# block 1

**config.mk**
```make
export PLATFORM = sky130hd
export DESIGN_NAME = atp_bill_ctrl
export DESIGN_NICKNAME = d
export VERILOG_FILES = /design/src/rtl/atp_bill_ctrl.sv
export SDC_FILE = /design/constraint.sdc
export NUM_CORES = 1
export LEC_CHECK = 0
export CORE_ASPECT_RATIO = 1.5
export CORE_MARGIN = 3
export CORE_UTILIZATION = 37
export DETAILED_ROUTE_END_ITERATION = 8
export PLACE_DENSITY = 0.61
export SYNTH_ARGS = -nofsm -noshare
export SYNTH_HDL_FRONTEND = slang
export SYNTH_SLANG_ARGS = --single-unit
```
**constraint.sdc**
```tcl
create_clock -name clk -period 6.5 [get_ports clk]
set_input_delay 1.625 -clock clk [delete_from_list [all_inputs] [get_ports clk]]
set_output_delay 1.625 -clock clk [all_outputs]
set_load 0.005 [all_outputs]
```
**src/rtl/atp_bill_ctrl.sv**
```systemverilog
// atp_bill_ctrl: bill-payment controller for one transaction at a time.
// It handles cash notes, cheque, demand draft and prepaid debit. Features are change
// return, excess-to-prepaid credit, cancel/refund, inactivity timeout, a note-count
// limit and a settled-transaction counter.
//
// Ports:
//   clk, reset (async, active-low)       clock and reset; reset also clears prepaid balance
//   start, bill_amount, payment_method   open a transaction (IDLE only)
//   note_valid, cashmethod, invalid      cash note strobe, note code, counterfeit flag
//   direct_valid, direct_amount          cheque/DD strobe and face value
//   confirm, cancel                      customer completes / aborts
//   input_amount, updated_amount         amount accepted / remaining due
//   change_amount, prepaid_amount        cash change / persistent prepaid balance
//   refund_amount                        amount returned on cancel or timeout
//   bill_receipt, refund, note_reject    one-cycle event pulses
//   busy, txn_count                      not-IDLE flag / settled transaction count
module atp_bill_ctrl #(
   parameter int unsigned AMT_W       = 16,
   parameter int unsigned MAX_NOTES   = 16,
   parameter int unsigned TIMEOUT_CYC = 1024,
   parameter int unsigned CNT_W       = 16
) (
   input  logic             clk,
   input  logic             reset,
   input  logic             start,
   input  logic [AMT_W-1:0] bill_amount,
   input  logic [1:0]       payment_method,
   input  logic             note_valid,
   input  logic [2:0]       cashmethod,
   input  logic             invalid,
   input  logic             direct_valid,
   input  logic [AMT_W-1:0] direct_amount,
   input  logic             confirm,
   input  logic             cancel,
   output logic [AMT_W-1:0] input_amount,
   output logic [AMT_W-1:0] updated_amount,
   output logic [AMT_W-1:0] change_amount,
   output logic [AMT_W-1:0] prepaid_amount,
   output logic [AMT_W-1:0] refund_amount,
   output logic             bill_receipt,
   output logic             refund,
   output logic             note_reject,
   output logic             busy,
   output logic [CNT_W-1:0] txn_count
);

   localparam int unsigned NcW  = $clog2(MAX_NOTES + 1);
   localparam int unsigned TmW  = $clog2(TIMEOUT_CYC + 1);
   // Wide enough for any amount plus the largest note (500) without wrapping.
   localparam int unsigned SumW = ((AMT_W > 10) ? AMT_W : 10) + 1;
   localparam logic [SumW-1:0] AmtMax = SumW'({AMT_W{1'b1}});

   localparam logic [1:0] PmCash    = 2'b00;
   localparam logic [1:0] PmCheque  = 2'b01;
   localparam logic [1:0] PmDd      = 2'b10;
   localparam logic [1:0] PmPrepaid = 2'b11;

   typedef enum logic [1:0] {StIdle, StCollect, StDone} state_e;

   state_e           state_q, state_d;
   logic [AMT_W-1:0] bill_q, bill_d;
   logic [1:0]       method_q, method_d;
   logic [AMT_W-1:0] input_q, input_d;
   logic [AMT_W-1:0] updated_q, updated_d;
   logic [AMT_W-1:0] change_q, change_d;
   logic [AMT_W-1:0] prepaid_q, prepaid_d;
   logic [AMT_W-1:0] refund_amt_q, refund_amt_d;
   logic [NcW-1:0]   note_cnt_q, note_cnt_d;
   logic [TmW-1:0]   timer_q, timer_d;
   logic             direct_done_q, direct_done_d;
   logic [CNT_W-1:0] txn_q, txn_d;
   logic             receipt_q, receipt_d;
   logic             refund_q, refund_d;
   logic             reject_q, reject_d;

   logic [9:0]       denom;
   logic             denom_ok;
   logic [SumW-1:0]  cash_sum;
   logic             cash_accept;
   logic             direct_accept;
   logic             is_cash;
   logic             is_direct;
   logic             timed_out;
   logic             accepted;
   logic [AMT_W-1:0] excess;
   logic [AMT_W:0]   credit_sum;
   logic [AMT_W-1:0] credit;
   logic [AMT_W-1:0] debit;

   always_comb begin
      denom    = '0;
      denom_ok = 1'b1;
      case (cashmethod)
         3'b001:  denom = 10'd20;
         3'b010:  denom = 10'd50;
         3'b011:  denom = 10'd100;
         3'b100:  denom = 10'd200;
         3'b101:  denom = 10'd500;
         default: denom_ok = 1'b0;
      endcase
   end

   assign is_cash   = (method_q == PmCash);
   assign is_direct = (method_q == PmCheque) || (method_q == PmDd);
   assign timed_out = (timer_q == TmW'(TIMEOUT_CYC));

   assign cash_sum    = SumW'(input_q) + SumW'(denom);
   assign cash_accept = !invalid && denom_ok && (note_cnt_q < NcW'(MAX_NOTES)) &&
                        (cash_sum <= AmtMax);
   assign direct_accept = !invalid && !direct_done_q;

   // Excess is only consumed when input_q >= bill_q, so the subtraction never wraps in use.
   assign excess     = input_q - bill_q;
   assign credit_sum = {1'b0, prepaid_q} + {1'b0, excess};
   assign credit     = credit_sum[AMT_W] ? {AMT_W{1'b1}} : credit_sum[AMT_W-1:0];
   assign debit      = (prepaid_q < bill_q) ? prepaid_q : bill_q;

   always_comb begin
      state_d       = state_q;
      bill_d        = bill_q;
      method_d      = method_q;
      input_d       = input_q;
      updated_d     = updated_q;
      change_d      = change_q;
      prepaid_d     = prepaid_q;
      refund_amt_d  = refund_amt_q;
      note_cnt_d    = note_cnt_q;
      timer_d       = timer_q;
      direct_done_d = direct_done_q;
      txn_d         = txn_q;
      receipt_d     = 1'b0;
      refund_d      = 1'b0;
      reject_d      = 1'b0;
      accepted      = 1'b0;

      case (state_q)
         StIdle: begin
            if (start) begin
               state_d       = StCollect;
               bill_d        = bill_amount;
               method_d      = payment_method;
               input_d       = '0;
               updated_d     = bill_amount;
               change_d      = '0;
               refund_amt_d  = '0;
               note_cnt_d    = '0;
               timer_d       = '0;
               direct_done_d = 1'b0;
            end
         end

         StCollect: begin
            if (cancel || timed_out) begin
               refund_amt_d = input_q;
               input_d      = '0;
               updated_d    = bill_q;
               refund_d     = 1'b1;
               state_d      = StDone;
            end else if (confirm) begin
               if (method_q == PmPrepaid) begin
                  prepaid_d = prepaid_q - debit;
                  input_d   = debit;
                  updated_d = bill_q - debit;
               end else if (input_q >= bill_q) begin
                  updated_d = '0;
                  if (is_cash) begin
                     change_d = excess;
                  end else begin
                     prepaid_d = credit;
                  end
               end else begin
                  updated_d = bill_q - input_q;
               end
               receipt_d = 1'b1;
               txn_d     = txn_q + 1'b1;
               state_d   = StDone;
            end else begin
               if (is_cash && note_valid) begin
                  if (cash_accept) begin
                     input_d    = cash_sum[AMT_W-1:0];
                     note_cnt_d = note_cnt_q + 1'b1;
                     accepted   = 1'b1;
                  end else begin
                     reject_d = 1'b1;
                  end
               end else if (is_direct && direct_valid) begin
                  if (direct_accept) begin
                     input_d       = direct_amount;
                     direct_done_d = 1'b1;
                     accepted      = 1'b1;
                  end else begin
                     reject_d = 1'b1;
                  end
               end
               timer_d = accepted ? '0 : timer_q + 1'b1;
            end
         end

         StDone: state_d = StIdle;

         default: state_d = StIdle;
      endcase
   end

   always_ff @(posedge clk or negedge reset) begin
      if (!reset) begin
         state_q       <= StIdle;
         bill_q        <= '0;
         method_q      <= '0;
         input_q       <= '0;
         updated_q     <= '0;
         change_q      <= '0;
         prepaid_q     <= '0;
         refund_amt_q  <= '0;
         note_cnt_q    <= '0;
         timer_q       <= '0;
         direct_done_q <= 1'b0;
         txn_q         <= '0;
         receipt_q     <= 1'b0;
         refund_q      <= 1'b0;
         reject_q      <= 1'b0;
      end else begin
         state_q       <= state_d;
         bill_q        <= bill_d;
         method_q      <= method_d;
         input_q       <= input_d;
         updated_q     <= updated_d;
         change_q      <= change_d;
         prepaid_q     <= prepaid_d;
         refund_amt_q  <= refund_amt_d;
         note_cnt_q    <= note_cnt_d;
         timer_q       <= timer_d;
         direct_done_q <= direct_done_d;
         txn_q         <= txn_d;
         receipt_q     <= receipt_d;
         refund_q      <= refund_d;
         reject_q      <= reject_d;
      end
   end

   assign input_amount   = input_q;
   assign updated_amount = updated_q;
   assign change_amount  = change_q;
   assign prepaid_amount = prepaid_q;
   assign refund_amount  = refund_amt_q;
   assign bill_receipt   = receipt_q;
   assign refund         = refund_q;
   assign note_reject    = reject_q;
   assign busy           = (state_q != StIdle);
   assign txn_count      = txn_q;

endmodule
```
# block 2

==> src/rtl/phold_pkg.sv <==
// Shared PHOLD definitions: MC command encodings, MC field widths, rtnctl layout.
// Latency: n/a (types and constants only).
// Backpressure: n/a.
package phold_pkg;

  localparam int MC_CMD_W  = 3;
  localparam int MC_SCMD_W = 4;
  localparam int MC_SIZE_W = 2;
  localparam int MC_VADR_W = 48;
  localparam int MC_DATA_W = 64;

  // rtnctl layout: tag at the bottom, core id directly above it (offset = TAG_W),
  // everything above the core id is zero.
  localparam int RTNCTL_TAG_LSB = 0;

  typedef enum logic [MC_CMD_W-1:0] {
    MC_CMD_RD   = 3'd1,
    MC_CMD_WR   = 3'd2,
    MC_CMD_RD64 = 3'd3,
    MC_CMD_WR64 = 3'd4
  } mc_cmd_e;

  // Offset of the core-id field inside rtnctl for a given tag width.
  function automatic int rtnctl_id_lsb(input int tag_w);
    return RTNCTL_TAG_LSB + tag_w;
  endfunction

  // True when two or more bits of v are set (x & (x-1) clears the lowest one).
  function automatic logic multi_hot(input logic [15:0] v);
    return (v & (v - 16'd1)) != 16'd0;
  endfunction

endpackage

==> src/rtl/rr_arbiter.sv <==
// N-way round-robin priority select: first requester at or above ptr, wrapping.
// Latency: purely combinational.
// Backpressure: none; the caller gates the grant and advances ptr.
module rr_arbiter #(
  parameter int N     = 8,
  parameter int PTR_W = 3
) (
  input  logic [N-1:0]     req,
  input  logic [PTR_W-1:0] ptr,
  output logic [N-1:0]     gnt,
  output logic             gnt_any,
  output logic [PTR_W-1:0] gnt_idx
);

  logic [PTR_W-1:0] idx;

  // Scan from ptr upward; N is a power of two so PTR_W-bit addition wraps for free.
  always_comb begin
    gnt     = '0;
    gnt_any = 1'b0;
    gnt_idx = '0;
    idx     = '0;
    for (int i = 0; i < N; i++) begin
      idx = ptr + PTR_W'(i);
      if (!gnt_any && req[idx]) begin
        gnt_any = 1'b1;
        gnt_idx = idx;
      end
    end
    gnt[gnt_idx] = gnt_any;
  end

endmodule

==> src/rtl/mc_port_arbiter.sv <==
// Shares one MC port among NUM_CORES cores: RR request arbitration, rtnctl-tagged response routing.
// Latency: grant same cycle, mc_rq 1 cycle later; response to core 1 cycle after mc_rs_vld.
// Backpressure: mc_rq_stall blocks new grants (registered request still issues); mc_rs_stall = registered OR of core stalls.
module mc_port_arbiter
  import phold_pkg::*;
#(
  parameter int NUM_CORES    = 8,
  parameter int CORE_ID_W    = 3,
  parameter int TAG_W        = 8,
  parameter int RTNCTL_WIDTH = 32
) (
  input  logic                              clk,
  input  logic                              i_reset,
  input  logic [NUM_CORES-1:0]              core_rq_vld,
  input  logic [MC_CMD_W*NUM_CORES-1:0]     core_rq_cmd,
  input  logic [MC_SCMD_W*NUM_CORES-1:0]    core_rq_scmd,
  input  logic [MC_SIZE_W*NUM_CORES-1:0]    core_rq_size,
  input  logic [MC_VADR_W*NUM_CORES-1:0]    core_rq_vadr,
  input  logic [MC_DATA_W*NUM_CORES-1:0]    core_rq_data,
  input  logic [TAG_W*NUM_CORES-1:0]        core_rq_tag,
  output logic [NUM_CORES-1:0]              core_rq_gnt,
  output logic [NUM_CORES-1:0]              core_rs_vld,
  output logic [MC_CMD_W-1:0]               core_rs_cmd,
  output logic [MC_SCMD_W-1:0]              core_rs_scmd,
  output logic [MC_DATA_W-1:0]              core_rs_data,
  output logic [TAG_W-1:0]                  core_rs_tag,
  input  logic [NUM_CORES-1:0]              core_rs_stall,
  output logic                              mc_rq_vld,
  output logic [MC_CMD_W-1:0]               mc_rq_cmd,
  output logic [MC_SCMD_W-1:0]              mc_rq_scmd,
  output logic [MC_SIZE_W-1:0]              mc_rq_size,
  output logic [MC_VADR_W-1:0]              mc_rq_vadr,
  output logic [MC_DATA_W-1:0]              mc_rq_data,
  output logic [RTNCTL_WIDTH-1:0]           mc_rq_rtnctl,
  input  logic                              mc_rq_stall,
  input  logic                              mc_rs_vld,
  input  logic [MC_CMD_W-1:0]               mc_rs_cmd,
  input  logic [MC_SCMD_W-1:0]              mc_rs_scmd,
  input  logic [MC_DATA_W-1:0]              mc_rs_data,
  input  logic [RTNCTL_WIDTH-1:0]           mc_rs_rtnctl,
  output logic                              mc_rs_stall,
  output logic [31:0]                       arb_conflicts
);

  localparam int ID_LSB = rtnctl_id_lsb(TAG_W);

  logic [CORE_ID_W-1:0]    ptr_q, ptr_d;
  logic                    rq_vld_q, rq_vld_d;
  logic [MC_CMD_W-1:0]     rq_cmd_q, rq_cmd_d;
  logic [MC_SCMD_W-1:0]    rq_scmd_q, rq_scmd_d;
  logic [MC_SIZE_W-1:0]    rq_size_q, rq_size_d;
  logic [MC_VADR_W-1:0]    rq_vadr_q, rq_vadr_d;
  logic [MC_DATA_W-1:0]    rq_data_q, rq_data_d;
  logic [RTNCTL_WIDTH-1:0] rq_rtnctl_q, rq_rtnctl_d;
  logic [NUM_CORES-1:0]    rs_vld_q, rs_vld_d;
  logic [MC_CMD_W-1:0]     rs_cmd_q, rs_cmd_d;
  logic [MC_SCMD_W-1:0]    rs_scmd_q, rs_scmd_d;
  logic [MC_DATA_W-1:0]    rs_data_q, rs_data_d;
  logic [TAG_W-1:0]        rs_tag_q, rs_tag_d;
  logic                    rs_stall_q, rs_stall_d;
  logic [31:0]             conflicts_q, conflicts_d;

  logic [NUM_CORES-1:0]    arb_gnt;
  logic                    arb_any;
  logic [CORE_ID_W-1:0]    win_idx;
  logic                    grant_en;
  logic                    grant;
  logic [CORE_ID_W-1:0]    rs_id;
  logic                    unused_rtnctl;

  rr_arbiter #(
    .N     (NUM_CORES),
    .PTR_W (CORE_ID_W)
  ) u_rr (
    .req     (core_rq_vld),
    .ptr     (ptr_q),
    .gnt     (arb_gnt),
    .gnt_any (arb_any),
    .gnt_idx (win_idx)
  );

  // Grant only when the MC can take a new request and we are not in reset.
  assign grant_en    = !mc_rq_stall && !i_reset;
  assign grant       = grant_en && arb_any;
  assign core_rq_gnt = grant_en ? arb_gnt : '0;

  assign rs_id         = mc_rs_rtnctl[ID_LSB +: CORE_ID_W];
  assign unused_rtnctl = ^mc_rs_rtnctl;

  // Request path: capture the winner's fields and tag rtnctl with its core id.
  always_comb begin
    ptr_d       = ptr_q;
    rq_vld_d    = grant;
    rq_cmd_d    = rq_cmd_q;
    rq_scmd_d   = rq_scmd_q;
    rq_size_d   = rq_size_q;
    rq_vadr_d   = rq_vadr_q;
    rq_data_d   = rq_data_q;
    rq_rtnctl_d = rq_rtnctl_q;
    if (grant) begin
      ptr_d       = win_idx + CORE_ID_W'(1);
      rq_cmd_d    = core_rq_cmd[int'(win_idx)*MC_CMD_W +: MC_CMD_W];
      rq_scmd_d   = core_rq_scmd[int'(win_idx)*MC_SCMD_W +: MC_SCMD_W];
      rq_size_d   = core_rq_size[int'(win_idx)*MC_SIZE_W +: MC_SIZE_W];
      rq_vadr_d   = core_rq_vadr[int'(win_idx)*MC_VADR_W +: MC_VADR_W];
      rq_data_d   = core_rq_data[int'(win_idx)*MC_DATA_W +: MC_DATA_W];
      rq_rtnctl_d = '0;
      rq_rtnctl_d[RTNCTL_TAG_LSB +: TAG_W] = core_rq_tag[int'(win_idx)*TAG_W +: TAG_W];
      rq_rtnctl_d[ID_LSB +: CORE_ID_W]     = win_idx;
    end
  end

  // Response path: decode the core id from rtnctl into a one-hot valid; payload is broadcast.
  always_comb begin
    rs_vld_d        = '0;
    rs_vld_d[rs_id] = mc_rs_vld;
    rs_cmd_d        = rs_cmd_q;
    rs_scmd_d       = rs_scmd_q;
    rs_data_d       = rs_data_q;
    rs_tag_d        = rs_tag_q;
    if (mc_rs_vld) begin
      rs_cmd_d  = mc_rs_cmd;
      rs_scmd_d = mc_rs_scmd;
      rs_data_d = mc_rs_data;
      rs_tag_d  = mc_rs_rtnctl[RTNCTL_TAG_LSB +: TAG_W];
    end
    // Cores absorb the skid of responses already in flight, so a plain registered OR suffices.
    rs_stall_d = |core_rs_stall;
  end

  // Saturating count of cycles with two or more cores requesting, independent of stall.
  always_comb begin
    conflicts_d = conflicts_q;
    if (multi_hot(16'(core_rq_vld)) && conflicts_q != 32'hFFFF_FFFF) begin
      conflicts_d = conflicts_q + 32'd1;
    end
  end

  // State update; reset drops any registered request or response.
  always_ff @(posedge clk) begin
    if (i_reset) begin
      ptr_q       <= '0;
      rq_vld_q    <= 1'b0;
      rq_cmd_q    <= '0;
      rq_scmd_q   <= '0;
      rq_size_q   <= '0;
      rq_vadr_q   <= '0;
      rq_data_q   <= '0;
      rq_rtnctl_q <= '0;
      rs_vld_q    <= '0;
      rs_cmd_q    <= '0;
      rs_scmd_q   <= '0;
      rs_data_q   <= '0;
      rs_tag_q    <= '0;
      rs_stall_q  <= 1'b0;
      conflicts_q <= '0;
    end else begin
      ptr_q       <= ptr_d;
      rq_vld_q    <= rq_vld_d;
      rq_cmd_q    <= rq_cmd_d;
      rq_scmd_q   <= rq_scmd_d;
      rq_size_q   <= rq_size_d;
      rq_vadr_q   <= rq_vadr_d;
      rq_data_q   <= rq_data_d;
      rq_rtnctl_q <= rq_rtnctl_d;
      rs_vld_q    <= rs_vld_d;
      rs_cmd_q    <= rs_cmd_d;
      rs_scmd_q   <= rs_scmd_d;
      rs_data_q   <= rs_data_d;
      rs_tag_q    <= rs_tag_d;
      rs_stall_q  <= rs_stall_d;
      conflicts_q <= conflicts_d;
    end
  end

  assign mc_rq_vld     = rq_vld_q;
  assign mc_rq_cmd     = rq_cmd_q;
  assign mc_rq_scmd    = rq_scmd_q;
  assign mc_rq_size    = rq_size_q;
  assign mc_rq_vadr    = rq_vadr_q;
  assign mc_rq_data    = rq_data_q;
  assign mc_rq_rtnctl  = rq_rtnctl_q;
  assign core_rs_vld   = rs_vld_q;
  assign core_rs_cmd   = rs_cmd_q;
  assign core_rs_scmd  = rs_scmd_q;
  assign core_rs_data  = rs_data_q;
  assign core_rs_tag   = rs_tag_q;
  assign mc_rs_stall   = rs_stall_q;
  assign arb_conflicts = conflicts_q;

endmodule

==> config.mk <==
export PLATFORM = sky130hd
export DESIGN_NAME = mc_port_arbiter
export DESIGN_NICKNAME = d
export VERILOG_FILES = /design/src/rtl/phold_pkg.sv /design/src/rtl/rr_arbiter.sv /design/src/rtl/mc_port_arbiter.sv
export SDC_FILE = /design/constraint.sdc
export NUM_CORES = 1
export LEC_CHECK = 0
export ABC_AREA = 1
export CAP_MARGIN = 20
export CORE_AREA = 2 2 566 568
export CTS_BUF_LIST = sky130_fd_sc_hd__clkbuf_4 sky130_fd_sc_hd__clkbuf_8
export DETAILED_ROUTE_END_ITERATION = 12
export DIE_AREA = 0 0 568 570
export GPL_TIMING_DRIVEN = 0
export PLACE_DENSITY = 0.3
export SLEW_MARGIN = 40
export SYNTH_ARGS = -nofsm -noshare
export SYNTH_HDL_FRONTEND = slang
export SYNTH_HIERARCHICAL = 1
export SYNTH_SLANG_ARGS = --single-unit
==> constraint.sdc <==
create_clock -name clk -period 7.1 [get_ports clk]
set_clock_uncertainty 0.1 [all_clocks]
set_input_delay 2.13 -clock clk [delete_from_list [all_inputs] [get_ports clk]]
set_output_delay 2.13 -clock clk [all_outputs]
set_load 0.02 [all_outputs]

## Gallery

Placed cells, one color a class.
Plate I
Scale: 1 px per um. Fill, decap, tap and diode cells in gray.
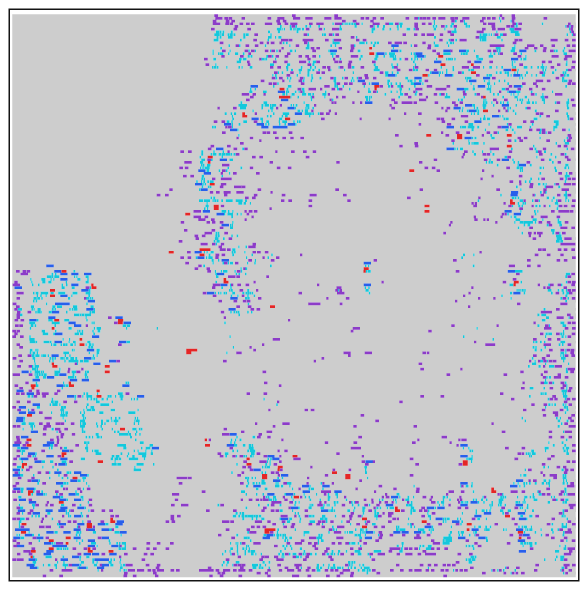
Plate II
Scale: 1.5 px per um. Fill, decap, tap and diode cells in gray.
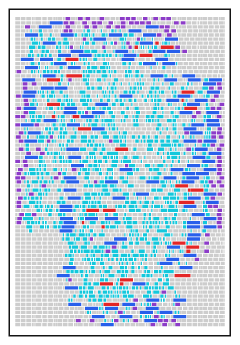
For block 2, see Plate I.
For block 1, see Plate II.

Block 2, track usage over the die:
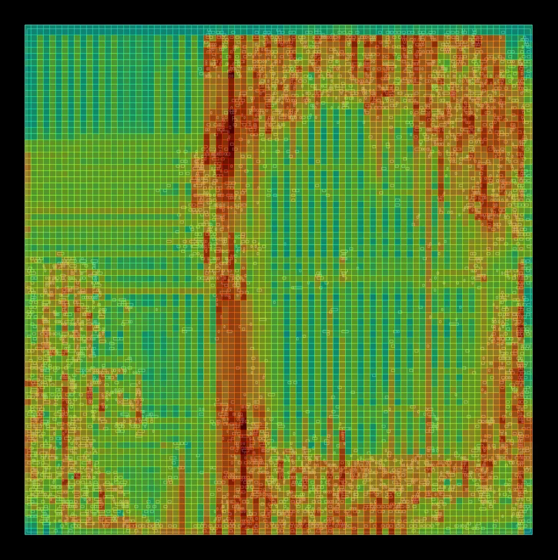
Total Routing Usage GR: 19.5%
post-detailed-route wirelength per cell: 35.8 um
grt peak-use layer: met2
grt met1 use: 22.2%

==> run summary, block 2 <==
inverter count - 197
cell taking the most area after synthesis - dfxtp_1
crit path capture - core_rq_gnt[2]
GP Congestion - 0.942
RSZ-0062 raised after global routing - no
Critical Path RT - 4.87 ns
final wirelength - 330 mm
gr ovfl total - 0
Tap Count - 4,180
Comb pwr share - 82.3%
dpl hpwl - 290 mm
# Max-Cap Violations - 0
Commonest Layout Cell - clkdlybuf4s50_1
Routed Antenna Nets - 0
AO/OA Area Share - 24.9%
status - finished clean
share of cells above drive strength 1 - 7.03%
slowest stage cell, crit path - dlygate4sd2_1
block 2: routing by layer:
| layer | vias to the layer above | part of all wire [%] | track usage (%) |
|---|---|---|---|
| met5 | - | 0.23 | 0 |
| met4 | 116 | 2.9 | 5.34 |
| met3 | 463 | 11 | 8.81 |
| met2 | 1974 | 47 | 32.8 |
| met1 | 15800 | 39 | 22.2 |
| li1 | 14300 | - | - |
block 2: worst max-delay path, delay by kind of cell:
family                 cells  cell delay (ns)
AND/OR/NAND/NOR           12             1.78
buffers and inverters      3             0.69
Block 1, met3 routing:
Scale: 2 px per um.
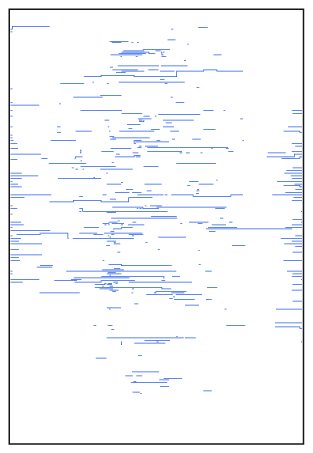
share of all routed wire: 5.9%
longest straight run: 54.7 um
main direction: horizontal
wire length on this layer: 2,490 um
GR Util met3: 4.94%
final wirelength: 42.0 mm
via count: 10,700

==> run summary, block 1 <==
commonest cells in the synthesized netlist - nand2_1 (158), dfrtp_1 (136), o21ai_0 (120), ha_1 (106), nor2_1 (86)
Synth top cell by count - nand2_1
status - finished clean
Crit Path Max Fanout - 13
worst reg2reg path startpoint - bill_q[7]$_DFFE_PN0P_
PnR worst setup slack - 1.09 ns
Final Hold Viols - 0
Net Sw Power - 4.36 mW
crit path capture - updated_amount[12]$_DFFE_PN0P_
WHS Path Cells - 2
Layout area overhead - 22.6%
post-detailed-route wirelength per cell - 23.0 um
Worst-Skew Late Latency - 0.45 ns
iteration-0 DRC count of the detailed router - 690
Tmin final - 5.41 ns
post-CTS setup buffers - 0
largest net degree at the start of global routing - 88
gr ovfl total - 0
Pleak - 5.97 nW
post-synthesis sequential area ratio - 31.1%
-- block 1: area by class of cell --
class	count	area [um^2]
Fill cell	2982	15500
Multi-Input combinational cell	1042	7080
Sequential cell	136	3400
Timing Repair Buffer	162	1580
Tap cell	390	488
Clock buffer	19	443
Inverter	65	244
Clock inverter	12	176
Antenna cell	1	2.50
-- block 1: power groups by stage --
stage               clock network, mW  logic, mW  registers (mW)
global route                     1.09       6.71            1.48
finish                           1.04       6.16            1.45
detailed placement                  0       6.03            1.45
CTS                              1.05       6.08            1.44
global placement                    0       6.01            1.44
floorplan                           0       4.20            1.32

# block 3

Block 3, met3 routing:
Scale: 3 px per um.
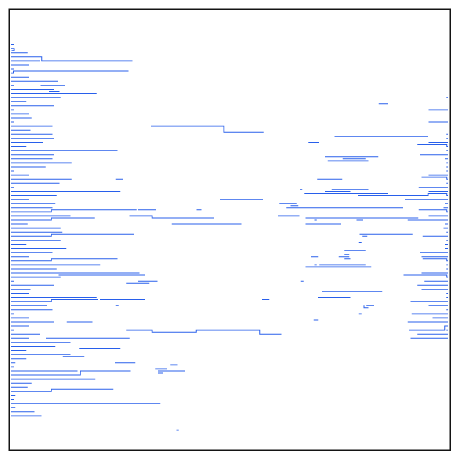

--- config.mk ---
export PLATFORM = sky130hd
export DESIGN_NAME = mips_cpu_mem_access
export DESIGN_NICKNAME = d
export VERILOG_FILES = /design/src/rtl/mips_cpu_mem_access.sv
export SDC_FILE = /design/constraint.sdc
export NUM_CORES = 1
export LEC_CHECK = 0
export ABC_AREA = 1
export CAP_MARGIN = 25
export CORE_MARGIN = 5
export CORE_UTILIZATION = 30
export DETAILED_ROUTE_END_ITERATION = 6
export GPL_ROUTABILITY_DRIVEN = 0
export GPL_TIMING_DRIVEN = 0
export SYNTH_ARGS = -nofsm -noshare
export SYNTH_HDL_FRONTEND = slang
export SYNTH_SLANG_ARGS = --single-unit
--- constraint.sdc ---
create_clock -name clk -period 8.45 [get_ports clk]
set_input_delay 0.845 -clock clk [delete_from_list [all_inputs] [get_ports clk]]
set_output_delay 0.845 -clock clk [all_outputs]
set_load 0.05 [all_outputs]
--- src/rtl/mips_cpu_mem_access.sv ---
// Memory-access stage: one Avalon-MM read or write per accepted request, extended load data back.
// Latency: accept at edge 0, strobe in cycle 1, resp_valid in cycle 2, plus one cycle per waitrequest cycle.
// Backpressure: req_ready only in IDLE; bus strobes and payload are held while avm_waitrequest is high.
module mips_cpu_mem_access #(
    parameter int ADDR_W = 32,
    parameter int DATA_W = 32
) (
    input  logic              clk,
    input  logic              reset,
    input  logic              req_valid,
    output logic              req_ready,
    input  logic [5:0]        opcode,
    input  logic [ADDR_W-1:0] eff_addr,
    input  logic [DATA_W-1:0] store_data,
    output logic              resp_valid,
    output logic [DATA_W-1:0] load_data,
    output logic              addr_error,
    output logic [ADDR_W-1:0] avm_address,
    output logic              avm_read,
    output logic              avm_write,
    output logic [3:0]        avm_byteenable,
    output logic [DATA_W-1:0] avm_writedata,
    input  logic [DATA_W-1:0] avm_readdata,
    input  logic              avm_waitrequest
);

    typedef enum logic [1:0] {
        ST_IDLE = 2'd0,
        ST_BUS  = 2'd1,
        ST_RESP = 2'd2
    } state_e;

    localparam logic [1:0] SZ_BYTE = 2'd0;
    localparam logic [1:0] SZ_HALF = 2'd1;
    localparam logic [1:0] SZ_WORD = 2'd2;

    typedef struct packed {
        logic       legal;
        logic       store;
        logic       sgn;
        logic [1:0] size;
    } dec_t;

    // Opcode decode: access size, direction and load extension kind.
    function automatic dec_t decode(input logic [5:0] op);
        dec_t d;
        d = '0;
        case (op)
            6'h20: d = '{legal: 1'b1, store: 1'b0, sgn: 1'b1, size: SZ_BYTE};  // lb
            6'h21: d = '{legal: 1'b1, store: 1'b0, sgn: 1'b1, size: SZ_HALF};  // lh
            6'h23: d = '{legal: 1'b1, store: 1'b0, sgn: 1'b0, size: SZ_WORD};  // lw
            6'h24: d = '{legal: 1'b1, store: 1'b0, sgn: 1'b0, size: SZ_BYTE};  // lbu
            6'h25: d = '{legal: 1'b1, store: 1'b0, sgn: 1'b0, size: SZ_HALF};  // lhu
            6'h28: d = '{legal: 1'b1, store: 1'b1, sgn: 1'b0, size: SZ_BYTE};  // sb
            6'h29: d = '{legal: 1'b1, store: 1'b1, sgn: 1'b0, size: SZ_HALF};  // sh
            6'h2B: d = '{legal: 1'b1, store: 1'b1, sgn: 1'b0, size: SZ_WORD};  // sw
            default: d = '0;
        endcase
        return d;
    endfunction

    state_e            state_q, state_d;
    logic [1:0]        size_q, size_d;
    logic              sgn_q, sgn_d;
    logic [1:0]        addr_lo_q, addr_lo_d;
    logic [DATA_W-1:0] load_data_q, load_data_d;
    logic              addr_error_q, addr_error_d;
    logic [ADDR_W-1:0] avm_address_q, avm_address_d;
    logic              avm_read_q, avm_read_d;
    logic              avm_write_q, avm_write_d;
    logic [3:0]        avm_be_q, avm_be_d;
    logic [DATA_W-1:0] avm_wdata_q, avm_wdata_d;

    dec_t              dec;
    logic              aligned;
    logic [3:0]        be_new;
    logic [DATA_W-1:0] wdata_new;
    logic [7:0]        rd_byte;
    logic [15:0]       rd_half;
    logic [DATA_W-1:0] rd_ext;

    // Request decode: alignment, byte lanes and lane-replicated store data for the incoming request.
    always_comb begin
        dec       = decode(opcode);
        aligned   = 1'b1;
        be_new    = 4'b1111;
        wdata_new = store_data;
        case (dec.size)
            SZ_BYTE: begin
                be_new    = 4'b0001 << eff_addr[1:0];
                wdata_new = {4{store_data[7:0]}};
            end
            SZ_HALF: begin
                aligned   = ~eff_addr[0];
                be_new    = eff_addr[1] ? 4'b1100 : 4'b0011;
                wdata_new = {2{store_data[15:0]}};
            end
            default: begin
                aligned   = (eff_addr[1:0] == 2'b00);
                be_new    = 4'b1111;
                wdata_new = store_data;
            end
        endcase
    end

    // Load extraction: pick the addressed lane from read data and sign/zero extend it.
    always_comb begin
        rd_byte = 8'h00;
        case (addr_lo_q)
            2'd0:    rd_byte = avm_readdata[7:0];
            2'd1:    rd_byte = avm_readdata[15:8];
            2'd2:    rd_byte = avm_readdata[23:16];
            default: rd_byte = avm_readdata[31:24];
        endcase
        rd_half = addr_lo_q[1] ? avm_readdata[31:16] : avm_readdata[15:0];
        case (size_q)
            SZ_BYTE: rd_ext = {{24{sgn_q & rd_byte[7]}}, rd_byte};
            SZ_HALF: rd_ext = {{16{sgn_q & rd_half[15]}}, rd_half};
            default: rd_ext = avm_readdata;
        endcase
    end

    // Next-state logic: IDLE accepts, BUS waits out waitrequest, RESP pulses for one cycle.
    always_comb begin
        state_d       = state_q;
        size_d        = size_q;
        sgn_d         = sgn_q;
        addr_lo_d     = addr_lo_q;
        load_data_d   = load_data_q;
        addr_error_d  = addr_error_q;
        avm_address_d = avm_address_q;
        avm_read_d    = avm_read_q;
        avm_write_d   = avm_write_q;
        avm_be_d      = avm_be_q;
        avm_wdata_d   = avm_wdata_q;
        case (state_q)
            ST_IDLE: begin
                if (req_valid) begin
                    size_d    = dec.size;
                    sgn_d     = dec.sgn;
                    addr_lo_d = eff_addr[1:0];
                    if (dec.legal && aligned) begin
                        state_d       = ST_BUS;
                        avm_read_d    = ~dec.store;
                        avm_write_d   = dec.store;
                        avm_address_d = {eff_addr[ADDR_W-1:2], 2'b00};
                        avm_be_d      = be_new;
                        avm_wdata_d   = wdata_new;
                    end else begin
                        // Rejected requests never touch the bus.
                        state_d      = ST_RESP;
                        addr_error_d = 1'b1;
                        load_data_d  = '0;
                    end
                end
            end
            ST_BUS: begin
                if (!avm_waitrequest) begin
                    state_d      = ST_RESP;
                    avm_read_d   = 1'b0;
                    avm_write_d  = 1'b0;
                    addr_error_d = 1'b0;
                    if (avm_read_q) begin
                        load_data_d = rd_ext;
                    end
                end
            end
            ST_RESP: state_d = ST_IDLE;
            default: state_d = ST_IDLE;
        endcase
    end

    // State and output registers; reset drops any transaction in flight.
    always_ff @(posedge clk or posedge reset) begin
        if (reset) begin
            state_q       <= ST_IDLE;
            size_q        <= SZ_BYTE;
            sgn_q         <= 1'b0;
            addr_lo_q     <= 2'b00;
            load_data_q   <= '0;
            addr_error_q  <= 1'b0;
            avm_address_q <= '0;
            avm_read_q    <= 1'b0;
            avm_write_q   <= 1'b0;
            avm_be_q      <= 4'b0000;
            avm_wdata_q   <= '0;
        end else begin
            state_q       <= state_d;
            size_q        <= size_d;
            sgn_q         <= sgn_d;
            addr_lo_q     <= addr_lo_d;
            load_data_q   <= load_data_d;
            addr_error_q  <= addr_error_d;
            avm_address_q <= avm_address_d;
            avm_read_q    <= avm_read_d;
            avm_write_q   <= avm_write_d;
            avm_be_q      <= avm_be_d;
            avm_wdata_q   <= avm_wdata_d;
        end
    end

    assign req_ready      = (state_q == ST_IDLE);
    assign resp_valid     = (state_q == ST_RESP);
    assign load_data      = load_data_q;
    assign addr_error     = addr_error_q;
    assign avm_address    = avm_address_q;
    assign avm_read       = avm_read_q;
    assign avm_write      = avm_write_q;
    assign avm_byteenable = avm_be_q;
    assign avm_writedata  = avm_wdata_q;

endmodule

# block 4

--- src/rtl/lcd_seq_pkg.sv ---
// lcd_seq_pkg: shared widths, mode indices, state encoding and mode-wrap helper
package lcd_seq_pkg;
  localparam int MODE_W  = 3;
  localparam int PHASE_W = 10;
  typedef enum logic [MODE_W-1:0] {
    MODE_GRAFTAL = 3'd0,
    MODE_HBARS   = 3'd1,
    MODE_VBARS   = 3'd2,
    MODE_GRAY    = 3'd3,
    MODE_CUSTOM  = 3'd4
  } mode_e;
  typedef enum logic [1:0] {WAIT, RUN, PAUSE} state_e;
  function automatic logic [MODE_W-1:0] mode_inc(input logic [MODE_W-1:0] m, input int unsigned n);
    return (m == MODE_W'(n - 1)) ? '0 : m + 1'b1;
  endfunction
endpackage

--- src/rtl/lcd_pattern_seq_if.sv ---
// lcd_pattern_seq_if: frame/request inputs and mode/phase status of the sequencer
interface lcd_pattern_seq_if;
  import lcd_seq_pkg::*;
  logic               frame_start_i;
  logic               next_req_i;
  logic               pause_req_i;
  logic [MODE_W-1:0]  mode_o;
  logic [PHASE_W-1:0] phase_o;
  logic               mode_changed_o;
  logic               paused_o;
  modport master (output frame_start_i, next_req_i, pause_req_i,
                  input  mode_o, phase_o, mode_changed_o, paused_o);
  modport slave  (input  frame_start_i, next_req_i, pause_req_i,
                  output mode_o, phase_o, mode_changed_o, paused_o);
endinterface

--- src/rtl/lcd_frame_divider.sv ---
// lcd_frame_divider: counts enabled frame_start ticks, pulses step on the terminal count
module lcd_frame_divider #(
  parameter int FRAMES_PER_STEP = 30
) (
  input  logic clk,
  input  logic rst,
  input  logic tick_i,
  input  logic en_i,
  input  logic clr_i,
  output logic step_o
);
  localparam int CW = $clog2(FRAMES_PER_STEP + 1);
  logic [CW-1:0] cnt_q, cnt_d;
  assign step_o = tick_i && en_i && cnt_q == CW'(FRAMES_PER_STEP - 1);
  always_comb cnt_d = (clr_i || step_o) ? '0 : (tick_i && en_i) ? cnt_q + 1'b1 : cnt_q;
  always_ff @(posedge clk or posedge rst)
    if (rst) cnt_q <= '0;
    else     cnt_q <= cnt_d;
endmodule

--- src/rtl/lcd_pattern_seq.sv ---
// lcd_pattern_seq: frame-synchronous pattern/phase sequencer for the LCD pattern generator
// Define LCD_SEQ_AUTO_ADVANCE_EN to advance the mode whenever phase wraps.
module lcd_pattern_seq
  import lcd_seq_pkg::*;
#(
  parameter int FRAMES_PER_STEP = 30,
  parameter int PHASE_MAX       = 999,
  parameter int NUM_MODES       = 5
) (
  input logic               clk,
  input logic               rst,
  lcd_pattern_seq_if.slave  bus
);
  state_e             state_q, state_d;
  logic               pend_q, chg_q, paused_q;
  logic [MODE_W-1:0]  mode_q;
  logic [PHASE_W-1:0] phase_q;
  logic               adv, step, wrap;
  // a request on the same frame_start counts as pending, so it wins over the step tick
  assign adv  = bus.frame_start_i && state_q != WAIT && (pend_q || bus.next_req_i);
  assign wrap = phase_q == PHASE_W'(PHASE_MAX);
  always_comb state_d = (state_q == WAIT) ? (bus.frame_start_i ? RUN : WAIT) :
                        bus.pause_req_i ? ((state_q == RUN) ? PAUSE : RUN) : state_q;
  lcd_frame_divider #(.FRAMES_PER_STEP(FRAMES_PER_STEP)) u_div (
    .clk    (clk),
    .rst    (rst),
    .tick_i (bus.frame_start_i),
    .en_i   (state_q == RUN),
    .clr_i  (adv),
    .step_o (step)
  );
  always_ff @(posedge clk or posedge rst)
    if (rst) begin
      state_q  <= WAIT;
      pend_q   <= 1'b0;
      mode_q   <= MODE_GRAFTAL;
      phase_q  <= '0;
      chg_q    <= 1'b0;
      paused_q <= 1'b0;
    end else begin
      state_q  <= state_d;
      paused_q <= state_d == PAUSE;
      pend_q   <= (pend_q || bus.next_req_i) && !adv;
      chg_q    <= 1'b0;
      if (adv) begin
        mode_q  <= mode_inc(mode_q, NUM_MODES);
        phase_q <= '0;
        chg_q   <= 1'b1;
      end else if (step) begin
        phase_q <= wrap ? '0 : phase_q + 1'b1;
`ifdef LCD_SEQ_AUTO_ADVANCE_EN
        if (wrap) begin
          mode_q <= mode_inc(mode_q, NUM_MODES);
          chg_q  <= 1'b1;
        end
`endif
      end
    end
  assign bus.mode_o         = mode_q;
  assign bus.phase_o        = phase_q;
  assign bus.mode_changed_o = chg_q;
  assign bus.paused_o       = paused_q;
endmodule

--- src/flat_wrapper.sv ---
// flat-port wrapper written by rule: the top's interface ports become plain ports
module lcd_pattern_seq_flat import lcd_seq_pkg::*;
#(
  parameter int FRAMES_PER_STEP = 30,
  parameter int PHASE_MAX       = 999,
  parameter int NUM_MODES       = 5
)
  (clk, rst, bus_frame_start_i, bus_next_req_i, bus_pause_req_i, bus_mode_o, bus_phase_o, bus_mode_changed_o, bus_paused_o);
  lcd_pattern_seq_if bus_i ();
  input logic clk;
  input logic rst;
  input wire logic [$bits(bus_i.frame_start_i)-1:0] bus_frame_start_i;
  input wire logic [$bits(bus_i.next_req_i)-1:0] bus_next_req_i;
  input wire logic [$bits(bus_i.pause_req_i)-1:0] bus_pause_req_i;
  output wire logic [$bits(bus_i.mode_o)-1:0] bus_mode_o;
  output wire logic [$bits(bus_i.phase_o)-1:0] bus_phase_o;
  output wire logic [$bits(bus_i.mode_changed_o)-1:0] bus_mode_changed_o;
  output wire logic [$bits(bus_i.paused_o)-1:0] bus_paused_o;
  assign bus_i.frame_start_i = bus_frame_start_i;
  assign bus_i.next_req_i = bus_next_req_i;
  assign bus_i.pause_req_i = bus_pause_req_i;
  assign bus_mode_o = bus_i.mode_o;
  assign bus_phase_o = bus_i.phase_o;
  assign bus_mode_changed_o = bus_i.mode_changed_o;
  assign bus_paused_o = bus_i.paused_o;
  lcd_pattern_seq #(.FRAMES_PER_STEP(FRAMES_PER_STEP), .PHASE_MAX(PHASE_MAX), .NUM_MODES(NUM_MODES)) u_core (.clk(clk), .rst(rst), .bus(bus_i));
endmodule
--- config.mk ---
export PLATFORM = sky130hd
export DESIGN_NAME = lcd_pattern_seq_flat
export DESIGN_NICKNAME = d
export VERILOG_FILES = /design/src/rtl/lcd_seq_pkg.sv /design/src/rtl/lcd_pattern_seq_if.sv /design/src/rtl/lcd_frame_divider.sv /design/src/rtl/lcd_pattern_seq.sv /design/src/flat_wrapper.sv
export SDC_FILE = /design/constraint.sdc
export NUM_CORES = 1
export LEC_CHECK = 0
export ABC_AREA = 1
export CORE_MARGIN = 3
export CORE_UTILIZATION = 44
export DETAILED_ROUTE_END_ITERATION = 10
export HOLD_SLACK_MARGIN = 0.02
export PLACE_DENSITY = 0.68
export SLEW_MARGIN = 20
export SYNTH_ARGS = -nofsm -noshare
export SYNTH_HDL_FRONTEND = slang
export SYNTH_SLANG_ARGS = --single-unit
--- constraint.sdc ---
create_clock -name clk -period 1.65 [get_ports clk]
set_clock_uncertainty 0.15 [all_clocks]
set_input_delay 0.165 -clock clk [delete_from_list [all_inputs] [get_ports clk]]
set_output_delay 0.165 -clock clk [all_outputs]
set_load 0.005 [all_outputs]
Block 3, track usage over the die:
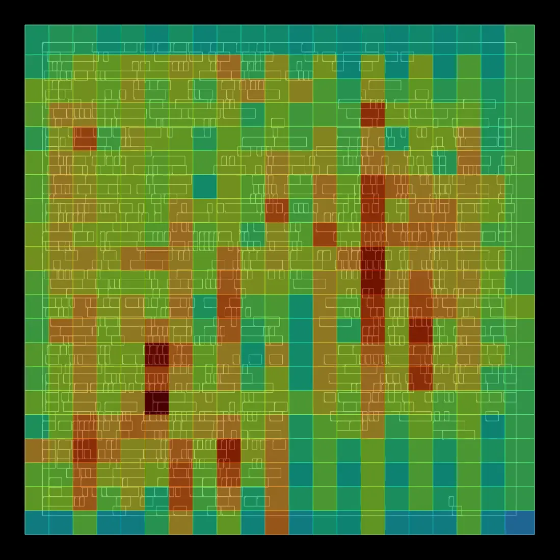
Total Routing Usage GR: 18.4%
grt peak-use layer: met2
grt met1 use: 23.6%

Notes on 'met3 routing' of block 3 above:
main direction: horizontal
nets with wire on the layer: 192
longest straight run: 49.4 um
share of all routed wire: 11%
GR Util met3: 7.95%
final wirelength: 20.0 mm
via count: 5,906

==> run summary, block 3 <==
syn_area_per_cell - 7.34 um^2
Crit Path Category - flip-flop to primary output
FP Util - 30.2%
max incr delay on CP - 0.82 ns
Worst-Margin Slew - 0.692 ns
worst reg2reg path startpoint - state_q[1]$_DFFE_PP0P_
Final Hold Viols - 0
Layout area overhead - 49.1%
core area - 0.0185 mm^2
largest net degree at the start of global routing - 56
Pleak - 4.07 nW
Hold Crit Endpoint - avm_address[28]$_DFFE_PP0P_
post-route insts no fill - 1,221
Top cells excl fill/tap - nand2_1 (351), clkdlybuf4s50_1 (208), nand3_1 (126)
cell count along the critical path - 2
reg2reg setup slack - 6.58 ns
status - finished clean
critical path startpoint - state_q[1]$_DFFE_PP0P_
DIE AREA - 0.0215 mm^2
-- block 3: worst min-delay path, stage by stage, from the launching register on --
cell and delay, ns:
dfrtp_1 0.35, nand2_1 0.05, nand2_1 0.05
-- block 3: power by group --
group / leakage (nW) / switching [mW] / internal [mW]
combinational: 2.50 / 0.650 / 0.309
sequential: 1.41 / 0.0687 / 0.631
clock: 0.156 / 0.214 / 0.266
total: 4.07 / 0.933 / 1.21
-- block 3: logic make-up (layout without fill, tap and decap cells) --
kind of cell	count (synthesis)	after routing
and+or+nand+nor	517	517
DFF	108	108
buffers and inverters	71	296
AOI/OAI and AO/OA	64	64
other	1	2
Block 4, selected gate families:
Scale: 6 px per um.
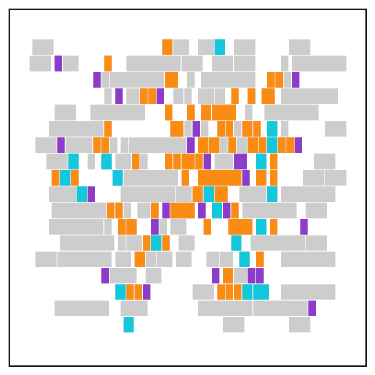
legend:
  nand cells:
    color: orange
    cells: 63
    most_used: nand2_1
  aoi and oai cells:
    color: cyan
    cells: 20
    most_used: a21oi_1
  inv cells:
    color: purple
    cells: 24
    most_used: inv_1

Block 4, sizing map:
Scale: 6 px per um.
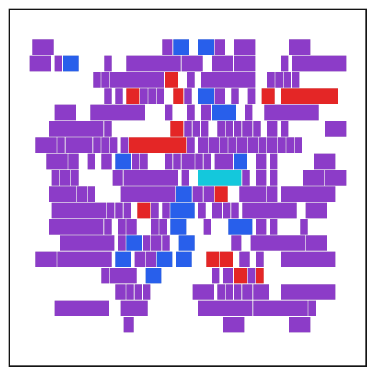
legend:
  _3 and _4 cells:
    color: blue
    cells: 17
  _6 and larger:
    color: cyan
    cells: 1
  _2 cells:
    color: red
    cells: 13
  _0 and _1 cells:
    color: purple
    cells: 167
final instance area: 0.00161 mm^2
PnR worst setup slack: 0.0497 ns
nonclk buf count: 30
Layout area overhead: 28.9%

==> run summary, block 4 <==
count of cell types in the netlist - 17
fmax - 0.625 GHz
drt first pass iters - 4
row count - 18
# diodes - 0
# Cells Yosys - 164
Crit Path Category - flip-flop to primary output
vias in the first global route - 1,057
worst reg2reg path startpoint - u_core.u_div.cnt_q[0]$_DFFE_PP0P_
DR vias/cell - 4.85
status - finished clean
final wirelength - 2.67 mm
Net count, final - 209
top area contributor share - 46.1%
CTS tree - built
## block 4: layer usage
layer / GRT usage, % / share of wire (%) / vias to the layer above
met1: 21.2 / 47 / 503
met4: 9.06 / 2.0 / 0
met2: 25.6 / 48 / 20
li1: - / - / 579
met3: 2.18 / 2.8 / 4
met5: 0 / 0 / -
## block 4: final cells by class
type | count | area [um^2]
fillers | 225 | 982
multi-input cells | 117 | 597
repair buffers | 30 | 275
flip-flops and latches | 23 | 578
well taps | 30 | 37.5
inverters | 24 | 92.6
clock buffers | 3 | 22.5
clock inverters | 1 | 5.00

# block 5

Block 5, sizing map:
Scale: 6 px per um.
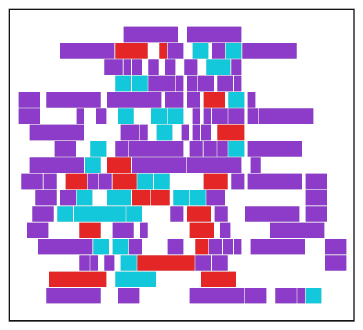

### src/rtl/mem_seq_if.sv
// Handshake/control bundle between the control unit, the memory and the
// memory-access sequencer. The master side is the control unit plus memory;
// the slave side is the sequencer itself.
interface mem_seq_if;
    // requests from the control unit
    logic       start;
    logic [1:0] op;
    logic       addr_src;
    // memory handshake
    logic       mem_ready;
    // sequencer controls and status
    logic       ar_wen;
    logic       ar_sel;
    logic       mem_rd;
    logic       mem_wr;
    logic       ir_wen;
    logic       dr_wen;
    logic       pc_inc;
    logic       busy;
    logic       done;
    logic       timeout;

    modport master (
        output start, op, addr_src, mem_ready,
        input  ar_wen, ar_sel, mem_rd, mem_wr, ir_wen, dr_wen, pc_inc,
               busy, done, timeout
    );

    modport slave (
        input  start, op, addr_src, mem_ready,
        output ar_wen, ar_sel, mem_rd, mem_wr, ir_wen, dr_wen, pc_inc,
               busy, done, timeout
    );
endinterface

### src/rtl/mem_seq.sv
// Memory-access sequencer for the 8-bit datapath: loads AR, issues one
// memory read/write, waits for mem_ready (bounded by WAIT_MAX) and steers
// returned data into IR (fetch) or DR (load).
//
// state   | meaning
// --------+-----------------------------------------------------------
// IDLE    | waiting for start; op/addr_src latched on acceptance
// LOAD_AR | AR written from immediate or bus (ar_sel = latched addr_src)
// REQ     | mem_rd/mem_wr asserted until mem_ready or wait limit
// WB      | returned data written to IR (+PC increment) or DR
// DONE    | one-cycle done pulse, then back to IDLE
module mem_seq #(
    parameter int WIDTH    = 8,
    parameter int WAIT_MAX = 15
) (
    input  logic      Clk,
    input  logic      Rst,
    mem_seq_if.slave  bus
);

    typedef enum logic [2:0] {
        IDLE    = 3'd0,
        LOAD_AR = 3'd1,
        REQ     = 3'd2,
        WB      = 3'd3,
        DONE    = 3'd4
    } state_t;

    typedef enum logic [1:0] {
        OP_FETCH = 2'b00,
        OP_LOAD  = 2'b01,
        OP_STORE = 2'b10,
        OP_RSVD  = 2'b11
    } op_t;

    // All controls except timeout, registered together with the state so
    // that no input ever reaches an output combinationally.
    typedef struct packed {
        logic ar_wen;
        logic ar_sel;
        logic mem_rd;
        logic mem_wr;
        logic ir_wen;
        logic dr_wen;
        logic pc_inc;
        logic busy;
        logic done;
    } ctl_t;

    // Counter value seen during the last permitted wait cycle in REQ.
    localparam logic [7:0] WAIT_LAST = 8'(WAIT_MAX - 1);

    // Out-of-range parameters would make the wait counter meaningless.
    if (WIDTH < 1 || WAIT_MAX < 1 || WAIT_MAX > 255) begin : g_param_check
        $error("mem_seq: illegal WIDTH/WAIT_MAX");
    end

    state_t     state;
    op_t        op_q;
    logic       src_q;
    logic [7:0] cnt;
    ctl_t       ctl;
    logic       timeout_q;

    // Control word for a given state and latched access attributes. Called
    // with the *next* state so the registered word lines up with the state.
    function automatic ctl_t decode(input state_t s, input op_t o, input logic src);
        ctl_t c;
        c = '0;
        case (s)
            LOAD_AR: begin
                c.ar_wen = 1'b1;
                c.ar_sel = src;
                c.busy   = 1'b1;
            end
            REQ: begin
                c.mem_rd = (o != OP_STORE);
                c.mem_wr = (o == OP_STORE);
                c.busy   = 1'b1;
            end
            WB: begin
                c.ir_wen = (o == OP_FETCH);
                c.pc_inc = (o == OP_FETCH);
                c.dr_wen = (o == OP_LOAD);
                c.busy   = 1'b1;
            end
            DONE: begin
                c.done = 1'b1;
                c.busy = 1'b1;
            end
            default: c = '0;
        endcase
        return c;
    endfunction

    // Sequencer FSM: state, latched access attributes, wait counter,
    // registered controls and the sticky timeout flag.
    always_ff @(posedge Clk or posedge Rst) begin
        if (Rst) begin
            state     <= IDLE;
            op_q      <= OP_FETCH;
            src_q     <= 1'b0;
            cnt       <= '0;
            ctl       <= '0;
            timeout_q <= 1'b0;
        end else begin
            case (state)
                IDLE: begin
                    // reserved op is dropped without touching timeout
                    if (bus.start && (op_t'(bus.op) != OP_RSVD)) begin
                        state     <= LOAD_AR;
                        op_q      <= op_t'(bus.op);
                        src_q     <= bus.addr_src;
                        cnt       <= '0;
                        timeout_q <= 1'b0;
                        ctl       <= decode(LOAD_AR, op_t'(bus.op), bus.addr_src);
                    end else begin
                        ctl <= decode(IDLE, op_q, src_q);
                    end
                end
                LOAD_AR: begin
                    state <= REQ;
                    ctl   <= decode(REQ, op_q, src_q);
                end
                REQ: begin
                    if (bus.mem_ready) begin
                        // ready on the last allowed cycle still counts as success
                        if (op_q == OP_STORE) begin
                            state <= DONE;
                            ctl   <= decode(DONE, op_q, src_q);
                        end else begin
                            state <= WB;
                            ctl   <= decode(WB, op_q, src_q);
                        end
                    end else if (cnt == WAIT_LAST) begin
                        state     <= DONE;
                        timeout_q <= 1'b1;
                        ctl       <= decode(DONE, op_q, src_q);
                    end else begin
                        cnt <= cnt + 8'd1;
                        ctl <= decode(REQ, op_q, src_q);
                    end
                end
                WB: begin
                    state <= DONE;
                    ctl   <= decode(DONE, op_q, src_q);
                end
                DONE: begin
                    state <= IDLE;
                    ctl   <= decode(IDLE, op_q, src_q);
                end
                default: begin
                    state <= IDLE;
                    ctl   <= '0;
                end
            endcase
        end
    end

    assign bus.ar_wen  = ctl.ar_wen;
    assign bus.ar_sel  = ctl.ar_sel;
    assign bus.mem_rd  = ctl.mem_rd;
    assign bus.mem_wr  = ctl.mem_wr;
    assign bus.ir_wen  = ctl.ir_wen;
    assign bus.dr_wen  = ctl.dr_wen;
    assign bus.pc_inc  = ctl.pc_inc;
    assign bus.busy    = ctl.busy;
    assign bus.done    = ctl.done;
    assign bus.timeout = timeout_q;

endmodule

### src/flat_wrapper.sv
// flat-port wrapper written by rule: the top's interface ports become plain ports
module mem_seq_flat 
#(
    parameter int WIDTH    = 8,
    parameter int WAIT_MAX = 15
)
  (Clk, Rst, bus_start, bus_op, bus_addr_src, bus_mem_ready, bus_ar_wen, bus_ar_sel, bus_mem_rd, bus_mem_wr, bus_ir_wen, bus_dr_wen, bus_pc_inc, bus_busy, bus_done, bus_timeout);
  mem_seq_if bus_i ();
  input  logic Clk;
  input  logic Rst;
  input wire logic [$bits(bus_i.start)-1:0] bus_start;
  input wire logic [$bits(bus_i.op)-1:0] bus_op;
  input wire logic [$bits(bus_i.addr_src)-1:0] bus_addr_src;
  input wire logic [$bits(bus_i.mem_ready)-1:0] bus_mem_ready;
  output wire logic [$bits(bus_i.ar_wen)-1:0] bus_ar_wen;
  output wire logic [$bits(bus_i.ar_sel)-1:0] bus_ar_sel;
  output wire logic [$bits(bus_i.mem_rd)-1:0] bus_mem_rd;
  output wire logic [$bits(bus_i.mem_wr)-1:0] bus_mem_wr;
  output wire logic [$bits(bus_i.ir_wen)-1:0] bus_ir_wen;
  output wire logic [$bits(bus_i.dr_wen)-1:0] bus_dr_wen;
  output wire logic [$bits(bus_i.pc_inc)-1:0] bus_pc_inc;
  output wire logic [$bits(bus_i.busy)-1:0] bus_busy;
  output wire logic [$bits(bus_i.done)-1:0] bus_done;
  output wire logic [$bits(bus_i.timeout)-1:0] bus_timeout;
  assign bus_i.start = bus_start;
  assign bus_i.op = bus_op;
  assign bus_i.addr_src = bus_addr_src;
  assign bus_i.mem_ready = bus_mem_ready;
  assign bus_ar_wen = bus_i.ar_wen;
  assign bus_ar_sel = bus_i.ar_sel;
  assign bus_mem_rd = bus_i.mem_rd;
  assign bus_mem_wr = bus_i.mem_wr;
  assign bus_ir_wen = bus_i.ir_wen;
  assign bus_dr_wen = bus_i.dr_wen;
  assign bus_pc_inc = bus_i.pc_inc;
  assign bus_busy = bus_i.busy;
  assign bus_done = bus_i.done;
  assign bus_timeout = bus_i.timeout;
  mem_seq #(.WIDTH(WIDTH), .WAIT_MAX(WAIT_MAX)) u_core (.Clk(Clk), .Rst(Rst), .bus(bus_i));
endmodule
### config.mk
export PLATFORM = sky130hd
export DESIGN_NAME = mem_seq_flat
export DESIGN_NICKNAME = d
export VERILOG_FILES = /design/src/rtl/mem_seq_if.sv /design/src/rtl/mem_seq.sv /design/src/flat_wrapper.sv
export SDC_FILE = /design/constraint.sdc
export NUM_CORES = 1
export LEC_CHECK = 0
export CAP_MARGIN = 25
export CORE_ASPECT_RATIO = 0.9
export CORE_UTILIZATION = 40
export DETAILED_ROUTE_END_ITERATION = 10
export PLACE_DENSITY = 0.67
export SLEW_MARGIN = 20
export SYNTH_ARGS = -nofsm -noshare
export SYNTH_HDL_FRONTEND = slang
export SYNTH_SLANG_ARGS = --single-unit
### constraint.sdc
create_clock -name Clk -period 1.5 [get_ports Clk]
set_input_delay 0.15 -clock Clk [delete_from_list [all_inputs] [get_ports Clk]]
set_output_delay 0.15 -clock Clk [all_outputs]
set_load 0.01 [all_outputs]
# block 6

$ cat src/rtl/sprite_blitter.sv
// rtl/sprite_blitter.sv - erase / fill / erase-then-draw rectangle blitter with screen clipping
// One pixel per cycle, raster order, single output register stage toward the VGA write port.
module sprite_blitter #(
  parameter int X_W      = 9,
  parameter int Y_W      = 8,
  parameter int COLOR_W  = 3,
  parameter int SPR_W    = 4,
  parameter int SPR_H    = 4,
  parameter int SCREEN_W = 320,
  parameter int SCREEN_H = 240
) (
  input  logic               clk,
  input  logic               resetn,
  input  logic               start,
  input  logic [1:0]         mode,
  input  logic [X_W-1:0]     x_old,
  input  logic [Y_W-1:0]     y_old,
  input  logic [X_W-1:0]     x_new,
  input  logic [Y_W-1:0]     y_new,
  input  logic [COLOR_W-1:0] fg_color,
  output logic [X_W-1:0]     bg_x,
  output logic [Y_W-1:0]     bg_y,
  input  logic [COLOR_W-1:0] bg_color,
  output logic               busy,
  output logic               done,
  output logic               plot,
  output logic [X_W-1:0]     vga_x,
  output logic [Y_W-1:0]     vga_y,
  output logic [COLOR_W-1:0] vga_color
);

  typedef enum logic [2:0] {S_IDLE, S_ERASE, S_DRAW, S_FLUSH, S_DONE} state_t;

  localparam logic [3:0] LAST_C = 4'(SPR_W - 1);
  localparam logic [3:0] LAST_R = 4'(SPR_H - 1);

  state_t               r_state;
  logic [3:0]           r_col;
  logic [3:0]           r_row;
  logic [1:0]           r_mode;
  logic [X_W-1:0]       r_xo;
  logic [Y_W-1:0]       r_yo;
  logic [X_W-1:0]       r_xn;
  logic [Y_W-1:0]       r_yn;
  logic [COLOR_W-1:0]   r_fg;
  logic                 r_busy;
  logic                 r_done;
  logic                 r_plot;
  logic                 r_erase_q;
  logic [X_W-1:0]       r_vga_x;
  logic [Y_W-1:0]       r_vga_y;
  logic [COLOR_W-1:0]   r_color;

  logic                 w_erase;
  logic                 w_last;
  logic                 w_clip;
  logic [X_W:0]         w_px;
  logic [Y_W:0]         w_py;

  // Address carries one extra bit so origins near the screen edge clip instead of wrapping.
  always_comb begin
    w_erase = (r_state == S_ERASE);
    w_px    = (w_erase ? {1'b0, r_xo} : {1'b0, r_xn}) + (X_W+1)'(r_col);
    w_py    = (w_erase ? {1'b0, r_yo} : {1'b0, r_yn}) + (Y_W+1)'(r_row);
    w_clip  = (w_px >= (X_W+1)'(SCREEN_W)) || (w_py >= (Y_W+1)'(SCREEN_H));
    w_last  = (r_col == LAST_C) && (r_row == LAST_R);
  end

  assign bg_x      = w_erase ? w_px[X_W-1:0] : '0;
  assign bg_y      = w_erase ? w_py[Y_W-1:0] : '0;
  // Background data returns one cycle after its address, aligned with the registered pixel.
  assign vga_color = r_erase_q ? bg_color : r_color;
  assign busy      = r_busy;
  assign done      = r_done;
  assign plot      = r_plot;
  assign vga_x     = r_vga_x;
  assign vga_y     = r_vga_y;

  always_ff @(posedge clk) begin
    if (!resetn) begin
      r_state   <= S_IDLE;
      r_col     <= '0;
      r_row     <= '0;
      r_mode    <= '0;
      r_xo      <= '0;
      r_yo      <= '0;
      r_xn      <= '0;
      r_yn      <= '0;
      r_fg      <= '0;
      r_busy    <= 1'b0;
      r_done    <= 1'b0;
      r_plot    <= 1'b0;
      r_erase_q <= 1'b0;
      r_vga_x   <= '0;
      r_vga_y   <= '0;
      r_color   <= '0;
    end else begin
      r_plot    <= 1'b0;
      r_done    <= 1'b0;
      r_erase_q <= 1'b0;
      case (r_state)
        S_IDLE: begin
          if (start) begin
            r_mode <= mode;
            r_xo   <= x_old;
            r_yo   <= y_old;
            r_xn   <= x_new;
            r_yn   <= y_new;
            r_fg   <= fg_color;
            r_col  <= '0;
            r_row  <= '0;
            r_busy <= 1'b1;
            r_state <= (mode == 2'b01 || mode == 2'b10) ? S_ERASE : S_DRAW;
          end
        end
        S_ERASE, S_DRAW: begin
          r_plot    <= ~w_clip;
          r_vga_x   <= w_px[X_W-1:0];
          r_vga_y   <= w_py[Y_W-1:0];
          r_erase_q <= w_erase;
          r_color   <= r_fg;
          if (w_last) begin
            r_col <= '0;
            r_row <= '0;
            if (w_erase && r_mode == 2'b10) r_state <= S_DRAW;
            else                            r_state <= S_FLUSH;
          end else if (r_col == LAST_C) begin
            r_col <= '0;
            r_row <= r_row + 4'd1;
          end else begin
            r_col <= r_col + 4'd1;
          end
        end
        S_FLUSH: begin
          r_busy  <= 1'b0;
          r_done  <= 1'b1;
          r_state <= S_DONE;
        end
        S_DONE:  r_state <= S_IDLE;
        default: r_state <= S_IDLE;
      endcase
    end
  end

endmodule

$ cat config.mk
export PLATFORM = sky130hd
export DESIGN_NAME = sprite_blitter
export DESIGN_NICKNAME = d
export VERILOG_FILES = /design/src/rtl/sprite_blitter.sv
export SDC_FILE = /design/constraint.sdc
export NUM_CORES = 1
export LEC_CHECK = 0
export CORE_MARGIN = 10
export CORE_UTILIZATION = 54
export DETAILED_ROUTE_END_ITERATION = 12
export PLACE_DENSITY_LB_ADDON = 0.25
export SLEW_MARGIN = 10
export SYNTH_ARGS = -nofsm -noshare
export SYNTH_HDL_FRONTEND = slang
export SYNTH_SLANG_ARGS = --single-unit
export TNS_END_PERCENT = 30
$ cat constraint.sdc
create_clock -name clk -period 7.1 [get_ports clk]
set_input_delay 0.71 -clock clk [delete_from_list [all_inputs] [get_ports clk]]
set_output_delay 0.71 -clock clk [all_outputs]
set_load 0.05 [all_outputs]
# block 7

--- config.mk ---
export PLATFORM = sky130hd
export DESIGN_NAME = row_smooth_filter
export DESIGN_NICKNAME = d
export VERILOG_FILES = /design/src/rtl/img_pkg.sv /design/src/rtl/tap3_channel.sv /design/src/rtl/row_smooth_filter.sv
export SDC_FILE = /design/constraint.sdc
export NUM_CORES = 1
export LEC_CHECK = 0
export CAP_MARGIN = 40
export CELL_PAD_IN_SITES_DETAIL_PLACEMENT = 0
export CELL_PAD_IN_SITES_GLOBAL_PLACEMENT = 2
export CORE_MARGIN = 2
export CORE_UTILIZATION = 37
export DETAILED_ROUTE_END_ITERATION = 7
export GPL_ROUTABILITY_DRIVEN = 1
export PLACE_DENSITY_LB_ADDON = 0.1
export RECOVER_POWER = 100
export SYNTH_ARGS = -nofsm -noshare
export SYNTH_HDL_FRONTEND = slang
export SYNTH_SLANG_ARGS = --single-unit
--- constraint.sdc ---
create_clock -name clk -period 7.8 [get_ports clk]
set_clock_uncertainty 0.2 [all_clocks]
set_input_delay 1.17 -clock clk [delete_from_list [all_inputs] [get_ports clk]]
set_output_delay 1.17 -clock clk [all_outputs]
set_load 0.005 [all_outputs]
--- src/rtl/img_pkg.sv ---
`default_nettype none
// +----------------------------------------------------------------------+
// | Package   : img_pkg                                                  |
// | Purpose   : Shared frame geometry, pixel packing and FSM encodings   |
// | Revision  : 1.0                                                      |
// +----------------------------------------------------------------------+
package img_pkg;

    localparam int DEF_WIDTH  = 800;
    localparam int DEF_HEIGHT = 600;
    localparam int DEF_SIZE   = DEF_WIDTH * DEF_HEIGHT;
    localparam int DEF_CH_W   = 8;
    localparam int DEF_NCH    = 3;

    typedef enum logic [1:0] {
        S_IDLE  = 2'd0,
        S_RUN   = 2'd1,
        S_FLUSH = 2'd2,
        S_DONE  = 2'd3
    } state_t;

endpackage
`default_nettype wire

--- src/rtl/tap3_channel.sv ---
`default_nettype none
// +----------------------------------------------------------------------+
// | Module    : tap3_channel                                             |
// | Purpose   : Combinational [1 2 1]/4 smoothing for one colour channel |
// | Revision  : 1.0                                                      |
// +----------------------------------------------------------------------+
module tap3_channel #(
    parameter int CH_W = 8
) (
    input  logic [CH_W-1:0] l,
    input  logic [CH_W-1:0] c,
    input  logic [CH_W-1:0] r,
    output logic [CH_W-1:0] y
);

    logic [CH_W+1:0] w_sum;

    // Two guard bits hold the worst case 4*(2^CH_W-1); the shift floors.
    assign w_sum = {2'b00, l} + {1'b0, c, 1'b0} + {2'b00, r};
    assign y     = CH_W'(w_sum >> 2);

endmodule
`default_nettype wire

--- src/rtl/row_smooth_filter.sv ---
`default_nettype none
// +----------------------------------------------------------------------+
// | Module    : row_smooth_filter                                        |
// | Purpose   : Streamed horizontal 3-tap RGB smoother with edge replicate|
// | Revision  : 1.0                                                      |
// +----------------------------------------------------------------------+
module row_smooth_filter
    import img_pkg::*;
#(
    parameter int WIDTH  = DEF_WIDTH,
    parameter int HEIGHT = DEF_HEIGHT,
    parameter int CH_W   = DEF_CH_W,
    parameter int NCH    = DEF_NCH
) (
    input  logic                clk,
    input  logic                rst,
    input  logic                start,
    input  logic                in_valid,
    input  logic [NCH*CH_W-1:0] in_pixel,
    output logic                out_valid,
    output logic [NCH*CH_W-1:0] out_pixel,
    output logic [31:0]         out_addr,
    output logic                busy,
    output logic                done
);

    localparam int          PIX_W     = NCH * CH_W;
    localparam int          COL_W     = (WIDTH > 1) ? $clog2(WIDTH) : 1;
    localparam int          ROW_W     = $clog2(HEIGHT + 1);
    localparam logic [31:0] LAST_ADDR = 32'(WIDTH * HEIGHT - 1);

    state_t             r_state;
    state_t             w_next;
    logic [COL_W-1:0]   r_col;
    logic [ROW_W-1:0]   r_row;
    logic [31:0]        r_emit_cnt;
    logic [PIX_W-1:0]   r_prev1;
    logic [PIX_W-1:0]   r_prev2;
    logic [PIX_W-1:0]   w_l;
    logic [PIX_W-1:0]   w_c;
    logic [PIX_W-1:0]   w_r;
    logic [PIX_W-1:0]   w_y;
    logic               w_last_col;
    logic               w_last_row;
    logic               w_flush;
    logic               w_accept;
    logic               w_emit;
    logic               w_launch;

    assign w_last_col = (r_col == COL_W'(WIDTH - 1));
    // r_row has already advanced past the final row by the time S_FLUSH runs.
    assign w_last_row = (r_row == ROW_W'(HEIGHT));
    assign w_flush    = (r_state == S_FLUSH);
    assign w_accept   = in_valid && ((r_state == S_RUN) || (w_flush && !w_last_row));
    assign w_emit     = w_flush || (w_accept && (r_col != '0));
    assign w_launch   = start && ((r_state == S_IDLE) || (r_state == S_DONE));

    always_ff @(posedge clk) begin
        if (rst) begin
            r_state <= S_IDLE;
        end else begin
            r_state <= w_next;
        end
    end

    always_comb begin
        w_next = r_state;
        case (r_state)
            S_IDLE:  if (start) w_next = S_RUN;
            S_RUN:   if (w_accept && w_last_col) w_next = S_FLUSH;
            S_FLUSH: w_next = w_last_row ? S_DONE : S_RUN;
            S_DONE:  if (start) w_next = S_RUN;
            default: w_next = S_IDLE;
        endcase
    end

    // Window taps: flush replicates the right edge, column 1 replicates the left.
    always_comb begin
        w_c = r_prev1;
        w_l = r_prev2;
        w_r = in_pixel;
        if (w_flush) begin
            w_r = r_prev1;
        end else if (r_col == COL_W'(1)) begin
            w_l = r_prev1;
        end
    end

    for (genvar ch = 0; ch < NCH; ch++) begin : g_ch
        tap3_channel #(
            .CH_W (CH_W)
        ) u_tap (
            .l (w_l[ch*CH_W +: CH_W]),
            .c (w_c[ch*CH_W +: CH_W]),
            .r (w_r[ch*CH_W +: CH_W]),
            .y (w_y[ch*CH_W +: CH_W])
        );
    end

    always_ff @(posedge clk) begin
        if (rst) begin
            r_col      <= '0;
            r_row      <= '0;
            r_emit_cnt <= '0;
            r_prev1    <= '0;
            r_prev2    <= '0;
            out_valid  <= 1'b0;
            out_pixel  <= '0;
            out_addr   <= '0;
            busy       <= 1'b0;
            done       <= 1'b0;
        end else begin
            out_valid <= w_emit;
            if (w_emit) begin
                out_pixel  <= w_y;
                out_addr   <= r_emit_cnt;
                r_emit_cnt <= r_emit_cnt + 32'd1;
                if (r_emit_cnt == LAST_ADDR) begin
                    done <= 1'b1;
                    busy <= 1'b0;
                end
            end
            if (w_launch) begin
                r_col      <= '0;
                r_row      <= '0;
                r_emit_cnt <= '0;
                r_prev1    <= '0;
                r_prev2    <= '0;
                done       <= 1'b0;
                busy       <= 1'b1;
            end else if (w_accept) begin
                r_prev2 <= r_prev1;
                r_prev1 <= in_pixel;
                if (w_last_col) begin
                    r_col <= '0;
                    r_row <= r_row + 1'b1;
                end else begin
                    r_col <= r_col + 1'b1;
                end
            end
        end
    end

endmodule
`default_nettype wire
Block 5, track usage over the die:
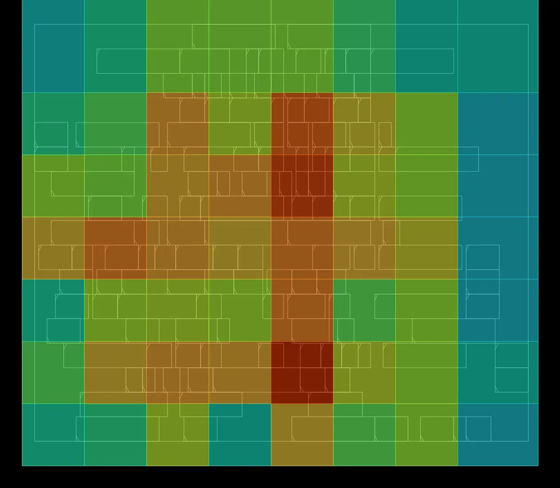
Final Util: 58.0%
grt peak-use layer: met2
Total Routing Usage GR: 18.4%

Notes on 'sizing map' of block 5 above:
legend:
  _3 and _4 cells:
    color: cyan
    cells: 27
  _2 cells:
    color: red
    cells: 17
  _0 and _1 cells:
    color: purple
    cells: 92
PnR worst setup slack: 0.0511 ns
nonclk buf count: 36
Layout area overhead: 33.8%

==> run summary, block 5 <==
setup violators final - 0
crit path capture - u_core.cnt[7]$_DFFE_PP0P_
Comb pwr share - 47.4%
Seq power - 940 uW
Num CTS Buffers - 3
synthesized area - 0.00110 mm^2
commonest cells in the synthesized netlist - dfrtp_1 (22), nor2_1 (8), a21oi_1 (5), nand3_1 (5)
Flop pwr share - 41.2%
reg2reg setup slack - 0.05 ns
RSZ-0062 raised after global routing - yes
share of cells above drive strength 1 - 32.4%
final wirelength - 2.31 mm
Die Wd - 57.2 um
cell count along the critical path - 4
status - finished clean
Crit Path Category - flip-flop to flip-flop
drt first pass iters - 4
RR Endpoint - u_core.cnt[7]$_DFFE_PP0P_
[block 5: worst min-delay path, stage by stage]
cell	delay (ns)
clkdlybuf4s50_1	0.39
inv_1	0.05
buf_4	0.27
[block 5: metal layers]
metal	part of all wire [%]	up-vias	routed length [um]
li1	-	446	-
met1	49	440	1120
met2	45	26	1030
met3	4.2	6	96
met4	2.3	0	53
met5	0	-	0
Block 7, selected gate families:
Scale: 2 px per um.
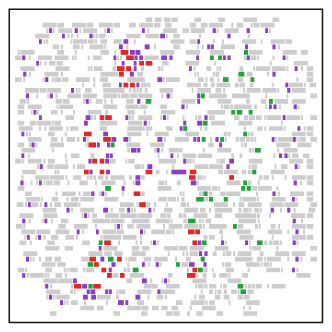
legend:
  and/or cells:
    color: green
    cells: 42
    most_used: or3_1
  aoi and oai cells:
    color: purple
    cells: 174
    most_used: a21oi_1
    where: spread over the die
  non-inverting ao/oa cells:
    color: red
    cells: 38
    most_used: a21o_1
Commonest Layout Cell: nand2_1
Comb/total area: 47.5%
post-route insts no fill: 1,392

==> run summary, block 7 <==
Die Wd - 156 um
inverter count - 65
Synthesis Warnings - 0
DR vias/cell - 5.10
sequential cell area share - 31.5%
status - finished with violations
FP Util - 37.7%
post-CTS setup buffers - 0
largest net degree at the start of global routing - 68
first-pass GRT wire length - 34.9 mm
Critical Path RT - 7.76 ns
Slew Limit Fails - 192
failing checks - max-capacitance violations, max-slew violations
RR Endpoint - out_pixel[7]$_SDFFE_PP0P_
# Max-Cap Violations - 4
switching share of power - 33.1%
Worst setup SP type - flip-flop
worst hold slack - 0.249 ns
Placement Setup Slack - 3.05 ns
Top cells excl fill/tap - nand2_1 (205), dfxtp_1 (161), a21oi_1 (112)
## block 7: per-layer routing
| metal | GRT usage (%) | wire length (um) |
|---|---|---|
| met3 | 2.89 | 454 |
| met1 | 24.5 | 10700 |
| met4 | 4.33 | 165 |
| met5 | 0 | 0 |
| met2 | 29.7 | 9630 |
## block 7: logic make-up after synthesis
kind of cell               Yosys count  synth area share [%]
and+or+nand+nor                    397                  21.3
AOI/OAI and AO/OA                  212                  15.3
DFF                                161                  37.8
buffers and inverters              119                  5.53
adders and majority gates           53                  9.89
muxes                               47                  5.69
xor gates and xnor gates            44                  4.52
Block 6, sizing map:
Scale: 4 px per um.
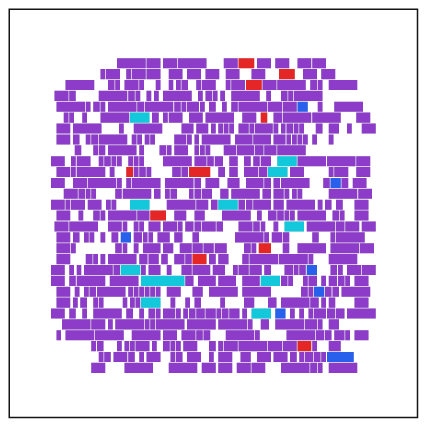
legend:
  _6 and larger:
    color: cyan
    cells: 11
  _3 and _4 cells:
    color: blue
    cells: 7
  _0 and _1 cells:
    color: purple
    cells: 518
  _2 cells:
    color: red
    cells: 10

==> run summary, block 6 <==
setup TNS - 0 ns
Placement Setup Slack - 2.96 ns
Comb group - 289 uW
Clock Sinks - 74
met2 usage in global routing - 29.6%
status - finished clean
Worst R2R Path Depth - 13
kind of end point of the critical path - primary output
Worst setup SP type - flip-flop
hold_buf cts - 0
post-detailed-route wirelength per cell - 15.5 um
Largest logic family - simple AND/OR/NAND/NOR gates
slowest stage cell, crit path - clkdlybuf4s50_1
Worst-Margin Slew - 0.844 ns
Post-synth ARST share - 0%
FA/HA/MAJ Cells, Area Fraction - 4.93%
post-synthesis sequential area ratio - 41.1%
Worst-path clk slew - 0.08 ns
iteration-0 DRC count of the detailed router - 156
launch point of the worst hold path - r_color[1]$_SDFFE_PN0N_
cell taking the most area after synthesis - dfxtp_1
via count - 3,455
FP Util - 56.1%
WHS Path Cells - 2
OpenROAD warning count - 27
Commonest Layout Cell - nand2_1
-- block 6: how the worst max path moves through the flow --
stage | from | endpoint | slack, ns | cells after the start
detailed placement | r_state[2]$_SDFFE_PN0P_ | bg_x[8] | 2.96 | 13
floorplan | r_state[2]$_SDFFE_PN0P_ | bg_x[5] | 3.03 | 12
CTS | r_state[2]$_SDFFE_PN0P_ | bg_x[8] | 2.60 | 13
global route | r_state[2]$_SDFFE_PN0P_ | bg_y[6] | 2.24 | 15
finish | r_state[2]$_SDFFE_PN0P_ | bg_x[8] | 2.56 | 13
global placement | r_state[2]$_SDFFE_PN0P_ | bg_x[8] | 3.08 | 13

# block 8

Block 8, selected gate families:
Scale: 3 px per um.
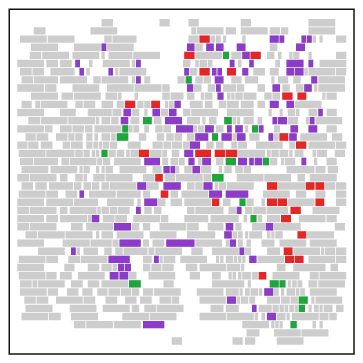

`config.mk`:
```
export PLATFORM = sky130hd
export DESIGN_NAME = disp14_scan_ctrl
export DESIGN_NICKNAME = d
export VERILOG_FILES = /design/src/rtl/disp14_scan_ctrl.sv
export SDC_FILE = /design/constraint.sdc
export NUM_CORES = 1
export LEC_CHECK = 0
export CORE_MARGIN = 2
export CORE_UTILIZATION = 54
export DETAILED_ROUTE_END_ITERATION = 10
export PLACE_DENSITY = 0.77
export SLEW_MARGIN = 20
export SYNTH_ARGS = -nofsm -noshare
export SYNTH_HDL_FRONTEND = slang
export SYNTH_SLANG_ARGS = --single-unit
```
`constraint.sdc`:
```
create_clock -name clk -period 3.2 [get_ports clk]
set_clock_uncertainty 0.1 [all_clocks]
set_input_delay 0.64 -clock clk [delete_from_list [all_inputs] [get_ports clk]]
set_output_delay 0.64 -clock clk [all_outputs]
set_load 0.01 [all_outputs]
```
`src/rtl/disp14_scan_ctrl.sv`:
```
// Scan controller for a multiplexed 14-segment display: character buffer, glyph decode, digit scan.
// Optional text rotation is compiled in with `define SCROLL_EN.
module disp14_scan_ctrl #(
  parameter int unsigned NUM_DIGITS    = 12,
  parameter int unsigned DWELL_CYCLES  = 1000,
  parameter int unsigned BLANK_CYCLES  = 2,
  parameter int unsigned SCROLL_FRAMES = 8
) (
  input  logic                  clk,
  input  logic                  rst_n,
  input  logic                  enable,
  input  logic                  wr_valid,
  output logic                  wr_ready,
  input  logic [3:0]            wr_addr,
  input  logic [5:0]            wr_char,
  output logic [NUM_DIGITS-1:0] sel,
  output logic [13:0]           segm,
  output logic                  frame_tick
);

  localparam int unsigned TMAX = (DWELL_CYCLES > BLANK_CYCLES) ? DWELL_CYCLES : BLANK_CYCLES;
  localparam int unsigned TW   = (TMAX <= 1) ? 1 : $clog2(TMAX);
  localparam int unsigned IW   = (NUM_DIGITS <= 1) ? 1 : $clog2(NUM_DIGITS);
  localparam int unsigned PRE  = (DWELL_CYCLES >= 2) ? DWELL_CYCLES - 2 : 0;

  localparam logic [TW-1:0] BLANK_LAST = TW'(BLANK_CYCLES - 1);
  localparam logic [TW-1:0] DWELL_LAST = TW'(DWELL_CYCLES - 1);
  localparam logic [TW-1:0] DWELL_PRE  = TW'(PRE);
  localparam logic [IW-1:0] IDX_LAST   = IW'(NUM_DIGITS - 1);
  localparam logic [IW:0]   ND_W       = (IW+1)'(NUM_DIGITS);

  typedef enum logic [1:0] {IDLE, BLANK, SHOW} state_t;

  state_t        state;
  logic [TW-1:0] timer;
  logic [IW-1:0] idx;
  logic [IW-1:0] offset;
  logic [IW-1:0] rd_idx;
  logic [IW:0]   rd_sum;
  logic [5:0]    rd_char;
  logic [5:0]    char_buf [NUM_DIGITS];
  logic          wr_fire;
  logic          last_digit;
  logic          show_end;

  function automatic logic [13:0] glyph(input logic [5:0] code);
    // bit order: a b c d e f g1 g2 h(ul diag) i(up vert) j(ur diag) k(lr diag) l(low vert) m(ll diag)
    case (code)
      6'd1:  glyph = 14'b11101111000000; // A
      6'd2:  glyph = 14'b11110001010010; // B
      6'd3:  glyph = 14'b10011100000000; // C
      6'd4:  glyph = 14'b11110000010010; // D
      6'd5:  glyph = 14'b10011111000000; // E
      6'd6:  glyph = 14'b10001110000000; // F
      6'd7:  glyph = 14'b10111101000000; // G
      6'd8:  glyph = 14'b01101111000000; // H
      6'd9:  glyph = 14'b10010000010010; // I
      6'd10: glyph = 14'b01111000000000; // J
      6'd11: glyph = 14'b00001110001100; // K
      6'd12: glyph = 14'b00011100000000; // L
      6'd13: glyph = 14'b01101100101000; // M
      6'd14: glyph = 14'b01101100100100; // N
      6'd15: glyph = 14'b11111100000000; // O
      6'd16: glyph = 14'b11001111000000; // P
      6'd17: glyph = 14'b11111100000100; // Q
      6'd18: glyph = 14'b11001111000100; // R
      6'd19: glyph = 14'b10110111000000; // S
      6'd20: glyph = 14'b10000000010010; // T
      6'd21: glyph = 14'b01111100000000; // U
      6'd22: glyph = 14'b00001100001001; // V
      6'd23: glyph = 14'b01101100000101; // W
      6'd24: glyph = 14'b00000000101101; // X
      6'd25: glyph = 14'b00000000101010; // Y
      6'd26: glyph = 14'b10010000001001; // Z
      6'd27: glyph = 14'b11101100100100; // N-tilde: N with top bar as tilde
      6'd28: glyph = 14'b11111100001001; // 0
      6'd29: glyph = 14'b01100000001000; // 1
      6'd30: glyph = 14'b11011011000000; // 2
      6'd31: glyph = 14'b11110001000000; // 3
      6'd32: glyph = 14'b01100111000000; // 4
      6'd33: glyph = 14'b10010110000100; // 5
      6'd34: glyph = 14'b10111111000000; // 6
      6'd35: glyph = 14'b11100000000000; // 7
      6'd36: glyph = 14'b11111111000000; // 8
      6'd37: glyph = 14'b11110111000000; // 9
      default: glyph = '0;
    endcase
  endfunction

  assign wr_fire    = wr_valid & wr_ready;
  assign last_digit = (idx == IDX_LAST);
  assign show_end   = (state == SHOW) && (timer == DWELL_LAST);

  always_comb begin
    rd_sum = {1'b0, idx} + {1'b0, offset};
    rd_idx = (rd_sum >= ND_W) ? IW'(rd_sum - ND_W) : IW'(rd_sum);
    // Write-first: a write landing on the same edge as the glyph latch must be the one shown.
    rd_char = (wr_fire && (wr_addr == 4'(rd_idx))) ? wr_char : char_buf[rd_idx];
  end

  always_ff @(posedge clk or negedge rst_n) begin
    if (!rst_n) begin
      for (int unsigned i = 0; i < NUM_DIGITS; i++) char_buf[i] <= '0;
    end else if (wr_fire) begin
      for (int unsigned i = 0; i < NUM_DIGITS; i++)
        if (wr_addr == 4'(i)) char_buf[i] <= wr_char;
    end
  end

`ifdef SCROLL_EN
  localparam int unsigned    FW       = (SCROLL_FRAMES <= 1) ? 1 : $clog2(SCROLL_FRAMES);
  localparam logic [FW-1:0] FRM_LAST = FW'(SCROLL_FRAMES - 1);

  logic [FW-1:0] frm_cnt;

  always_ff @(posedge clk or negedge rst_n) begin
    if (!rst_n) begin
      offset  <= '0;
      frm_cnt <= '0;
    end else if (!enable) begin
      offset  <= '0;
      frm_cnt <= '0;
    end else if (show_end && last_digit) begin
      if (frm_cnt == FRM_LAST) begin
        frm_cnt <= '0;
        offset  <= (offset == IDX_LAST) ? '0 : offset + 1'b1;
      end else begin
        frm_cnt <= frm_cnt + 1'b1;
      end
    end
  end
`else
  assign offset = '0;
`endif

  always_ff @(posedge clk or negedge rst_n) begin
    if (!rst_n) begin
      state      <= IDLE;
      timer      <= '0;
      idx        <= '0;
      sel        <= '0;
      segm       <= '0;
      frame_tick <= 1'b0;
      wr_ready   <= 1'b1;
    end else begin
      frame_tick <= 1'b0;
      if (!enable) begin
        state    <= IDLE;
        timer    <= '0;
        idx      <= '0;
        sel      <= '0;
        segm     <= '0;
        wr_ready <= 1'b1;
      end else begin
        case (state)
          IDLE: begin
            state    <= BLANK;
            timer    <= '0;
            sel      <= '0;
            segm     <= '0;
            wr_ready <= 1'b1;
          end
          BLANK: begin
            if (timer == BLANK_LAST) begin
              state    <= SHOW;
              timer    <= '0;
              sel      <= NUM_DIGITS'(1) << idx;
              segm     <= glyph(rd_char);
              wr_ready <= 1'b0;
              // Single-cycle dwell: the only SHOW cycle is also the frame's last one.
              if ((DWELL_CYCLES == 1) && last_digit) frame_tick <= 1'b1;
            end else begin
              timer <= timer + 1'b1;
            end
          end
          SHOW: begin
            if (show_end) begin
              state    <= BLANK;
              timer    <= '0;
              sel      <= '0;
              segm     <= '0;
              wr_ready <= 1'b1;
              idx      <= last_digit ? '0 : idx + 1'b1;
            end else begin
              timer <= timer + 1'b1;
              // Registered one cycle early so the pulse coincides with the final SHOW cycle.
              if ((DWELL_CYCLES >= 2) && (timer == DWELL_PRE) && last_digit) frame_tick <= 1'b1;
            end
          end
          default: begin
            state    <= IDLE;
            timer    <= '0;
            idx      <= '0;
            sel      <= '0;
            segm     <= '0;
            wr_ready <= 1'b1;
          end
        endcase
      end
    end
  end

endmodule
```
# block 9

--- src/rtl/button_gesture.sv ---
// Gesture classifier for debounced button edge pulses: short, double and long press,
// plus auto-repeat while held. All event outputs are registered one-cycle pulses.
module button_gesture #(
  parameter int CLK_FREQ  = 12_000_000,
  parameter int LONG_MS   = 600,
  parameter int DOUBLE_MS = 250,
  parameter int REPEAT_MS = 100
) (
  input  logic clk,
  input  logic rst,
  input  logic btn_rise,
  input  logic btn_fall,
  output logic short_press,
  output logic double_press,
  output logic long_press,
  output logic repeat_pulse,
  output logic pressed
);

  localparam int CPM     = CLK_FREQ / 1000;
  localparam int MAX_MS1 = (LONG_MS > DOUBLE_MS) ? LONG_MS : DOUBLE_MS;
  localparam int MAX_MS  = (MAX_MS1 > REPEAT_MS) ? MAX_MS1 : REPEAT_MS;
  localparam int TW      = $clog2(MAX_MS * CPM) + 1;

  localparam logic [TW-1:0] LONG_END   = TW'(LONG_MS * CPM - 1);
  localparam logic [TW-1:0] DOUBLE_END = TW'(DOUBLE_MS * CPM - 1);
  localparam logic [TW-1:0] REPEAT_END = TW'(REPEAT_MS * CPM - 1);

  typedef enum logic [2:0] {
    S_IDLE,
    S_PRESS,
    S_GAP,
    S_REPEAT,
    S_WAIT_REL
  } state_t;

  state_t        r_state;
  state_t        w_next;
  logic [TW-1:0] r_timer;
  logic          w_rise;
  logic          w_fall;
  logic          w_clr;
  logic          w_short;
  logic          w_double;
  logic          w_long;
  logic          w_repeat;

  // Simultaneous rise and fall carry no information and are treated as no event.
  assign w_rise = btn_rise & ~btn_fall;
  assign w_fall = btn_fall & ~btn_rise;

  always_comb begin
    w_next   = r_state;
    w_clr    = 1'b0;
    w_short  = 1'b0;
    w_double = 1'b0;
    w_long   = 1'b0;
    w_repeat = 1'b0;
    unique case (r_state)
      S_IDLE: begin
        if (w_rise) w_next = S_PRESS;
      end
      S_PRESS: begin
        if (w_fall) begin
          w_next = S_GAP;
        end else if (r_timer == LONG_END) begin
          w_next = S_REPEAT;
          w_long = 1'b1;
        end
      end
      S_GAP: begin
        if (w_rise) begin
          w_next   = S_WAIT_REL;
          w_double = 1'b1;
        end else if (r_timer == DOUBLE_END) begin
          w_next  = S_IDLE;
          w_short = 1'b1;
        end
      end
      S_REPEAT: begin
        if (w_fall) begin
          w_next = S_IDLE;
        end else if (r_timer == REPEAT_END) begin
          w_clr    = 1'b1;
          w_repeat = 1'b1;
        end
      end
      S_WAIT_REL: begin
        if (w_fall) w_next = S_IDLE;
      end
      default: w_next = S_IDLE;
    endcase
    if (w_next != r_state) w_clr = 1'b1;
  end

  always_ff @(posedge clk) begin
    if (rst) begin
      r_state      <= S_IDLE;
      r_timer      <= '0;
      short_press  <= 1'b0;
      double_press <= 1'b0;
      long_press   <= 1'b0;
      repeat_pulse <= 1'b0;
      pressed      <= 1'b0;
    end else begin
      r_state      <= w_next;
      r_timer      <= w_clr ? '0 : r_timer + 1'b1;
      short_press  <= w_short;
      double_press <= w_double;
      long_press   <= w_long;
      repeat_pulse <= w_repeat;
      pressed      <= (w_next == S_PRESS) || (w_next == S_REPEAT) || (w_next == S_WAIT_REL);
    end
  end

endmodule
--- config.mk ---
export PLATFORM = sky130hd
export DESIGN_NAME = button_gesture
export DESIGN_NICKNAME = d
export VERILOG_FILES = /design/src/rtl/button_gesture.sv
export SDC_FILE = /design/constraint.sdc
export NUM_CORES = 1
export LEC_CHECK = 0
export ABC_AREA = 0
export CAP_MARGIN = 20
export CORE_ASPECT_RATIO = 1.75
export CORE_UTILIZATION = 58
export CTS_CLUSTER_SIZE = 30
export DETAILED_ROUTE_END_ITERATION = 6
export PLACE_DENSITY = 0.85
export SETUP_SLACK_MARGIN = 0.3
export SYNTH_ARGS = -nofsm -noshare
export SYNTH_HDL_FRONTEND = slang
export SYNTH_SLANG_ARGS = --single-unit
--- constraint.sdc ---
create_clock -name clk -period 2.2 [get_ports clk]
set_input_delay 0.44 -clock clk [delete_from_list [all_inputs] [get_ports clk]]
set_output_delay 0.44 -clock clk [all_outputs]
set_load 0.05 [all_outputs]
# block 10

--- src/rtl/mem_port_arbiter_pkg.sv ---
// mem_port_arbiter_pkg: arbiter state encoding and grant-source constants
package mem_port_arbiter_pkg;
  typedef enum logic [1:0] {IDLE, GRANT_I, GRANT_D} state_t;
  localparam logic GNT_I = 1'b0;
  localparam logic GNT_D = 1'b1;
endpackage

--- src/rtl/mem_port_arbiter_starve_cnt.sv ---
// arb_starve_cnt: saturating count of D grants taken while fetch waits (clk, rst async low, inc, clr, limit -> at_limit)
module arb_starve_cnt (
  input  logic       clk,
  input  logic       rst,
  input  logic       inc,
  input  logic       clr,
  input  logic [3:0] limit,
  output logic       at_limit
);
  logic [3:0] cnt;
  always_ff @(posedge clk or negedge rst)
    if (!rst) cnt <= '0;
    else if (clr) cnt <= '0;
    else if (inc && cnt < limit) cnt <= cnt + 4'd1;
  assign at_limit = cnt >= limit;
endmodule

--- src/rtl/mem_port_arbiter.sv ---
// mem_port_arbiter: shares one memory port between fetch (if_*) and load/store (ls_*), driving mem_* with D priority and fetch starvation guard
module mem_port_arbiter
  import mem_port_arbiter_pkg::*;
#(
  parameter int ADDR_W     = 32,
  parameter int DATA_W     = 32,
  parameter int STARVE_MAX = 4
) (
  input  logic                clk,
  input  logic                rst,
  input  logic                if_req,
  input  logic [ADDR_W-1:0]   if_addr,
  output logic [DATA_W-1:0]   if_rdata,
  output logic                if_valid,
  input  logic                ls_req,
  input  logic                ls_we,
  input  logic [ADDR_W-1:0]   ls_addr,
  input  logic [DATA_W-1:0]   ls_wdata,
  input  logic [DATA_W/8-1:0] ls_wstrb,
  output logic [DATA_W-1:0]   ls_rdata,
  output logic                ls_valid,
  output logic                stall_if,
  output logic                stall_ls,
  output logic                mem_req,
  output logic                mem_we,
  output logic [ADDR_W-1:0]   mem_addr,
  output logic [DATA_W-1:0]   mem_wdata,
  output logic [DATA_W/8-1:0] mem_wstrb,
  input  logic                mem_ready,
  input  logic [DATA_W-1:0]   mem_rdata
);
  state_t state, nxt;
  logic at_limit, grant_d, grant_i, src;
  assign grant_d = state == IDLE && ls_req && (!if_req || !at_limit);
  assign grant_i = state == IDLE && !grant_d && if_req;
  assign src = grant_d ? GNT_D : GNT_I;
  always_comb begin
    nxt = state;
    nxt = state == IDLE ? (grant_d ? GRANT_D : grant_i ? GRANT_I : IDLE) : mem_ready ? IDLE : state;
  end
  always_ff @(posedge clk or negedge rst)
    if (!rst) state <= IDLE;
    else state <= nxt;
  always_ff @(posedge clk or negedge rst)
    if (!rst) begin
      mem_we    <= 1'b0;
      mem_addr  <= '0;
      mem_wdata <= '0;
      mem_wstrb <= '0;
    end else if (grant_d || grant_i) begin
      mem_we    <= src == GNT_D && ls_we;
      mem_addr  <= src == GNT_D ? ls_addr : if_addr;
      mem_wdata <= src == GNT_D ? ls_wdata : '0;
      mem_wstrb <= src == GNT_D ? ls_wstrb : '0;
    end
  arb_starve_cnt u_starve (
    .clk      (clk),
    .rst      (rst),
    .inc      (grant_d && if_req),
    .clr      (grant_i || !if_req),
    .limit    (4'(STARVE_MAX)),
    .at_limit (at_limit)
  );
  assign mem_req  = state != IDLE;
  assign if_valid = state == GRANT_I && mem_ready;
  assign ls_valid = state == GRANT_D && mem_ready;
  assign if_rdata = if_valid ? mem_rdata : '0;
  assign ls_rdata = ls_valid && !mem_we ? mem_rdata : '0;
  // rst gating keeps stalls low while the pipeline is held in reset
  assign stall_if = rst && if_req && !if_valid;
  assign stall_ls = rst && ls_req && !ls_valid;
endmodule

--- config.mk ---
export PLATFORM = sky130hd
export DESIGN_NAME = mem_port_arbiter
export DESIGN_NICKNAME = d
export VERILOG_FILES = /design/src/rtl/mem_port_arbiter_pkg.sv /design/src/rtl/mem_port_arbiter_starve_cnt.sv /design/src/rtl/mem_port_arbiter.sv
export SDC_FILE = /design/constraint.sdc
export NUM_CORES = 1
export LEC_CHECK = 0
export ABC_CLOCK_PERIOD_IN_PS = 4100
export CORE_MARGIN = 4
export CORE_UTILIZATION = 37
export CTS_CLUSTER_DIAMETER = 40
export DETAILED_ROUTE_END_ITERATION = 6
export PLACE_DENSITY = 0.88
export SYNTH_ARGS = -nofsm -noshare
export SYNTH_HDL_FRONTEND = slang
export SYNTH_SLANG_ARGS = --single-unit
export TNS_END_PERCENT = 20
--- constraint.sdc ---
create_clock -name clk -period 4.1 [get_ports clk]
set_input_delay 1.025 -clock clk [delete_from_list [all_inputs] [get_ports clk]]
set_output_delay 1.025 -clock clk [all_outputs]
set_load 0.005 [all_outputs]

==> notes/layouts.md <==
Pictures saved along the way, in no particular order.

Sizing map.
(a)
Scale: 6 px per um.
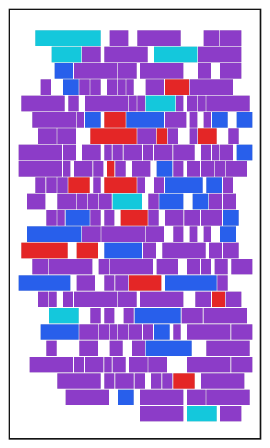
(b)
Scale: 4 px per um.
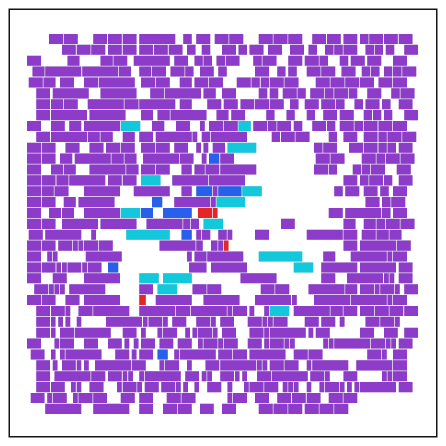
(c)
Scale: 3 px per um.
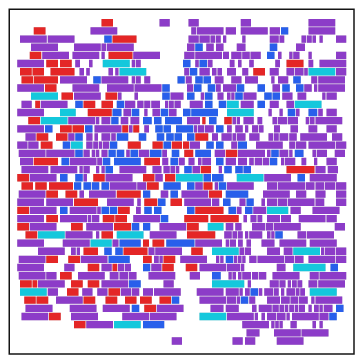
- (c) = block 8
- (b) = block 10
- (a) = block 9
Of these, largest die: (c)
Of these, fewest cells: (a)

Block 8, met3 routing:
Scale: 4 px per um.
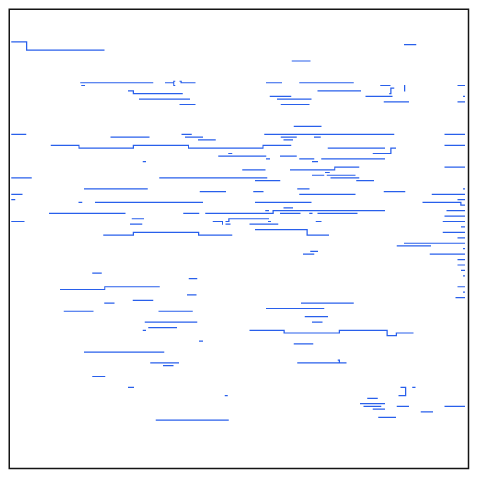
share of all routed wire: 5.7%
wire length on this layer: 1,050 um
main direction: horizontal
nets with wire on the layer: 112
longest straight run: 32.2 um

About 'selected gate families' of block 8:
legend:
  aoi and oai cells:
    color: purple
    cells: 100
    most_used: o21ai_0
  and/or cells:
    color: green
    cells: 20
    most_used: and2_1
  non-inverting ao/oa cells:
    color: red
    cells: 31
    most_used: a22o_1

==> run summary, block 8 <==
Pleak - 3.69 nW
Crit Path Category - flip-flop to flip-flop
inverter count - 22
IO Pins - 42
FP Util - 55.0%
Post-synth ARST share - 100%
worst reg2reg path startpoint - idx[0]$_DFFE_PN0P_
DIE AREA - 0.0131 mm^2
Signal buf overhead - 14.8%
Worst-Skew Late Latency - 0.44 ns
Final Hold Viols - 0
count of cell types in the netlist - 82
antenna violations before repair - 0
sequential cell area share - 34.0%
Worst-Margin Slew - 0.665 ns
setup violators final - 0
uppermost routed layer - met4
Critical Path RT - 3.39 ns
Die Wd - 114 um
status - finished clean
drt first pass iters - 5
hold_buf cts - 0
num sequential - 116
root buf cell - clkbuf_16
power per cell area - 584 mW/mm^2
CTS tree - built
cell count along the critical path - 9
Routed Antenna Nets - 0
## block 8: metrics by stage
step,instance area [um^2],hold slack [ns],setup WS (ns),setup TNS (ns)
4_1_cts,8410,0.0881,-0.00243,-0.00243
3_5_place_dp,7760,0.365,-0.478,-4.99
6_report,8560,0.0670,0.0227,0
5_1_grt,8560,0.111,-0.0268,-0.0415
3_3_place_gp,7760,0.359,-0.382,-3.68
2_1_floorplan,6660,0.244,0.00194,0
## block 8: state kept, by name (all words and copies together), names as in the netlist
name,cells
state,2
wr_ready,1
idx,4
sel,12
char_buf,72
segm,14
timer,10
frame_tick,1
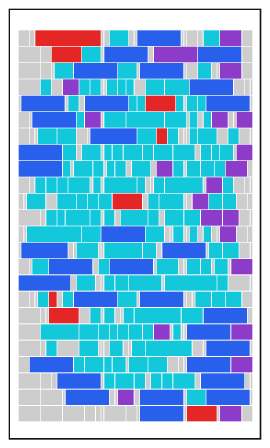
Block 9: placed cells, one color a class
Scale: 6 px per um. Fill, decap, tap and diode cells in gray.
legend:
  remaining buffers and delay cells:
    color: purple
    cells: 21
    share_of_their_area: 9.6%
  clock drivers and dummy loads:
    color: red
    cells: 8
    share_of_their_area: 5.4%
  sequential cells:
    color: blue
    cells: 32
    share_of_their_area: 33%
  combinational and other logic:
    color: cyan
    cells: 142
    share_of_their_area: 52%
core area: 0.00255 mm^2
sequential cell area share: 32.2%

Block 9, selected gate families:
Scale: 6 px per um.
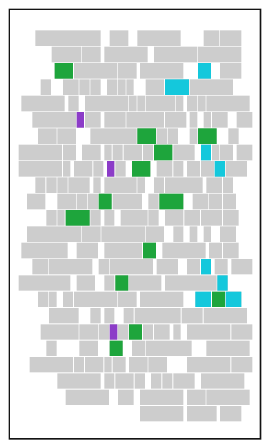
legend:
  inv cells:
    color: purple
    cells: 3
    most_used: inv_1
  and/or cells:
    color: green
    cells: 13
    most_used: and3_1
  aoi and oai cells:
    color: cyan
    cells: 8
    most_used: o21ai_0

==> run summary, block 9 <==
met2 usage in global routing - 49.0%
status - finished clean
peak supply drop - 0.000882 V
Hold Crit Endpoint - r_timer[0]$_SDFF_PP0_
clock skew - 0.00205 ns
worst path bufs/invs - 2
critical path startpoint - r_timer[13]$_SDFF_PP0_
post-synthesis cell count - 178
slowest stage cell, crit path - nor4bb_1
main flop type - dfxtp_1
cell taking the most area after synthesis - dfxtp_1
worst hold slack - 0.462 ns
H-tree level count - 2
Worst setup SP type - flip-flop
cell count along the critical path - 6
-- block 9: registers in the layout, summed over array words and instances (netlist names) --
signal / count
r_state: 3
short_press: 1
repeat_pulse: 1
r_timer: 24
pressed: 1
double_press: 1
long_press: 1
-- block 9: routing by layer --
layer / up-vias / wire [um]
li1: 701 / -
met3: 21 / 288
met2: 86 / 2260
met1: 711 / 1530
met4: 0 / 233
met5: - / 0
-- block 9: power breakdown --
group | internal, mW | switching (mW) | total [mW]
Clock | 0.336 | 0.216 | 0.551
Sequential | 0.588 | 0.00928 | 0.597
Combinational | 0.0390 | 0.0473 | 0.0863
Total | 0.963 | 0.272 | 1.23
Block 10, placed cells, one color a class:
Scale: 4 px per um. Fill, decap, tap and diode cells in gray.
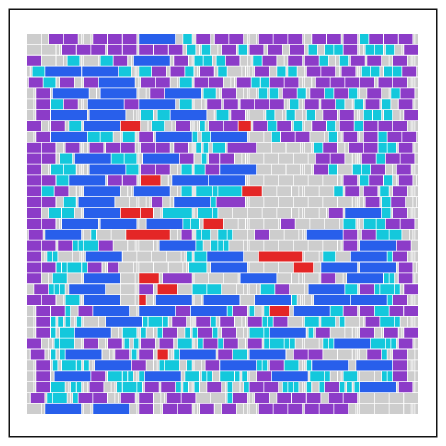
legend:
  sequential cells:
    color: blue
    cells: 75
    share_of_their_area: 29%
  remaining buffers and delay cells:
    color: purple
    cells: 281
    share_of_their_area: 43%
  combinational and other logic:
    color: cyan
    cells: 258
    share_of_their_area: 24%
  clock drivers and dummy loads:
    color: red
    cells: 15
    share_of_their_area: 3.3%
sequential cell area share: 28.1%
final instance area: 0.00668 mm^2
Final Util: 71.6%

==> run summary, block 10 <==
RSZ-0062 raised after global routing - no
worst reg2reg path startpoint - u_starve.cnt[3]$_DFFE_PN0P_
Hold WC Path Type - flip-flop to flip-flop
worst hold slack - 0.507 ns
Critical Path RT - 3.07 ns
synthesized area - 0.00359 mm^2
post-detailed-route wirelength per cell - 17.9 um
Post-synth ARST share - 100%
GR Util met3 - 5.71%
clk cell area share - 3.20%
status - finished clean
most used cell, CP - clkdlybuf4s50_1
DR vias/cell - 4.86
clk pwr - 612 uW
Seq power - 1.14 mW
## block 10: kinds of logic after synthesis
family                     count (synthesis)  synth area share (%)
buffers and inverters                    125                  14.3
adders and majority gates                  1                 0.348
AOI/OAI and AO/OA                         77                  19.5
and+or+nand+nor                           80                  13.6
DFF                                       75                  52.3
## block 10: sequential cells by signal, summed over array words and instances, names as in the netlist
signal,cells
mem_addr,32
mem_wdata,32
mem_we,1
mem_wstrb,4
state,2
u_starve.cnt,4

# block 11

===== config.mk =====
export PLATFORM = sky130hd
export DESIGN_NAME = command_serializer_flat
export DESIGN_NICKNAME = d
export VERILOG_FILES = /design/src/rtl/command_serializer_if.sv /design/src/rtl/command_serializer.sv /design/src/flat_wrapper.sv
export SDC_FILE = /design/constraint.sdc
export NUM_CORES = 1
export LEC_CHECK = 0
export CORE_ASPECT_RATIO = 0.7
export CORE_MARGIN = 8
export CORE_UTILIZATION = 50
export CTS_BUF_LIST = sky130_fd_sc_hd__clkbuf_4
export DETAILED_ROUTE_END_ITERATION = 10
export GPL_ROUTABILITY_DRIVEN = 0
export HOLD_SLACK_MARGIN = 0.02
export PLACE_DENSITY = 0.78
export SLEW_MARGIN = 10
export SYNTH_ARGS = -nofsm -noshare
export SYNTH_HDL_FRONTEND = slang
export SYNTH_SLANG_ARGS = --single-unit
export TNS_END_PERCENT = 10

===== constraint.sdc =====
create_clock -name clk -period 2.8 [get_ports clk]
set_input_delay 0.42 -clock clk [delete_from_list [all_inputs] [get_ports clk]]
set_output_delay 0.42 -clock clk [all_outputs]
set_load 0.02 [all_outputs]

===== src/rtl/command_serializer_if.sv =====
// Host-side command handshake and byte-stream outputs of command_serializer.
// The master modport is the side that issues commands and sinks bytes.
interface command_serializer_if;
    logic        i_valid;
    logic        o_ready;
    logic        i_write;
    logic [7:0]  i_addr;
    logic [31:0] i_value;
    logic        i_tx_ready;
    logic [7:0]  o_data;
    logic        o_dv;
    logic        o_busy;
    logic        o_done;

    modport master (
        output i_valid, i_write, i_addr, i_value, i_tx_ready,
        input  o_ready, o_data, o_dv, o_busy, o_done
    );

    modport slave (
        input  i_valid, i_write, i_addr, i_value, i_tx_ready,
        output o_ready, o_data, o_dv, o_busy, o_done
    );
endinterface


===== src/rtl/command_serializer.sv =====
// Serializes one register command into the 6-byte cmd/addr/value frame parsed by
// command_controller, one o_dv strobe per byte with a programmable idle gap.
module command_serializer #(
    parameter int unsigned GAP_CYCLES = 10,
    parameter logic [7:0]  READ_CMD   = 8'h00,
    parameter logic [7:0]  WRITE_CMD  = 8'hAA
) (
    input  logic                 clk,
    input  logic                 i_reset_n,
    command_serializer_if.slave  bus
);
    typedef enum logic [1:0] {
        ST_IDLE = 2'd0,
        ST_SEND = 2'd1,
        ST_GAP  = 2'd2
    } state_t;

    localparam logic [7:0] GAP_LOAD   = 8'(GAP_CYCLES);
    localparam logic [2:0] LAST_INDEX = 3'd5;

    state_t      state_r, state_s;
    logic [47:0] frame_r, frame_s;
    logic [2:0]  index_r, index_s;
    logic [7:0]  count_r, count_s;
    logic [7:0]  data_r, data_s;
    logic        dv_r, dv_s;
    logic        done_r, done_s;

    // Byte 0 is the command byte; value bytes follow MSB first.
    function automatic logic [7:0] frame_byte(input logic [47:0] frame, input logic [2:0] index);
        logic [7:0] sel;
        case (index)
            3'd0:    sel = frame[47:40];
            3'd1:    sel = frame[39:32];
            3'd2:    sel = frame[31:24];
            3'd3:    sel = frame[23:16];
            3'd4:    sel = frame[15:8];
            3'd5:    sel = frame[7:0];
            default: sel = 8'h00;
        endcase
        return sel;
    endfunction

    // Next-state and next-output logic; o_data holds unless a byte is strobed.
    always_comb begin
        state_s = state_r;
        frame_s = frame_r;
        index_s = index_r;
        count_s = count_r;
        data_s  = data_r;
        dv_s    = 1'b0;
        done_s  = 1'b0;
        case (state_r)
            ST_IDLE: begin
                if (bus.i_valid) begin
                    frame_s = {(bus.i_write ? WRITE_CMD : READ_CMD), bus.i_addr, bus.i_value};
                    index_s = 3'd0;
                    state_s = ST_SEND;
                end else begin
                    state_s = ST_IDLE;
                end
            end
            ST_SEND: begin
                if (bus.i_tx_ready) begin
                    data_s  = frame_byte(frame_r, index_r);
                    dv_s    = 1'b1;
                    count_s = GAP_LOAD;
                    state_s = ST_GAP;
                end else begin
                    state_s = ST_SEND;
                end
            end
            ST_GAP: begin
                if (count_r != 8'd0) begin
                    count_s = count_r - 8'd1;
                end else if (index_r != LAST_INDEX) begin
                    index_s = index_r + 3'd1;
                    state_s = ST_SEND;
                end else begin
                    state_s = ST_IDLE;
                    done_s  = 1'b1;
                end
            end
            default: begin
                state_s = ST_IDLE;
            end
        endcase
    end

    // State and output registers; reset aborts any frame in flight.
    always_ff @(posedge clk or negedge i_reset_n) begin
        if (!i_reset_n) begin
            state_r <= ST_IDLE;
            frame_r <= 48'h0;
            index_r <= 3'd0;
            count_r <= 8'd0;
            data_r  <= 8'h00;
            dv_r    <= 1'b0;
            done_r  <= 1'b0;
        end else begin
            state_r <= state_s;
            frame_r <= frame_s;
            index_r <= index_s;
            count_r <= count_s;
            data_r  <= data_s;
            dv_r    <= dv_s;
            done_r  <= done_s;
        end
    end

    assign bus.o_ready = (state_r == ST_IDLE);
    assign bus.o_busy  = (state_r != ST_IDLE);
    assign bus.o_data  = data_r;
    assign bus.o_dv    = dv_r;
    assign bus.o_done  = done_r;
endmodule


===== src/flat_wrapper.sv =====
// flat-port wrapper written by rule: the top's interface ports become plain ports
module command_serializer_flat 
#(
    parameter int unsigned GAP_CYCLES = 10,
    parameter logic [7:0]  READ_CMD   = 8'h00,
    parameter logic [7:0]  WRITE_CMD  = 8'hAA
)
  (clk, i_reset_n, bus_i_valid, bus_i_write, bus_i_addr, bus_i_value, bus_i_tx_ready, bus_o_ready, bus_o_data, bus_o_dv, bus_o_busy, bus_o_done);
  command_serializer_if bus_i ();
  input  logic clk;
  input  logic i_reset_n;
  input wire logic [$bits(bus_i.i_valid)-1:0] bus_i_valid;
  input wire logic [$bits(bus_i.i_write)-1:0] bus_i_write;
  input wire logic [$bits(bus_i.i_addr)-1:0] bus_i_addr;
  input wire logic [$bits(bus_i.i_value)-1:0] bus_i_value;
  input wire logic [$bits(bus_i.i_tx_ready)-1:0] bus_i_tx_ready;
  output wire logic [$bits(bus_i.o_ready)-1:0] bus_o_ready;
  output wire logic [$bits(bus_i.o_data)-1:0] bus_o_data;
  output wire logic [$bits(bus_i.o_dv)-1:0] bus_o_dv;
  output wire logic [$bits(bus_i.o_busy)-1:0] bus_o_busy;
  output wire logic [$bits(bus_i.o_done)-1:0] bus_o_done;
  assign bus_i.i_valid = bus_i_valid;
  assign bus_i.i_write = bus_i_write;
  assign bus_i.i_addr = bus_i_addr;
  assign bus_i.i_value = bus_i_value;
  assign bus_i.i_tx_ready = bus_i_tx_ready;
  assign bus_o_ready = bus_i.o_ready;
  assign bus_o_data = bus_i.o_data;
  assign bus_o_dv = bus_i.o_dv;
  assign bus_o_busy = bus_i.o_busy;
  assign bus_o_done = bus_i.o_done;
  command_serializer #(.GAP_CYCLES(GAP_CYCLES), .READ_CMD(READ_CMD), .WRITE_CMD(WRITE_CMD)) u_core (.clk(clk), .i_reset_n(i_reset_n), .bus(bus_i));
endmodule

# block 12

**src/rtl/fft_tw_cmul_if.sv**
```systemverilog
// Sample/twiddle bus of the FFT twiddle multiplier: upstream stream, twiddle ROM port, downstream stream.
// The master side is the surrounding datapath (source, ROM, sink); the slave side is the multiplier.
interface fft_tw_cmul_if #(
  parameter int DW  = 9,
  parameter int TWW = 10
);
  logic                  din_valid;
  logic                  din_ready;
  logic                  din_first;
  logic signed [DW-1:0]  din_re;
  logic signed [DW-1:0]  din_im;
  logic [2:0]            tw_addr;
  logic signed [TWW-1:0] tw_re;
  logic signed [TWW-1:0] tw_im;
  logic                  dout_valid;
  logic                  dout_ready;
  logic                  dout_last;
  logic signed [DW-1:0]  dout_re;
  logic signed [DW-1:0]  dout_im;

  modport master (
    output din_valid, din_first, din_re, din_im, tw_re, tw_im, dout_ready,
    input  din_ready, tw_addr, dout_valid, dout_last, dout_re, dout_im
  );

  modport slave (
    input  din_valid, din_first, din_re, din_im, tw_re, tw_im, dout_ready,
    output din_ready, tw_addr, dout_valid, dout_last, dout_re, dout_im
  );
endinterface

```
**src/rtl/fft_tw_cmul.sv**
```systemverilog
// Streaming complex twiddle multiplier (3 register stages, valid/ready) for the 8-point FFT.
// Define TW_ROUND_EN to round half up before the >>8; otherwise the shift floors.
module fft_tw_cmul #(
  parameter int DW  = 9,
  parameter int TWW = 10
) (
  input logic           clk,
  input logic           rstn,
  fft_tw_cmul_if.slave  bus
);

  localparam int PW = DW + TWW;
  localparam int SW = PW + 1;
  localparam logic signed [SW-1:0] SAT_MAX = SW'((1 <<< (DW - 1)) - 1);
  localparam logic signed [SW-1:0] SAT_MIN = ~SAT_MAX;

  logic                  stall;
  logic                  accept;
  logic [2:0]            addr;
  logic [2:0]            idx_q, idx_d;

  logic                  v1_q, last1_q;
  logic signed [DW-1:0]  re1_q, im1_q;
  logic signed [TWW-1:0] twRe1_q, twIm1_q;

  logic                  v2_q, last2_q;
  logic signed [PW-1:0]  pr_q, pi_q, pri_q, pir_q;
  logic signed [PW-1:0]  pr_d, pi_d, pri_d, pir_d;

  logic                  doutValid_q, doutLast_q;
  logic signed [DW-1:0]  doutRe_q, doutIm_q;
  logic signed [DW-1:0]  doutRe_d, doutIm_d;

  logic signed [SW-1:0]  reSum, imSum, reRnd, imRnd, reSh, imSh;

  function automatic logic signed [DW-1:0] saturate(input logic signed [SW-1:0] v);
    if (v > SAT_MAX)      saturate = SAT_MAX[DW-1:0];
    else if (v < SAT_MIN) saturate = SAT_MIN[DW-1:0];
    else                  saturate = v[DW-1:0];
  endfunction

  // din_first forces address 0 so a frame can realign at any point without flagging an error.
  always_comb begin
    stall  = doutValid_q & ~bus.dout_ready;
    accept = bus.din_valid & ~stall;
    addr   = bus.din_first ? 3'd0 : idx_q;
    idx_d  = accept ? addr + 3'd1 : idx_q;
  end

  always_comb begin
    pr_d  = PW'(re1_q) * PW'(twRe1_q);
    pi_d  = PW'(im1_q) * PW'(twIm1_q);
    pri_d = PW'(re1_q) * PW'(twIm1_q);
    pir_d = PW'(im1_q) * PW'(twRe1_q);
  end

  // One extra bit absorbs the add/sub growth so saturation sees the true value.
  always_comb begin
    reSum = {pr_q[PW-1], pr_q} - {pi_q[PW-1], pi_q};
    imSum = {pri_q[PW-1], pri_q} + {pir_q[PW-1], pir_q};
`ifdef TW_ROUND_EN
    reRnd = reSum + SW'(128);
    imRnd = imSum + SW'(128);
`else
    reRnd = reSum;
    imRnd = imSum;
`endif
    reSh     = reRnd >>> 8;
    imSh     = imRnd >>> 8;
    doutRe_d = saturate(reSh);
    doutIm_d = saturate(imSh);
  end

  always_ff @(posedge clk) begin
    if (!rstn) begin
      idx_q       <= 3'd0;
      v1_q        <= 1'b0;
      last1_q     <= 1'b0;
      re1_q       <= '0;
      im1_q       <= '0;
      twRe1_q     <= '0;
      twIm1_q     <= '0;
      v2_q        <= 1'b0;
      last2_q     <= 1'b0;
      pr_q        <= '0;
      pi_q        <= '0;
      pri_q       <= '0;
      pir_q       <= '0;
      doutValid_q <= 1'b0;
      doutLast_q  <= 1'b0;
      doutRe_q    <= '0;
      doutIm_q    <= '0;
    end else begin
      idx_q <= idx_d;
      if (!stall) begin
        v1_q <= accept;
        if (accept) begin
          last1_q <= (addr == 3'd7);
          re1_q   <= bus.din_re;
          im1_q   <= bus.din_im;
          twRe1_q <= bus.tw_re;
          twIm1_q <= bus.tw_im;
        end
        v2_q    <= v1_q;
        last2_q <= last1_q;
        pr_q    <= pr_d;
        pi_q    <= pi_d;
        pri_q   <= pri_d;
        pir_q   <= pir_d;
        doutValid_q <= v2_q;
        doutLast_q  <= v2_q & last2_q;
        if (v2_q) begin
          doutRe_q <= doutRe_d;
          doutIm_q <= doutIm_d;
        end
      end
    end
  end

  assign bus.din_ready  = ~stall;
  assign bus.tw_addr    = addr;
  assign bus.dout_valid = doutValid_q;
  assign bus.dout_last  = doutLast_q;
  assign bus.dout_re    = doutRe_q;
  assign bus.dout_im    = doutIm_q;

endmodule

```
**src/flat_wrapper.sv**
```systemverilog
// flat-port wrapper written by rule: the top's interface ports become plain ports
module fft_tw_cmul_flat 
#(
  parameter int DW  = 9,
  parameter int TWW = 10
)
  (clk, rstn, bus_din_valid, bus_din_first, bus_din_re, bus_din_im, bus_tw_re, bus_tw_im, bus_dout_ready, bus_din_ready, bus_tw_addr, bus_dout_valid, bus_dout_last, bus_dout_re, bus_dout_im);
  fft_tw_cmul_if #(.DW(DW), .TWW(TWW)) bus_i ();
  input logic clk;
  input logic rstn;
  input wire logic [$bits(bus_i.din_valid)-1:0] bus_din_valid;
  input wire logic [$bits(bus_i.din_first)-1:0] bus_din_first;
  input wire logic [$bits(bus_i.din_re)-1:0] bus_din_re;
  input wire logic [$bits(bus_i.din_im)-1:0] bus_din_im;
  input wire logic [$bits(bus_i.tw_re)-1:0] bus_tw_re;
  input wire logic [$bits(bus_i.tw_im)-1:0] bus_tw_im;
  input wire logic [$bits(bus_i.dout_ready)-1:0] bus_dout_ready;
  output wire logic [$bits(bus_i.din_ready)-1:0] bus_din_ready;
  output wire logic [$bits(bus_i.tw_addr)-1:0] bus_tw_addr;
  output wire logic [$bits(bus_i.dout_valid)-1:0] bus_dout_valid;
  output wire logic [$bits(bus_i.dout_last)-1:0] bus_dout_last;
  output wire logic [$bits(bus_i.dout_re)-1:0] bus_dout_re;
  output wire logic [$bits(bus_i.dout_im)-1:0] bus_dout_im;
  assign bus_i.din_valid = bus_din_valid;
  assign bus_i.din_first = bus_din_first;
  assign bus_i.din_re = bus_din_re;
  assign bus_i.din_im = bus_din_im;
  assign bus_i.tw_re = bus_tw_re;
  assign bus_i.tw_im = bus_tw_im;
  assign bus_i.dout_ready = bus_dout_ready;
  assign bus_din_ready = bus_i.din_ready;
  assign bus_tw_addr = bus_i.tw_addr;
  assign bus_dout_valid = bus_i.dout_valid;
  assign bus_dout_last = bus_i.dout_last;
  assign bus_dout_re = bus_i.dout_re;
  assign bus_dout_im = bus_i.dout_im;
  fft_tw_cmul #(.DW(DW), .TWW(TWW)) u_core (.clk(clk), .rstn(rstn), .bus(bus_i));
endmodule
```
**config.mk**
```make
export PLATFORM = sky130hd
export DESIGN_NAME = fft_tw_cmul_flat
export DESIGN_NICKNAME = d
export VERILOG_FILES = /design/src/rtl/fft_tw_cmul_if.sv /design/src/rtl/fft_tw_cmul.sv /design/src/flat_wrapper.sv
export SDC_FILE = /design/constraint.sdc
export NUM_CORES = 1
export LEC_CHECK = 0
export ABC_AREA = 1
export CORE_AREA = 2 2 154 232
export CTS_CLUSTER_DIAMETER = 50
export DETAILED_ROUTE_END_ITERATION = 8
export DIE_AREA = 0 0 156 234
export GPL_ROUTABILITY_DRIVEN = 1
export HOLD_SLACK_MARGIN = 0.1
export PLACE_DENSITY = 0.86
export SLEW_MARGIN = 30
export SYNTH_ARGS = -nofsm -noshare
export SYNTH_HDL_FRONTEND = slang
export SYNTH_SLANG_ARGS = --single-unit
export TNS_END_PERCENT = 50
```
**constraint.sdc**
```tcl
create_clock -name clk -period 7.8 [get_ports clk]
set_input_delay 1.56 -clock clk [delete_from_list [all_inputs] [get_ports clk]]
set_output_delay 1.56 -clock clk [all_outputs]
set_load 0.05 [all_outputs]
```

==> gallery <==
Sizing map.
panel A
Scale: 1.5 px per um.
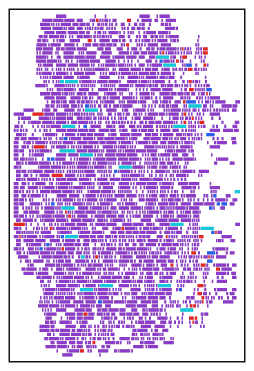
panel B
Scale: 3 px per um.
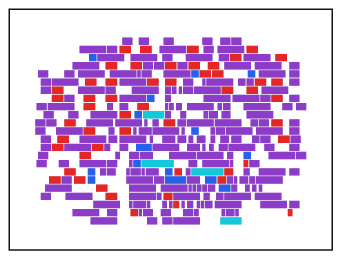
- largest die: panel A
- most cells: panel A
| from | picture |
|---|---|
| block 12 | panel A |
| block 11 | panel B |

Key to panel A:
legend:
  _3 and _4 cells:
    color: blue
    cells: 24
  _0 and _1 cells:
    color: purple
    cells: 2,566
  _6 and larger:
    color: cyan
    cells: 21
  _2 cells:
    color: red
    cells: 51

Block 11, track usage over the die:
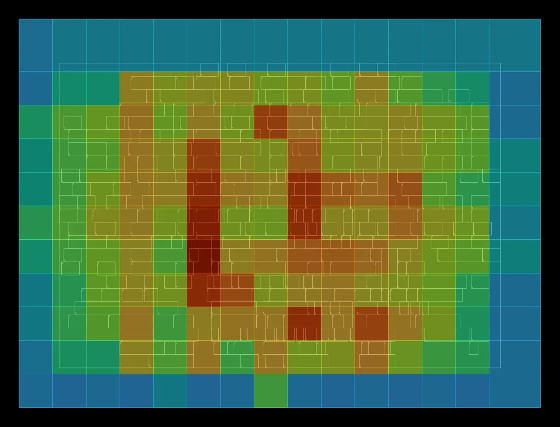
met2 usage in global routing: 22.7%
grt peak-use layer: met2
Total Routing Usage GR: 16.3%

Block 11, placed cells, one color a class:
Scale: 3 px per um. Fill, decap, tap and diode cells in gray.
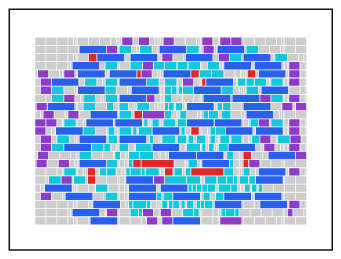
legend:
  clock drivers and dummy loads:
    color: red
    cells: 15
    share_of_their_area: 4.1%
  sequential cells:
    color: blue
    cells: 64
    share_of_their_area: 44%
  remaining buffers and delay cells:
    color: purple
    cells: 59
    share_of_their_area: 17%
  combinational and other logic:
    color: cyan
    cells: 151
    share_of_their_area: 35%
Final Util: 65.2%
core area: 0.00567 mm^2
row count: 23
sequential cell area share: 43.3%

==> run summary, block 11 <==
share of cells above drive strength 1 - 24.6%
critical path startpoint - u_core.state_r[1]$_DFFE_PN0P_
switching share of power - 31.0%
Crit Path Category - flip-flop to primary output
DRC Markers - 0
via count - 2,019
post-CTS setup buffers - 0
buffers added on ports - 56
Die Wd - 107 um
setup TNS - 0 ns
status - finished clean
reg2reg setup slack - 0.76 ns
top cell category - flip-flops and latches
Top cells excl fill/tap - dfrtp_1 (64), clkdlybuf4s50_1 (55), mux2_2 (44)
fillers - 441
Net Sw Power - 1.02 mW
number of cells upsized or downsized after cts - 0
Worst-Margin Slew - 0.691 ns
crit share post-route - 74.8%
count of cell types in the netlist - 41
==> block 11: per-stage QoR <==
stage               std cells  cell area, um^2  hold slack [ns]  utilization, %  power [mW]
floorplan                 228             2910            0.124               -        2.24
global placement          349             3550            0.487            62.6        2.58
detailed placement        349             3550            0.493            62.6        2.63
CTS                       364             3700           0.0493            65.2        3.31
global route              364             3700           0.0596            65.2        3.49
finish                    364             3700           0.0558            65.2        3.28
==> block 11: state kept, by name (all words and copies together), names as in the netlist <==
register           count
u_core.bus.o_done      1
u_core.index_r         3
u_core.frame_r        41
u_core.count_r         8
u_core.bus.o_data      8
u_core.bus.o_dv        1
u_core.state_r         2
Block 12, placed cells, one color a class:
Scale: 1.5 px per um. Fill, decap, tap and diode cells in gray.
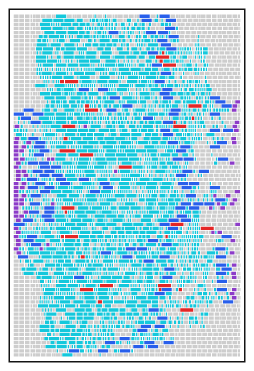
legend:
  clock drivers and dummy loads:
    color: red
    cells: 32
    share_of_their_area: 2.6%
  remaining buffers and delay cells:
    color: purple
    cells: 77
    share_of_their_area: 3.5%
  combinational and other logic:
    color: cyan
    cells: 2,412
    share_of_their_area: 81%
  sequential cells:
    color: blue
    cells: 141
    share_of_their_area: 13%

==> run summary, block 12 <==
clock skew - 0.0166 ns
fmax - 0.178 GHz
nonclk buf count - 77
Pleak - 12.6 nW
Synthesis Warnings - 0
peak supply drop - 0.000143 V
slowest stage cell, crit path - dfxtp_1
GR Util met3 - 4.75%
grt met1 use - 33.7%
Area after DPL - 0.0213 mm^2
top area contributor share - 30.2%
status - finished clean
launch point of the worst hold path - u_core.pr_q[0]$_SDFFE_PN0N_
Layout area overhead - 6.88%
synthesized area - 0.0204 mm^2
Crit Path Category - flip-flop to flip-flop
share of cells above drive strength 1 - 3.61%
number of cells upsized or downsized after cts - 0
Worst R2R Path Depth - 18
met1 WL - 18.5 mm
[block 12: cells by family after synthesis]
family | Yosys count | synth area share, %
AND/OR/NAND/NOR | 876 | 17.4
buffers and inverters | 709 | 13.0
adder cells (fa/ha/maj) | 506 | 42.3
AND-OR/OR-AND | 361 | 10.2
flip-flops | 141 | 13.8
XOR/XNOR | 76 | 3.26
[block 12: power by group]
| part | switching (mW) | internal (mW) |
|---|---|---|
| registers | 0.181 | 0.853 |
| clock network | 0.371 | 0.439 |
| logic | 1.72 | 1.03 |
| total | 2.27 | 2.32 |


## Gallery

Met3 routing.
picture 1
Scale: 8 px per um.
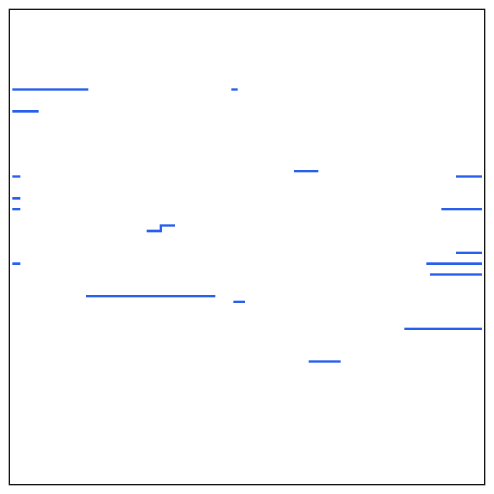
picture 2
Scale: 8 px per um.
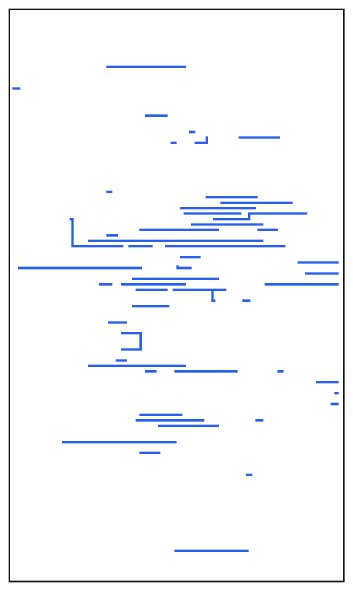
picture 3
Scale: 8 px per um.
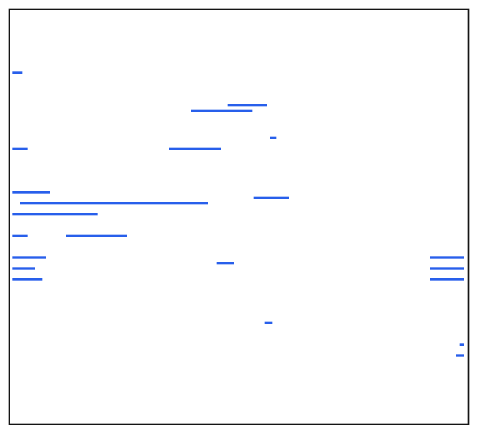
picture 4
Scale: 2 px per um.
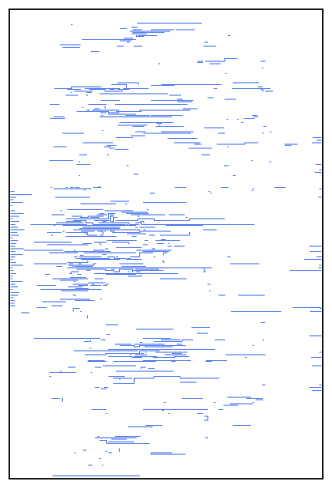
picture 5
Scale: 4 px per um.
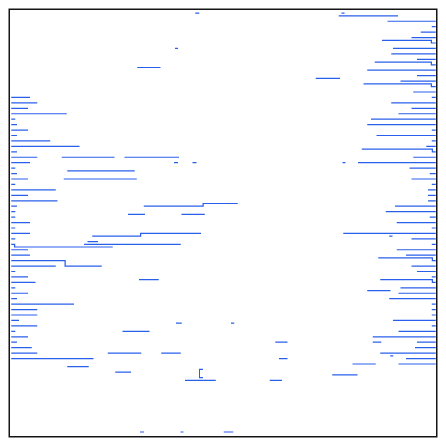
picture 6
Scale: 1 px per um.
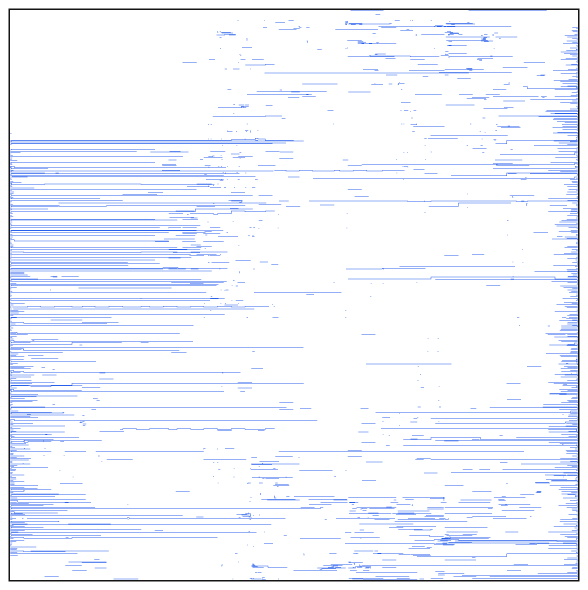
- picture 6 = block 2
- picture 2 = block 9
- picture 4 = block 12
- picture 3 = block 5
- picture 1 = block 4
- picture 5 = block 10
The one with the largest die is picture 6.

Key to picture 5:
wire length on this layer: 1,020 um
main direction: horizontal
nets with wire on the layer: 140


==> notes/layouts.md <==
Pictures saved along the way, in no particular order.

Met3 routing.
shot_01.png
Scale: 3 px per um.
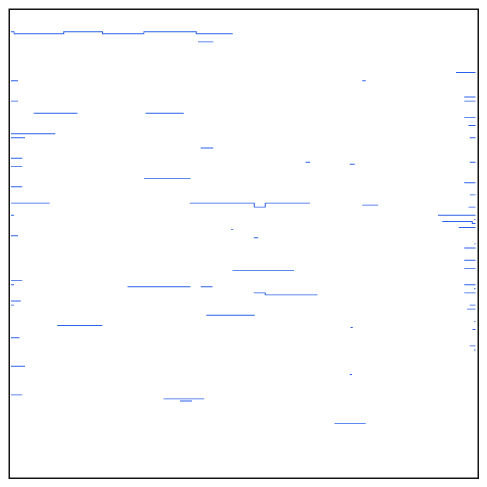
shot_02.png
Scale: 4 px per um.
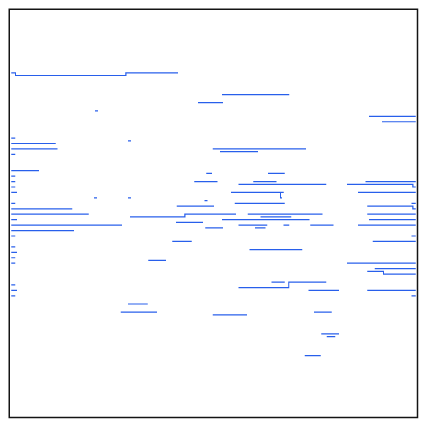
shot_03.png
Scale: 4 px per um.
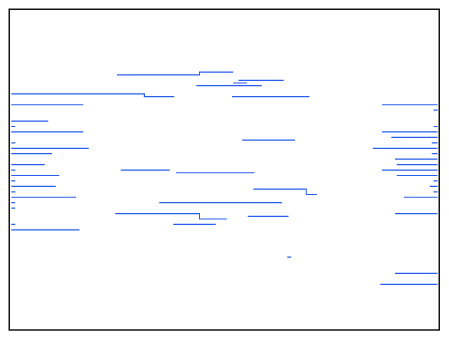
- largest die: shot_01.png
- smallest die: shot_03.png
- shot_01.png = block 7
- shot_03.png = block 11
- shot_02.png = block 6

Power is estimated from default activity; no workload was simulated.
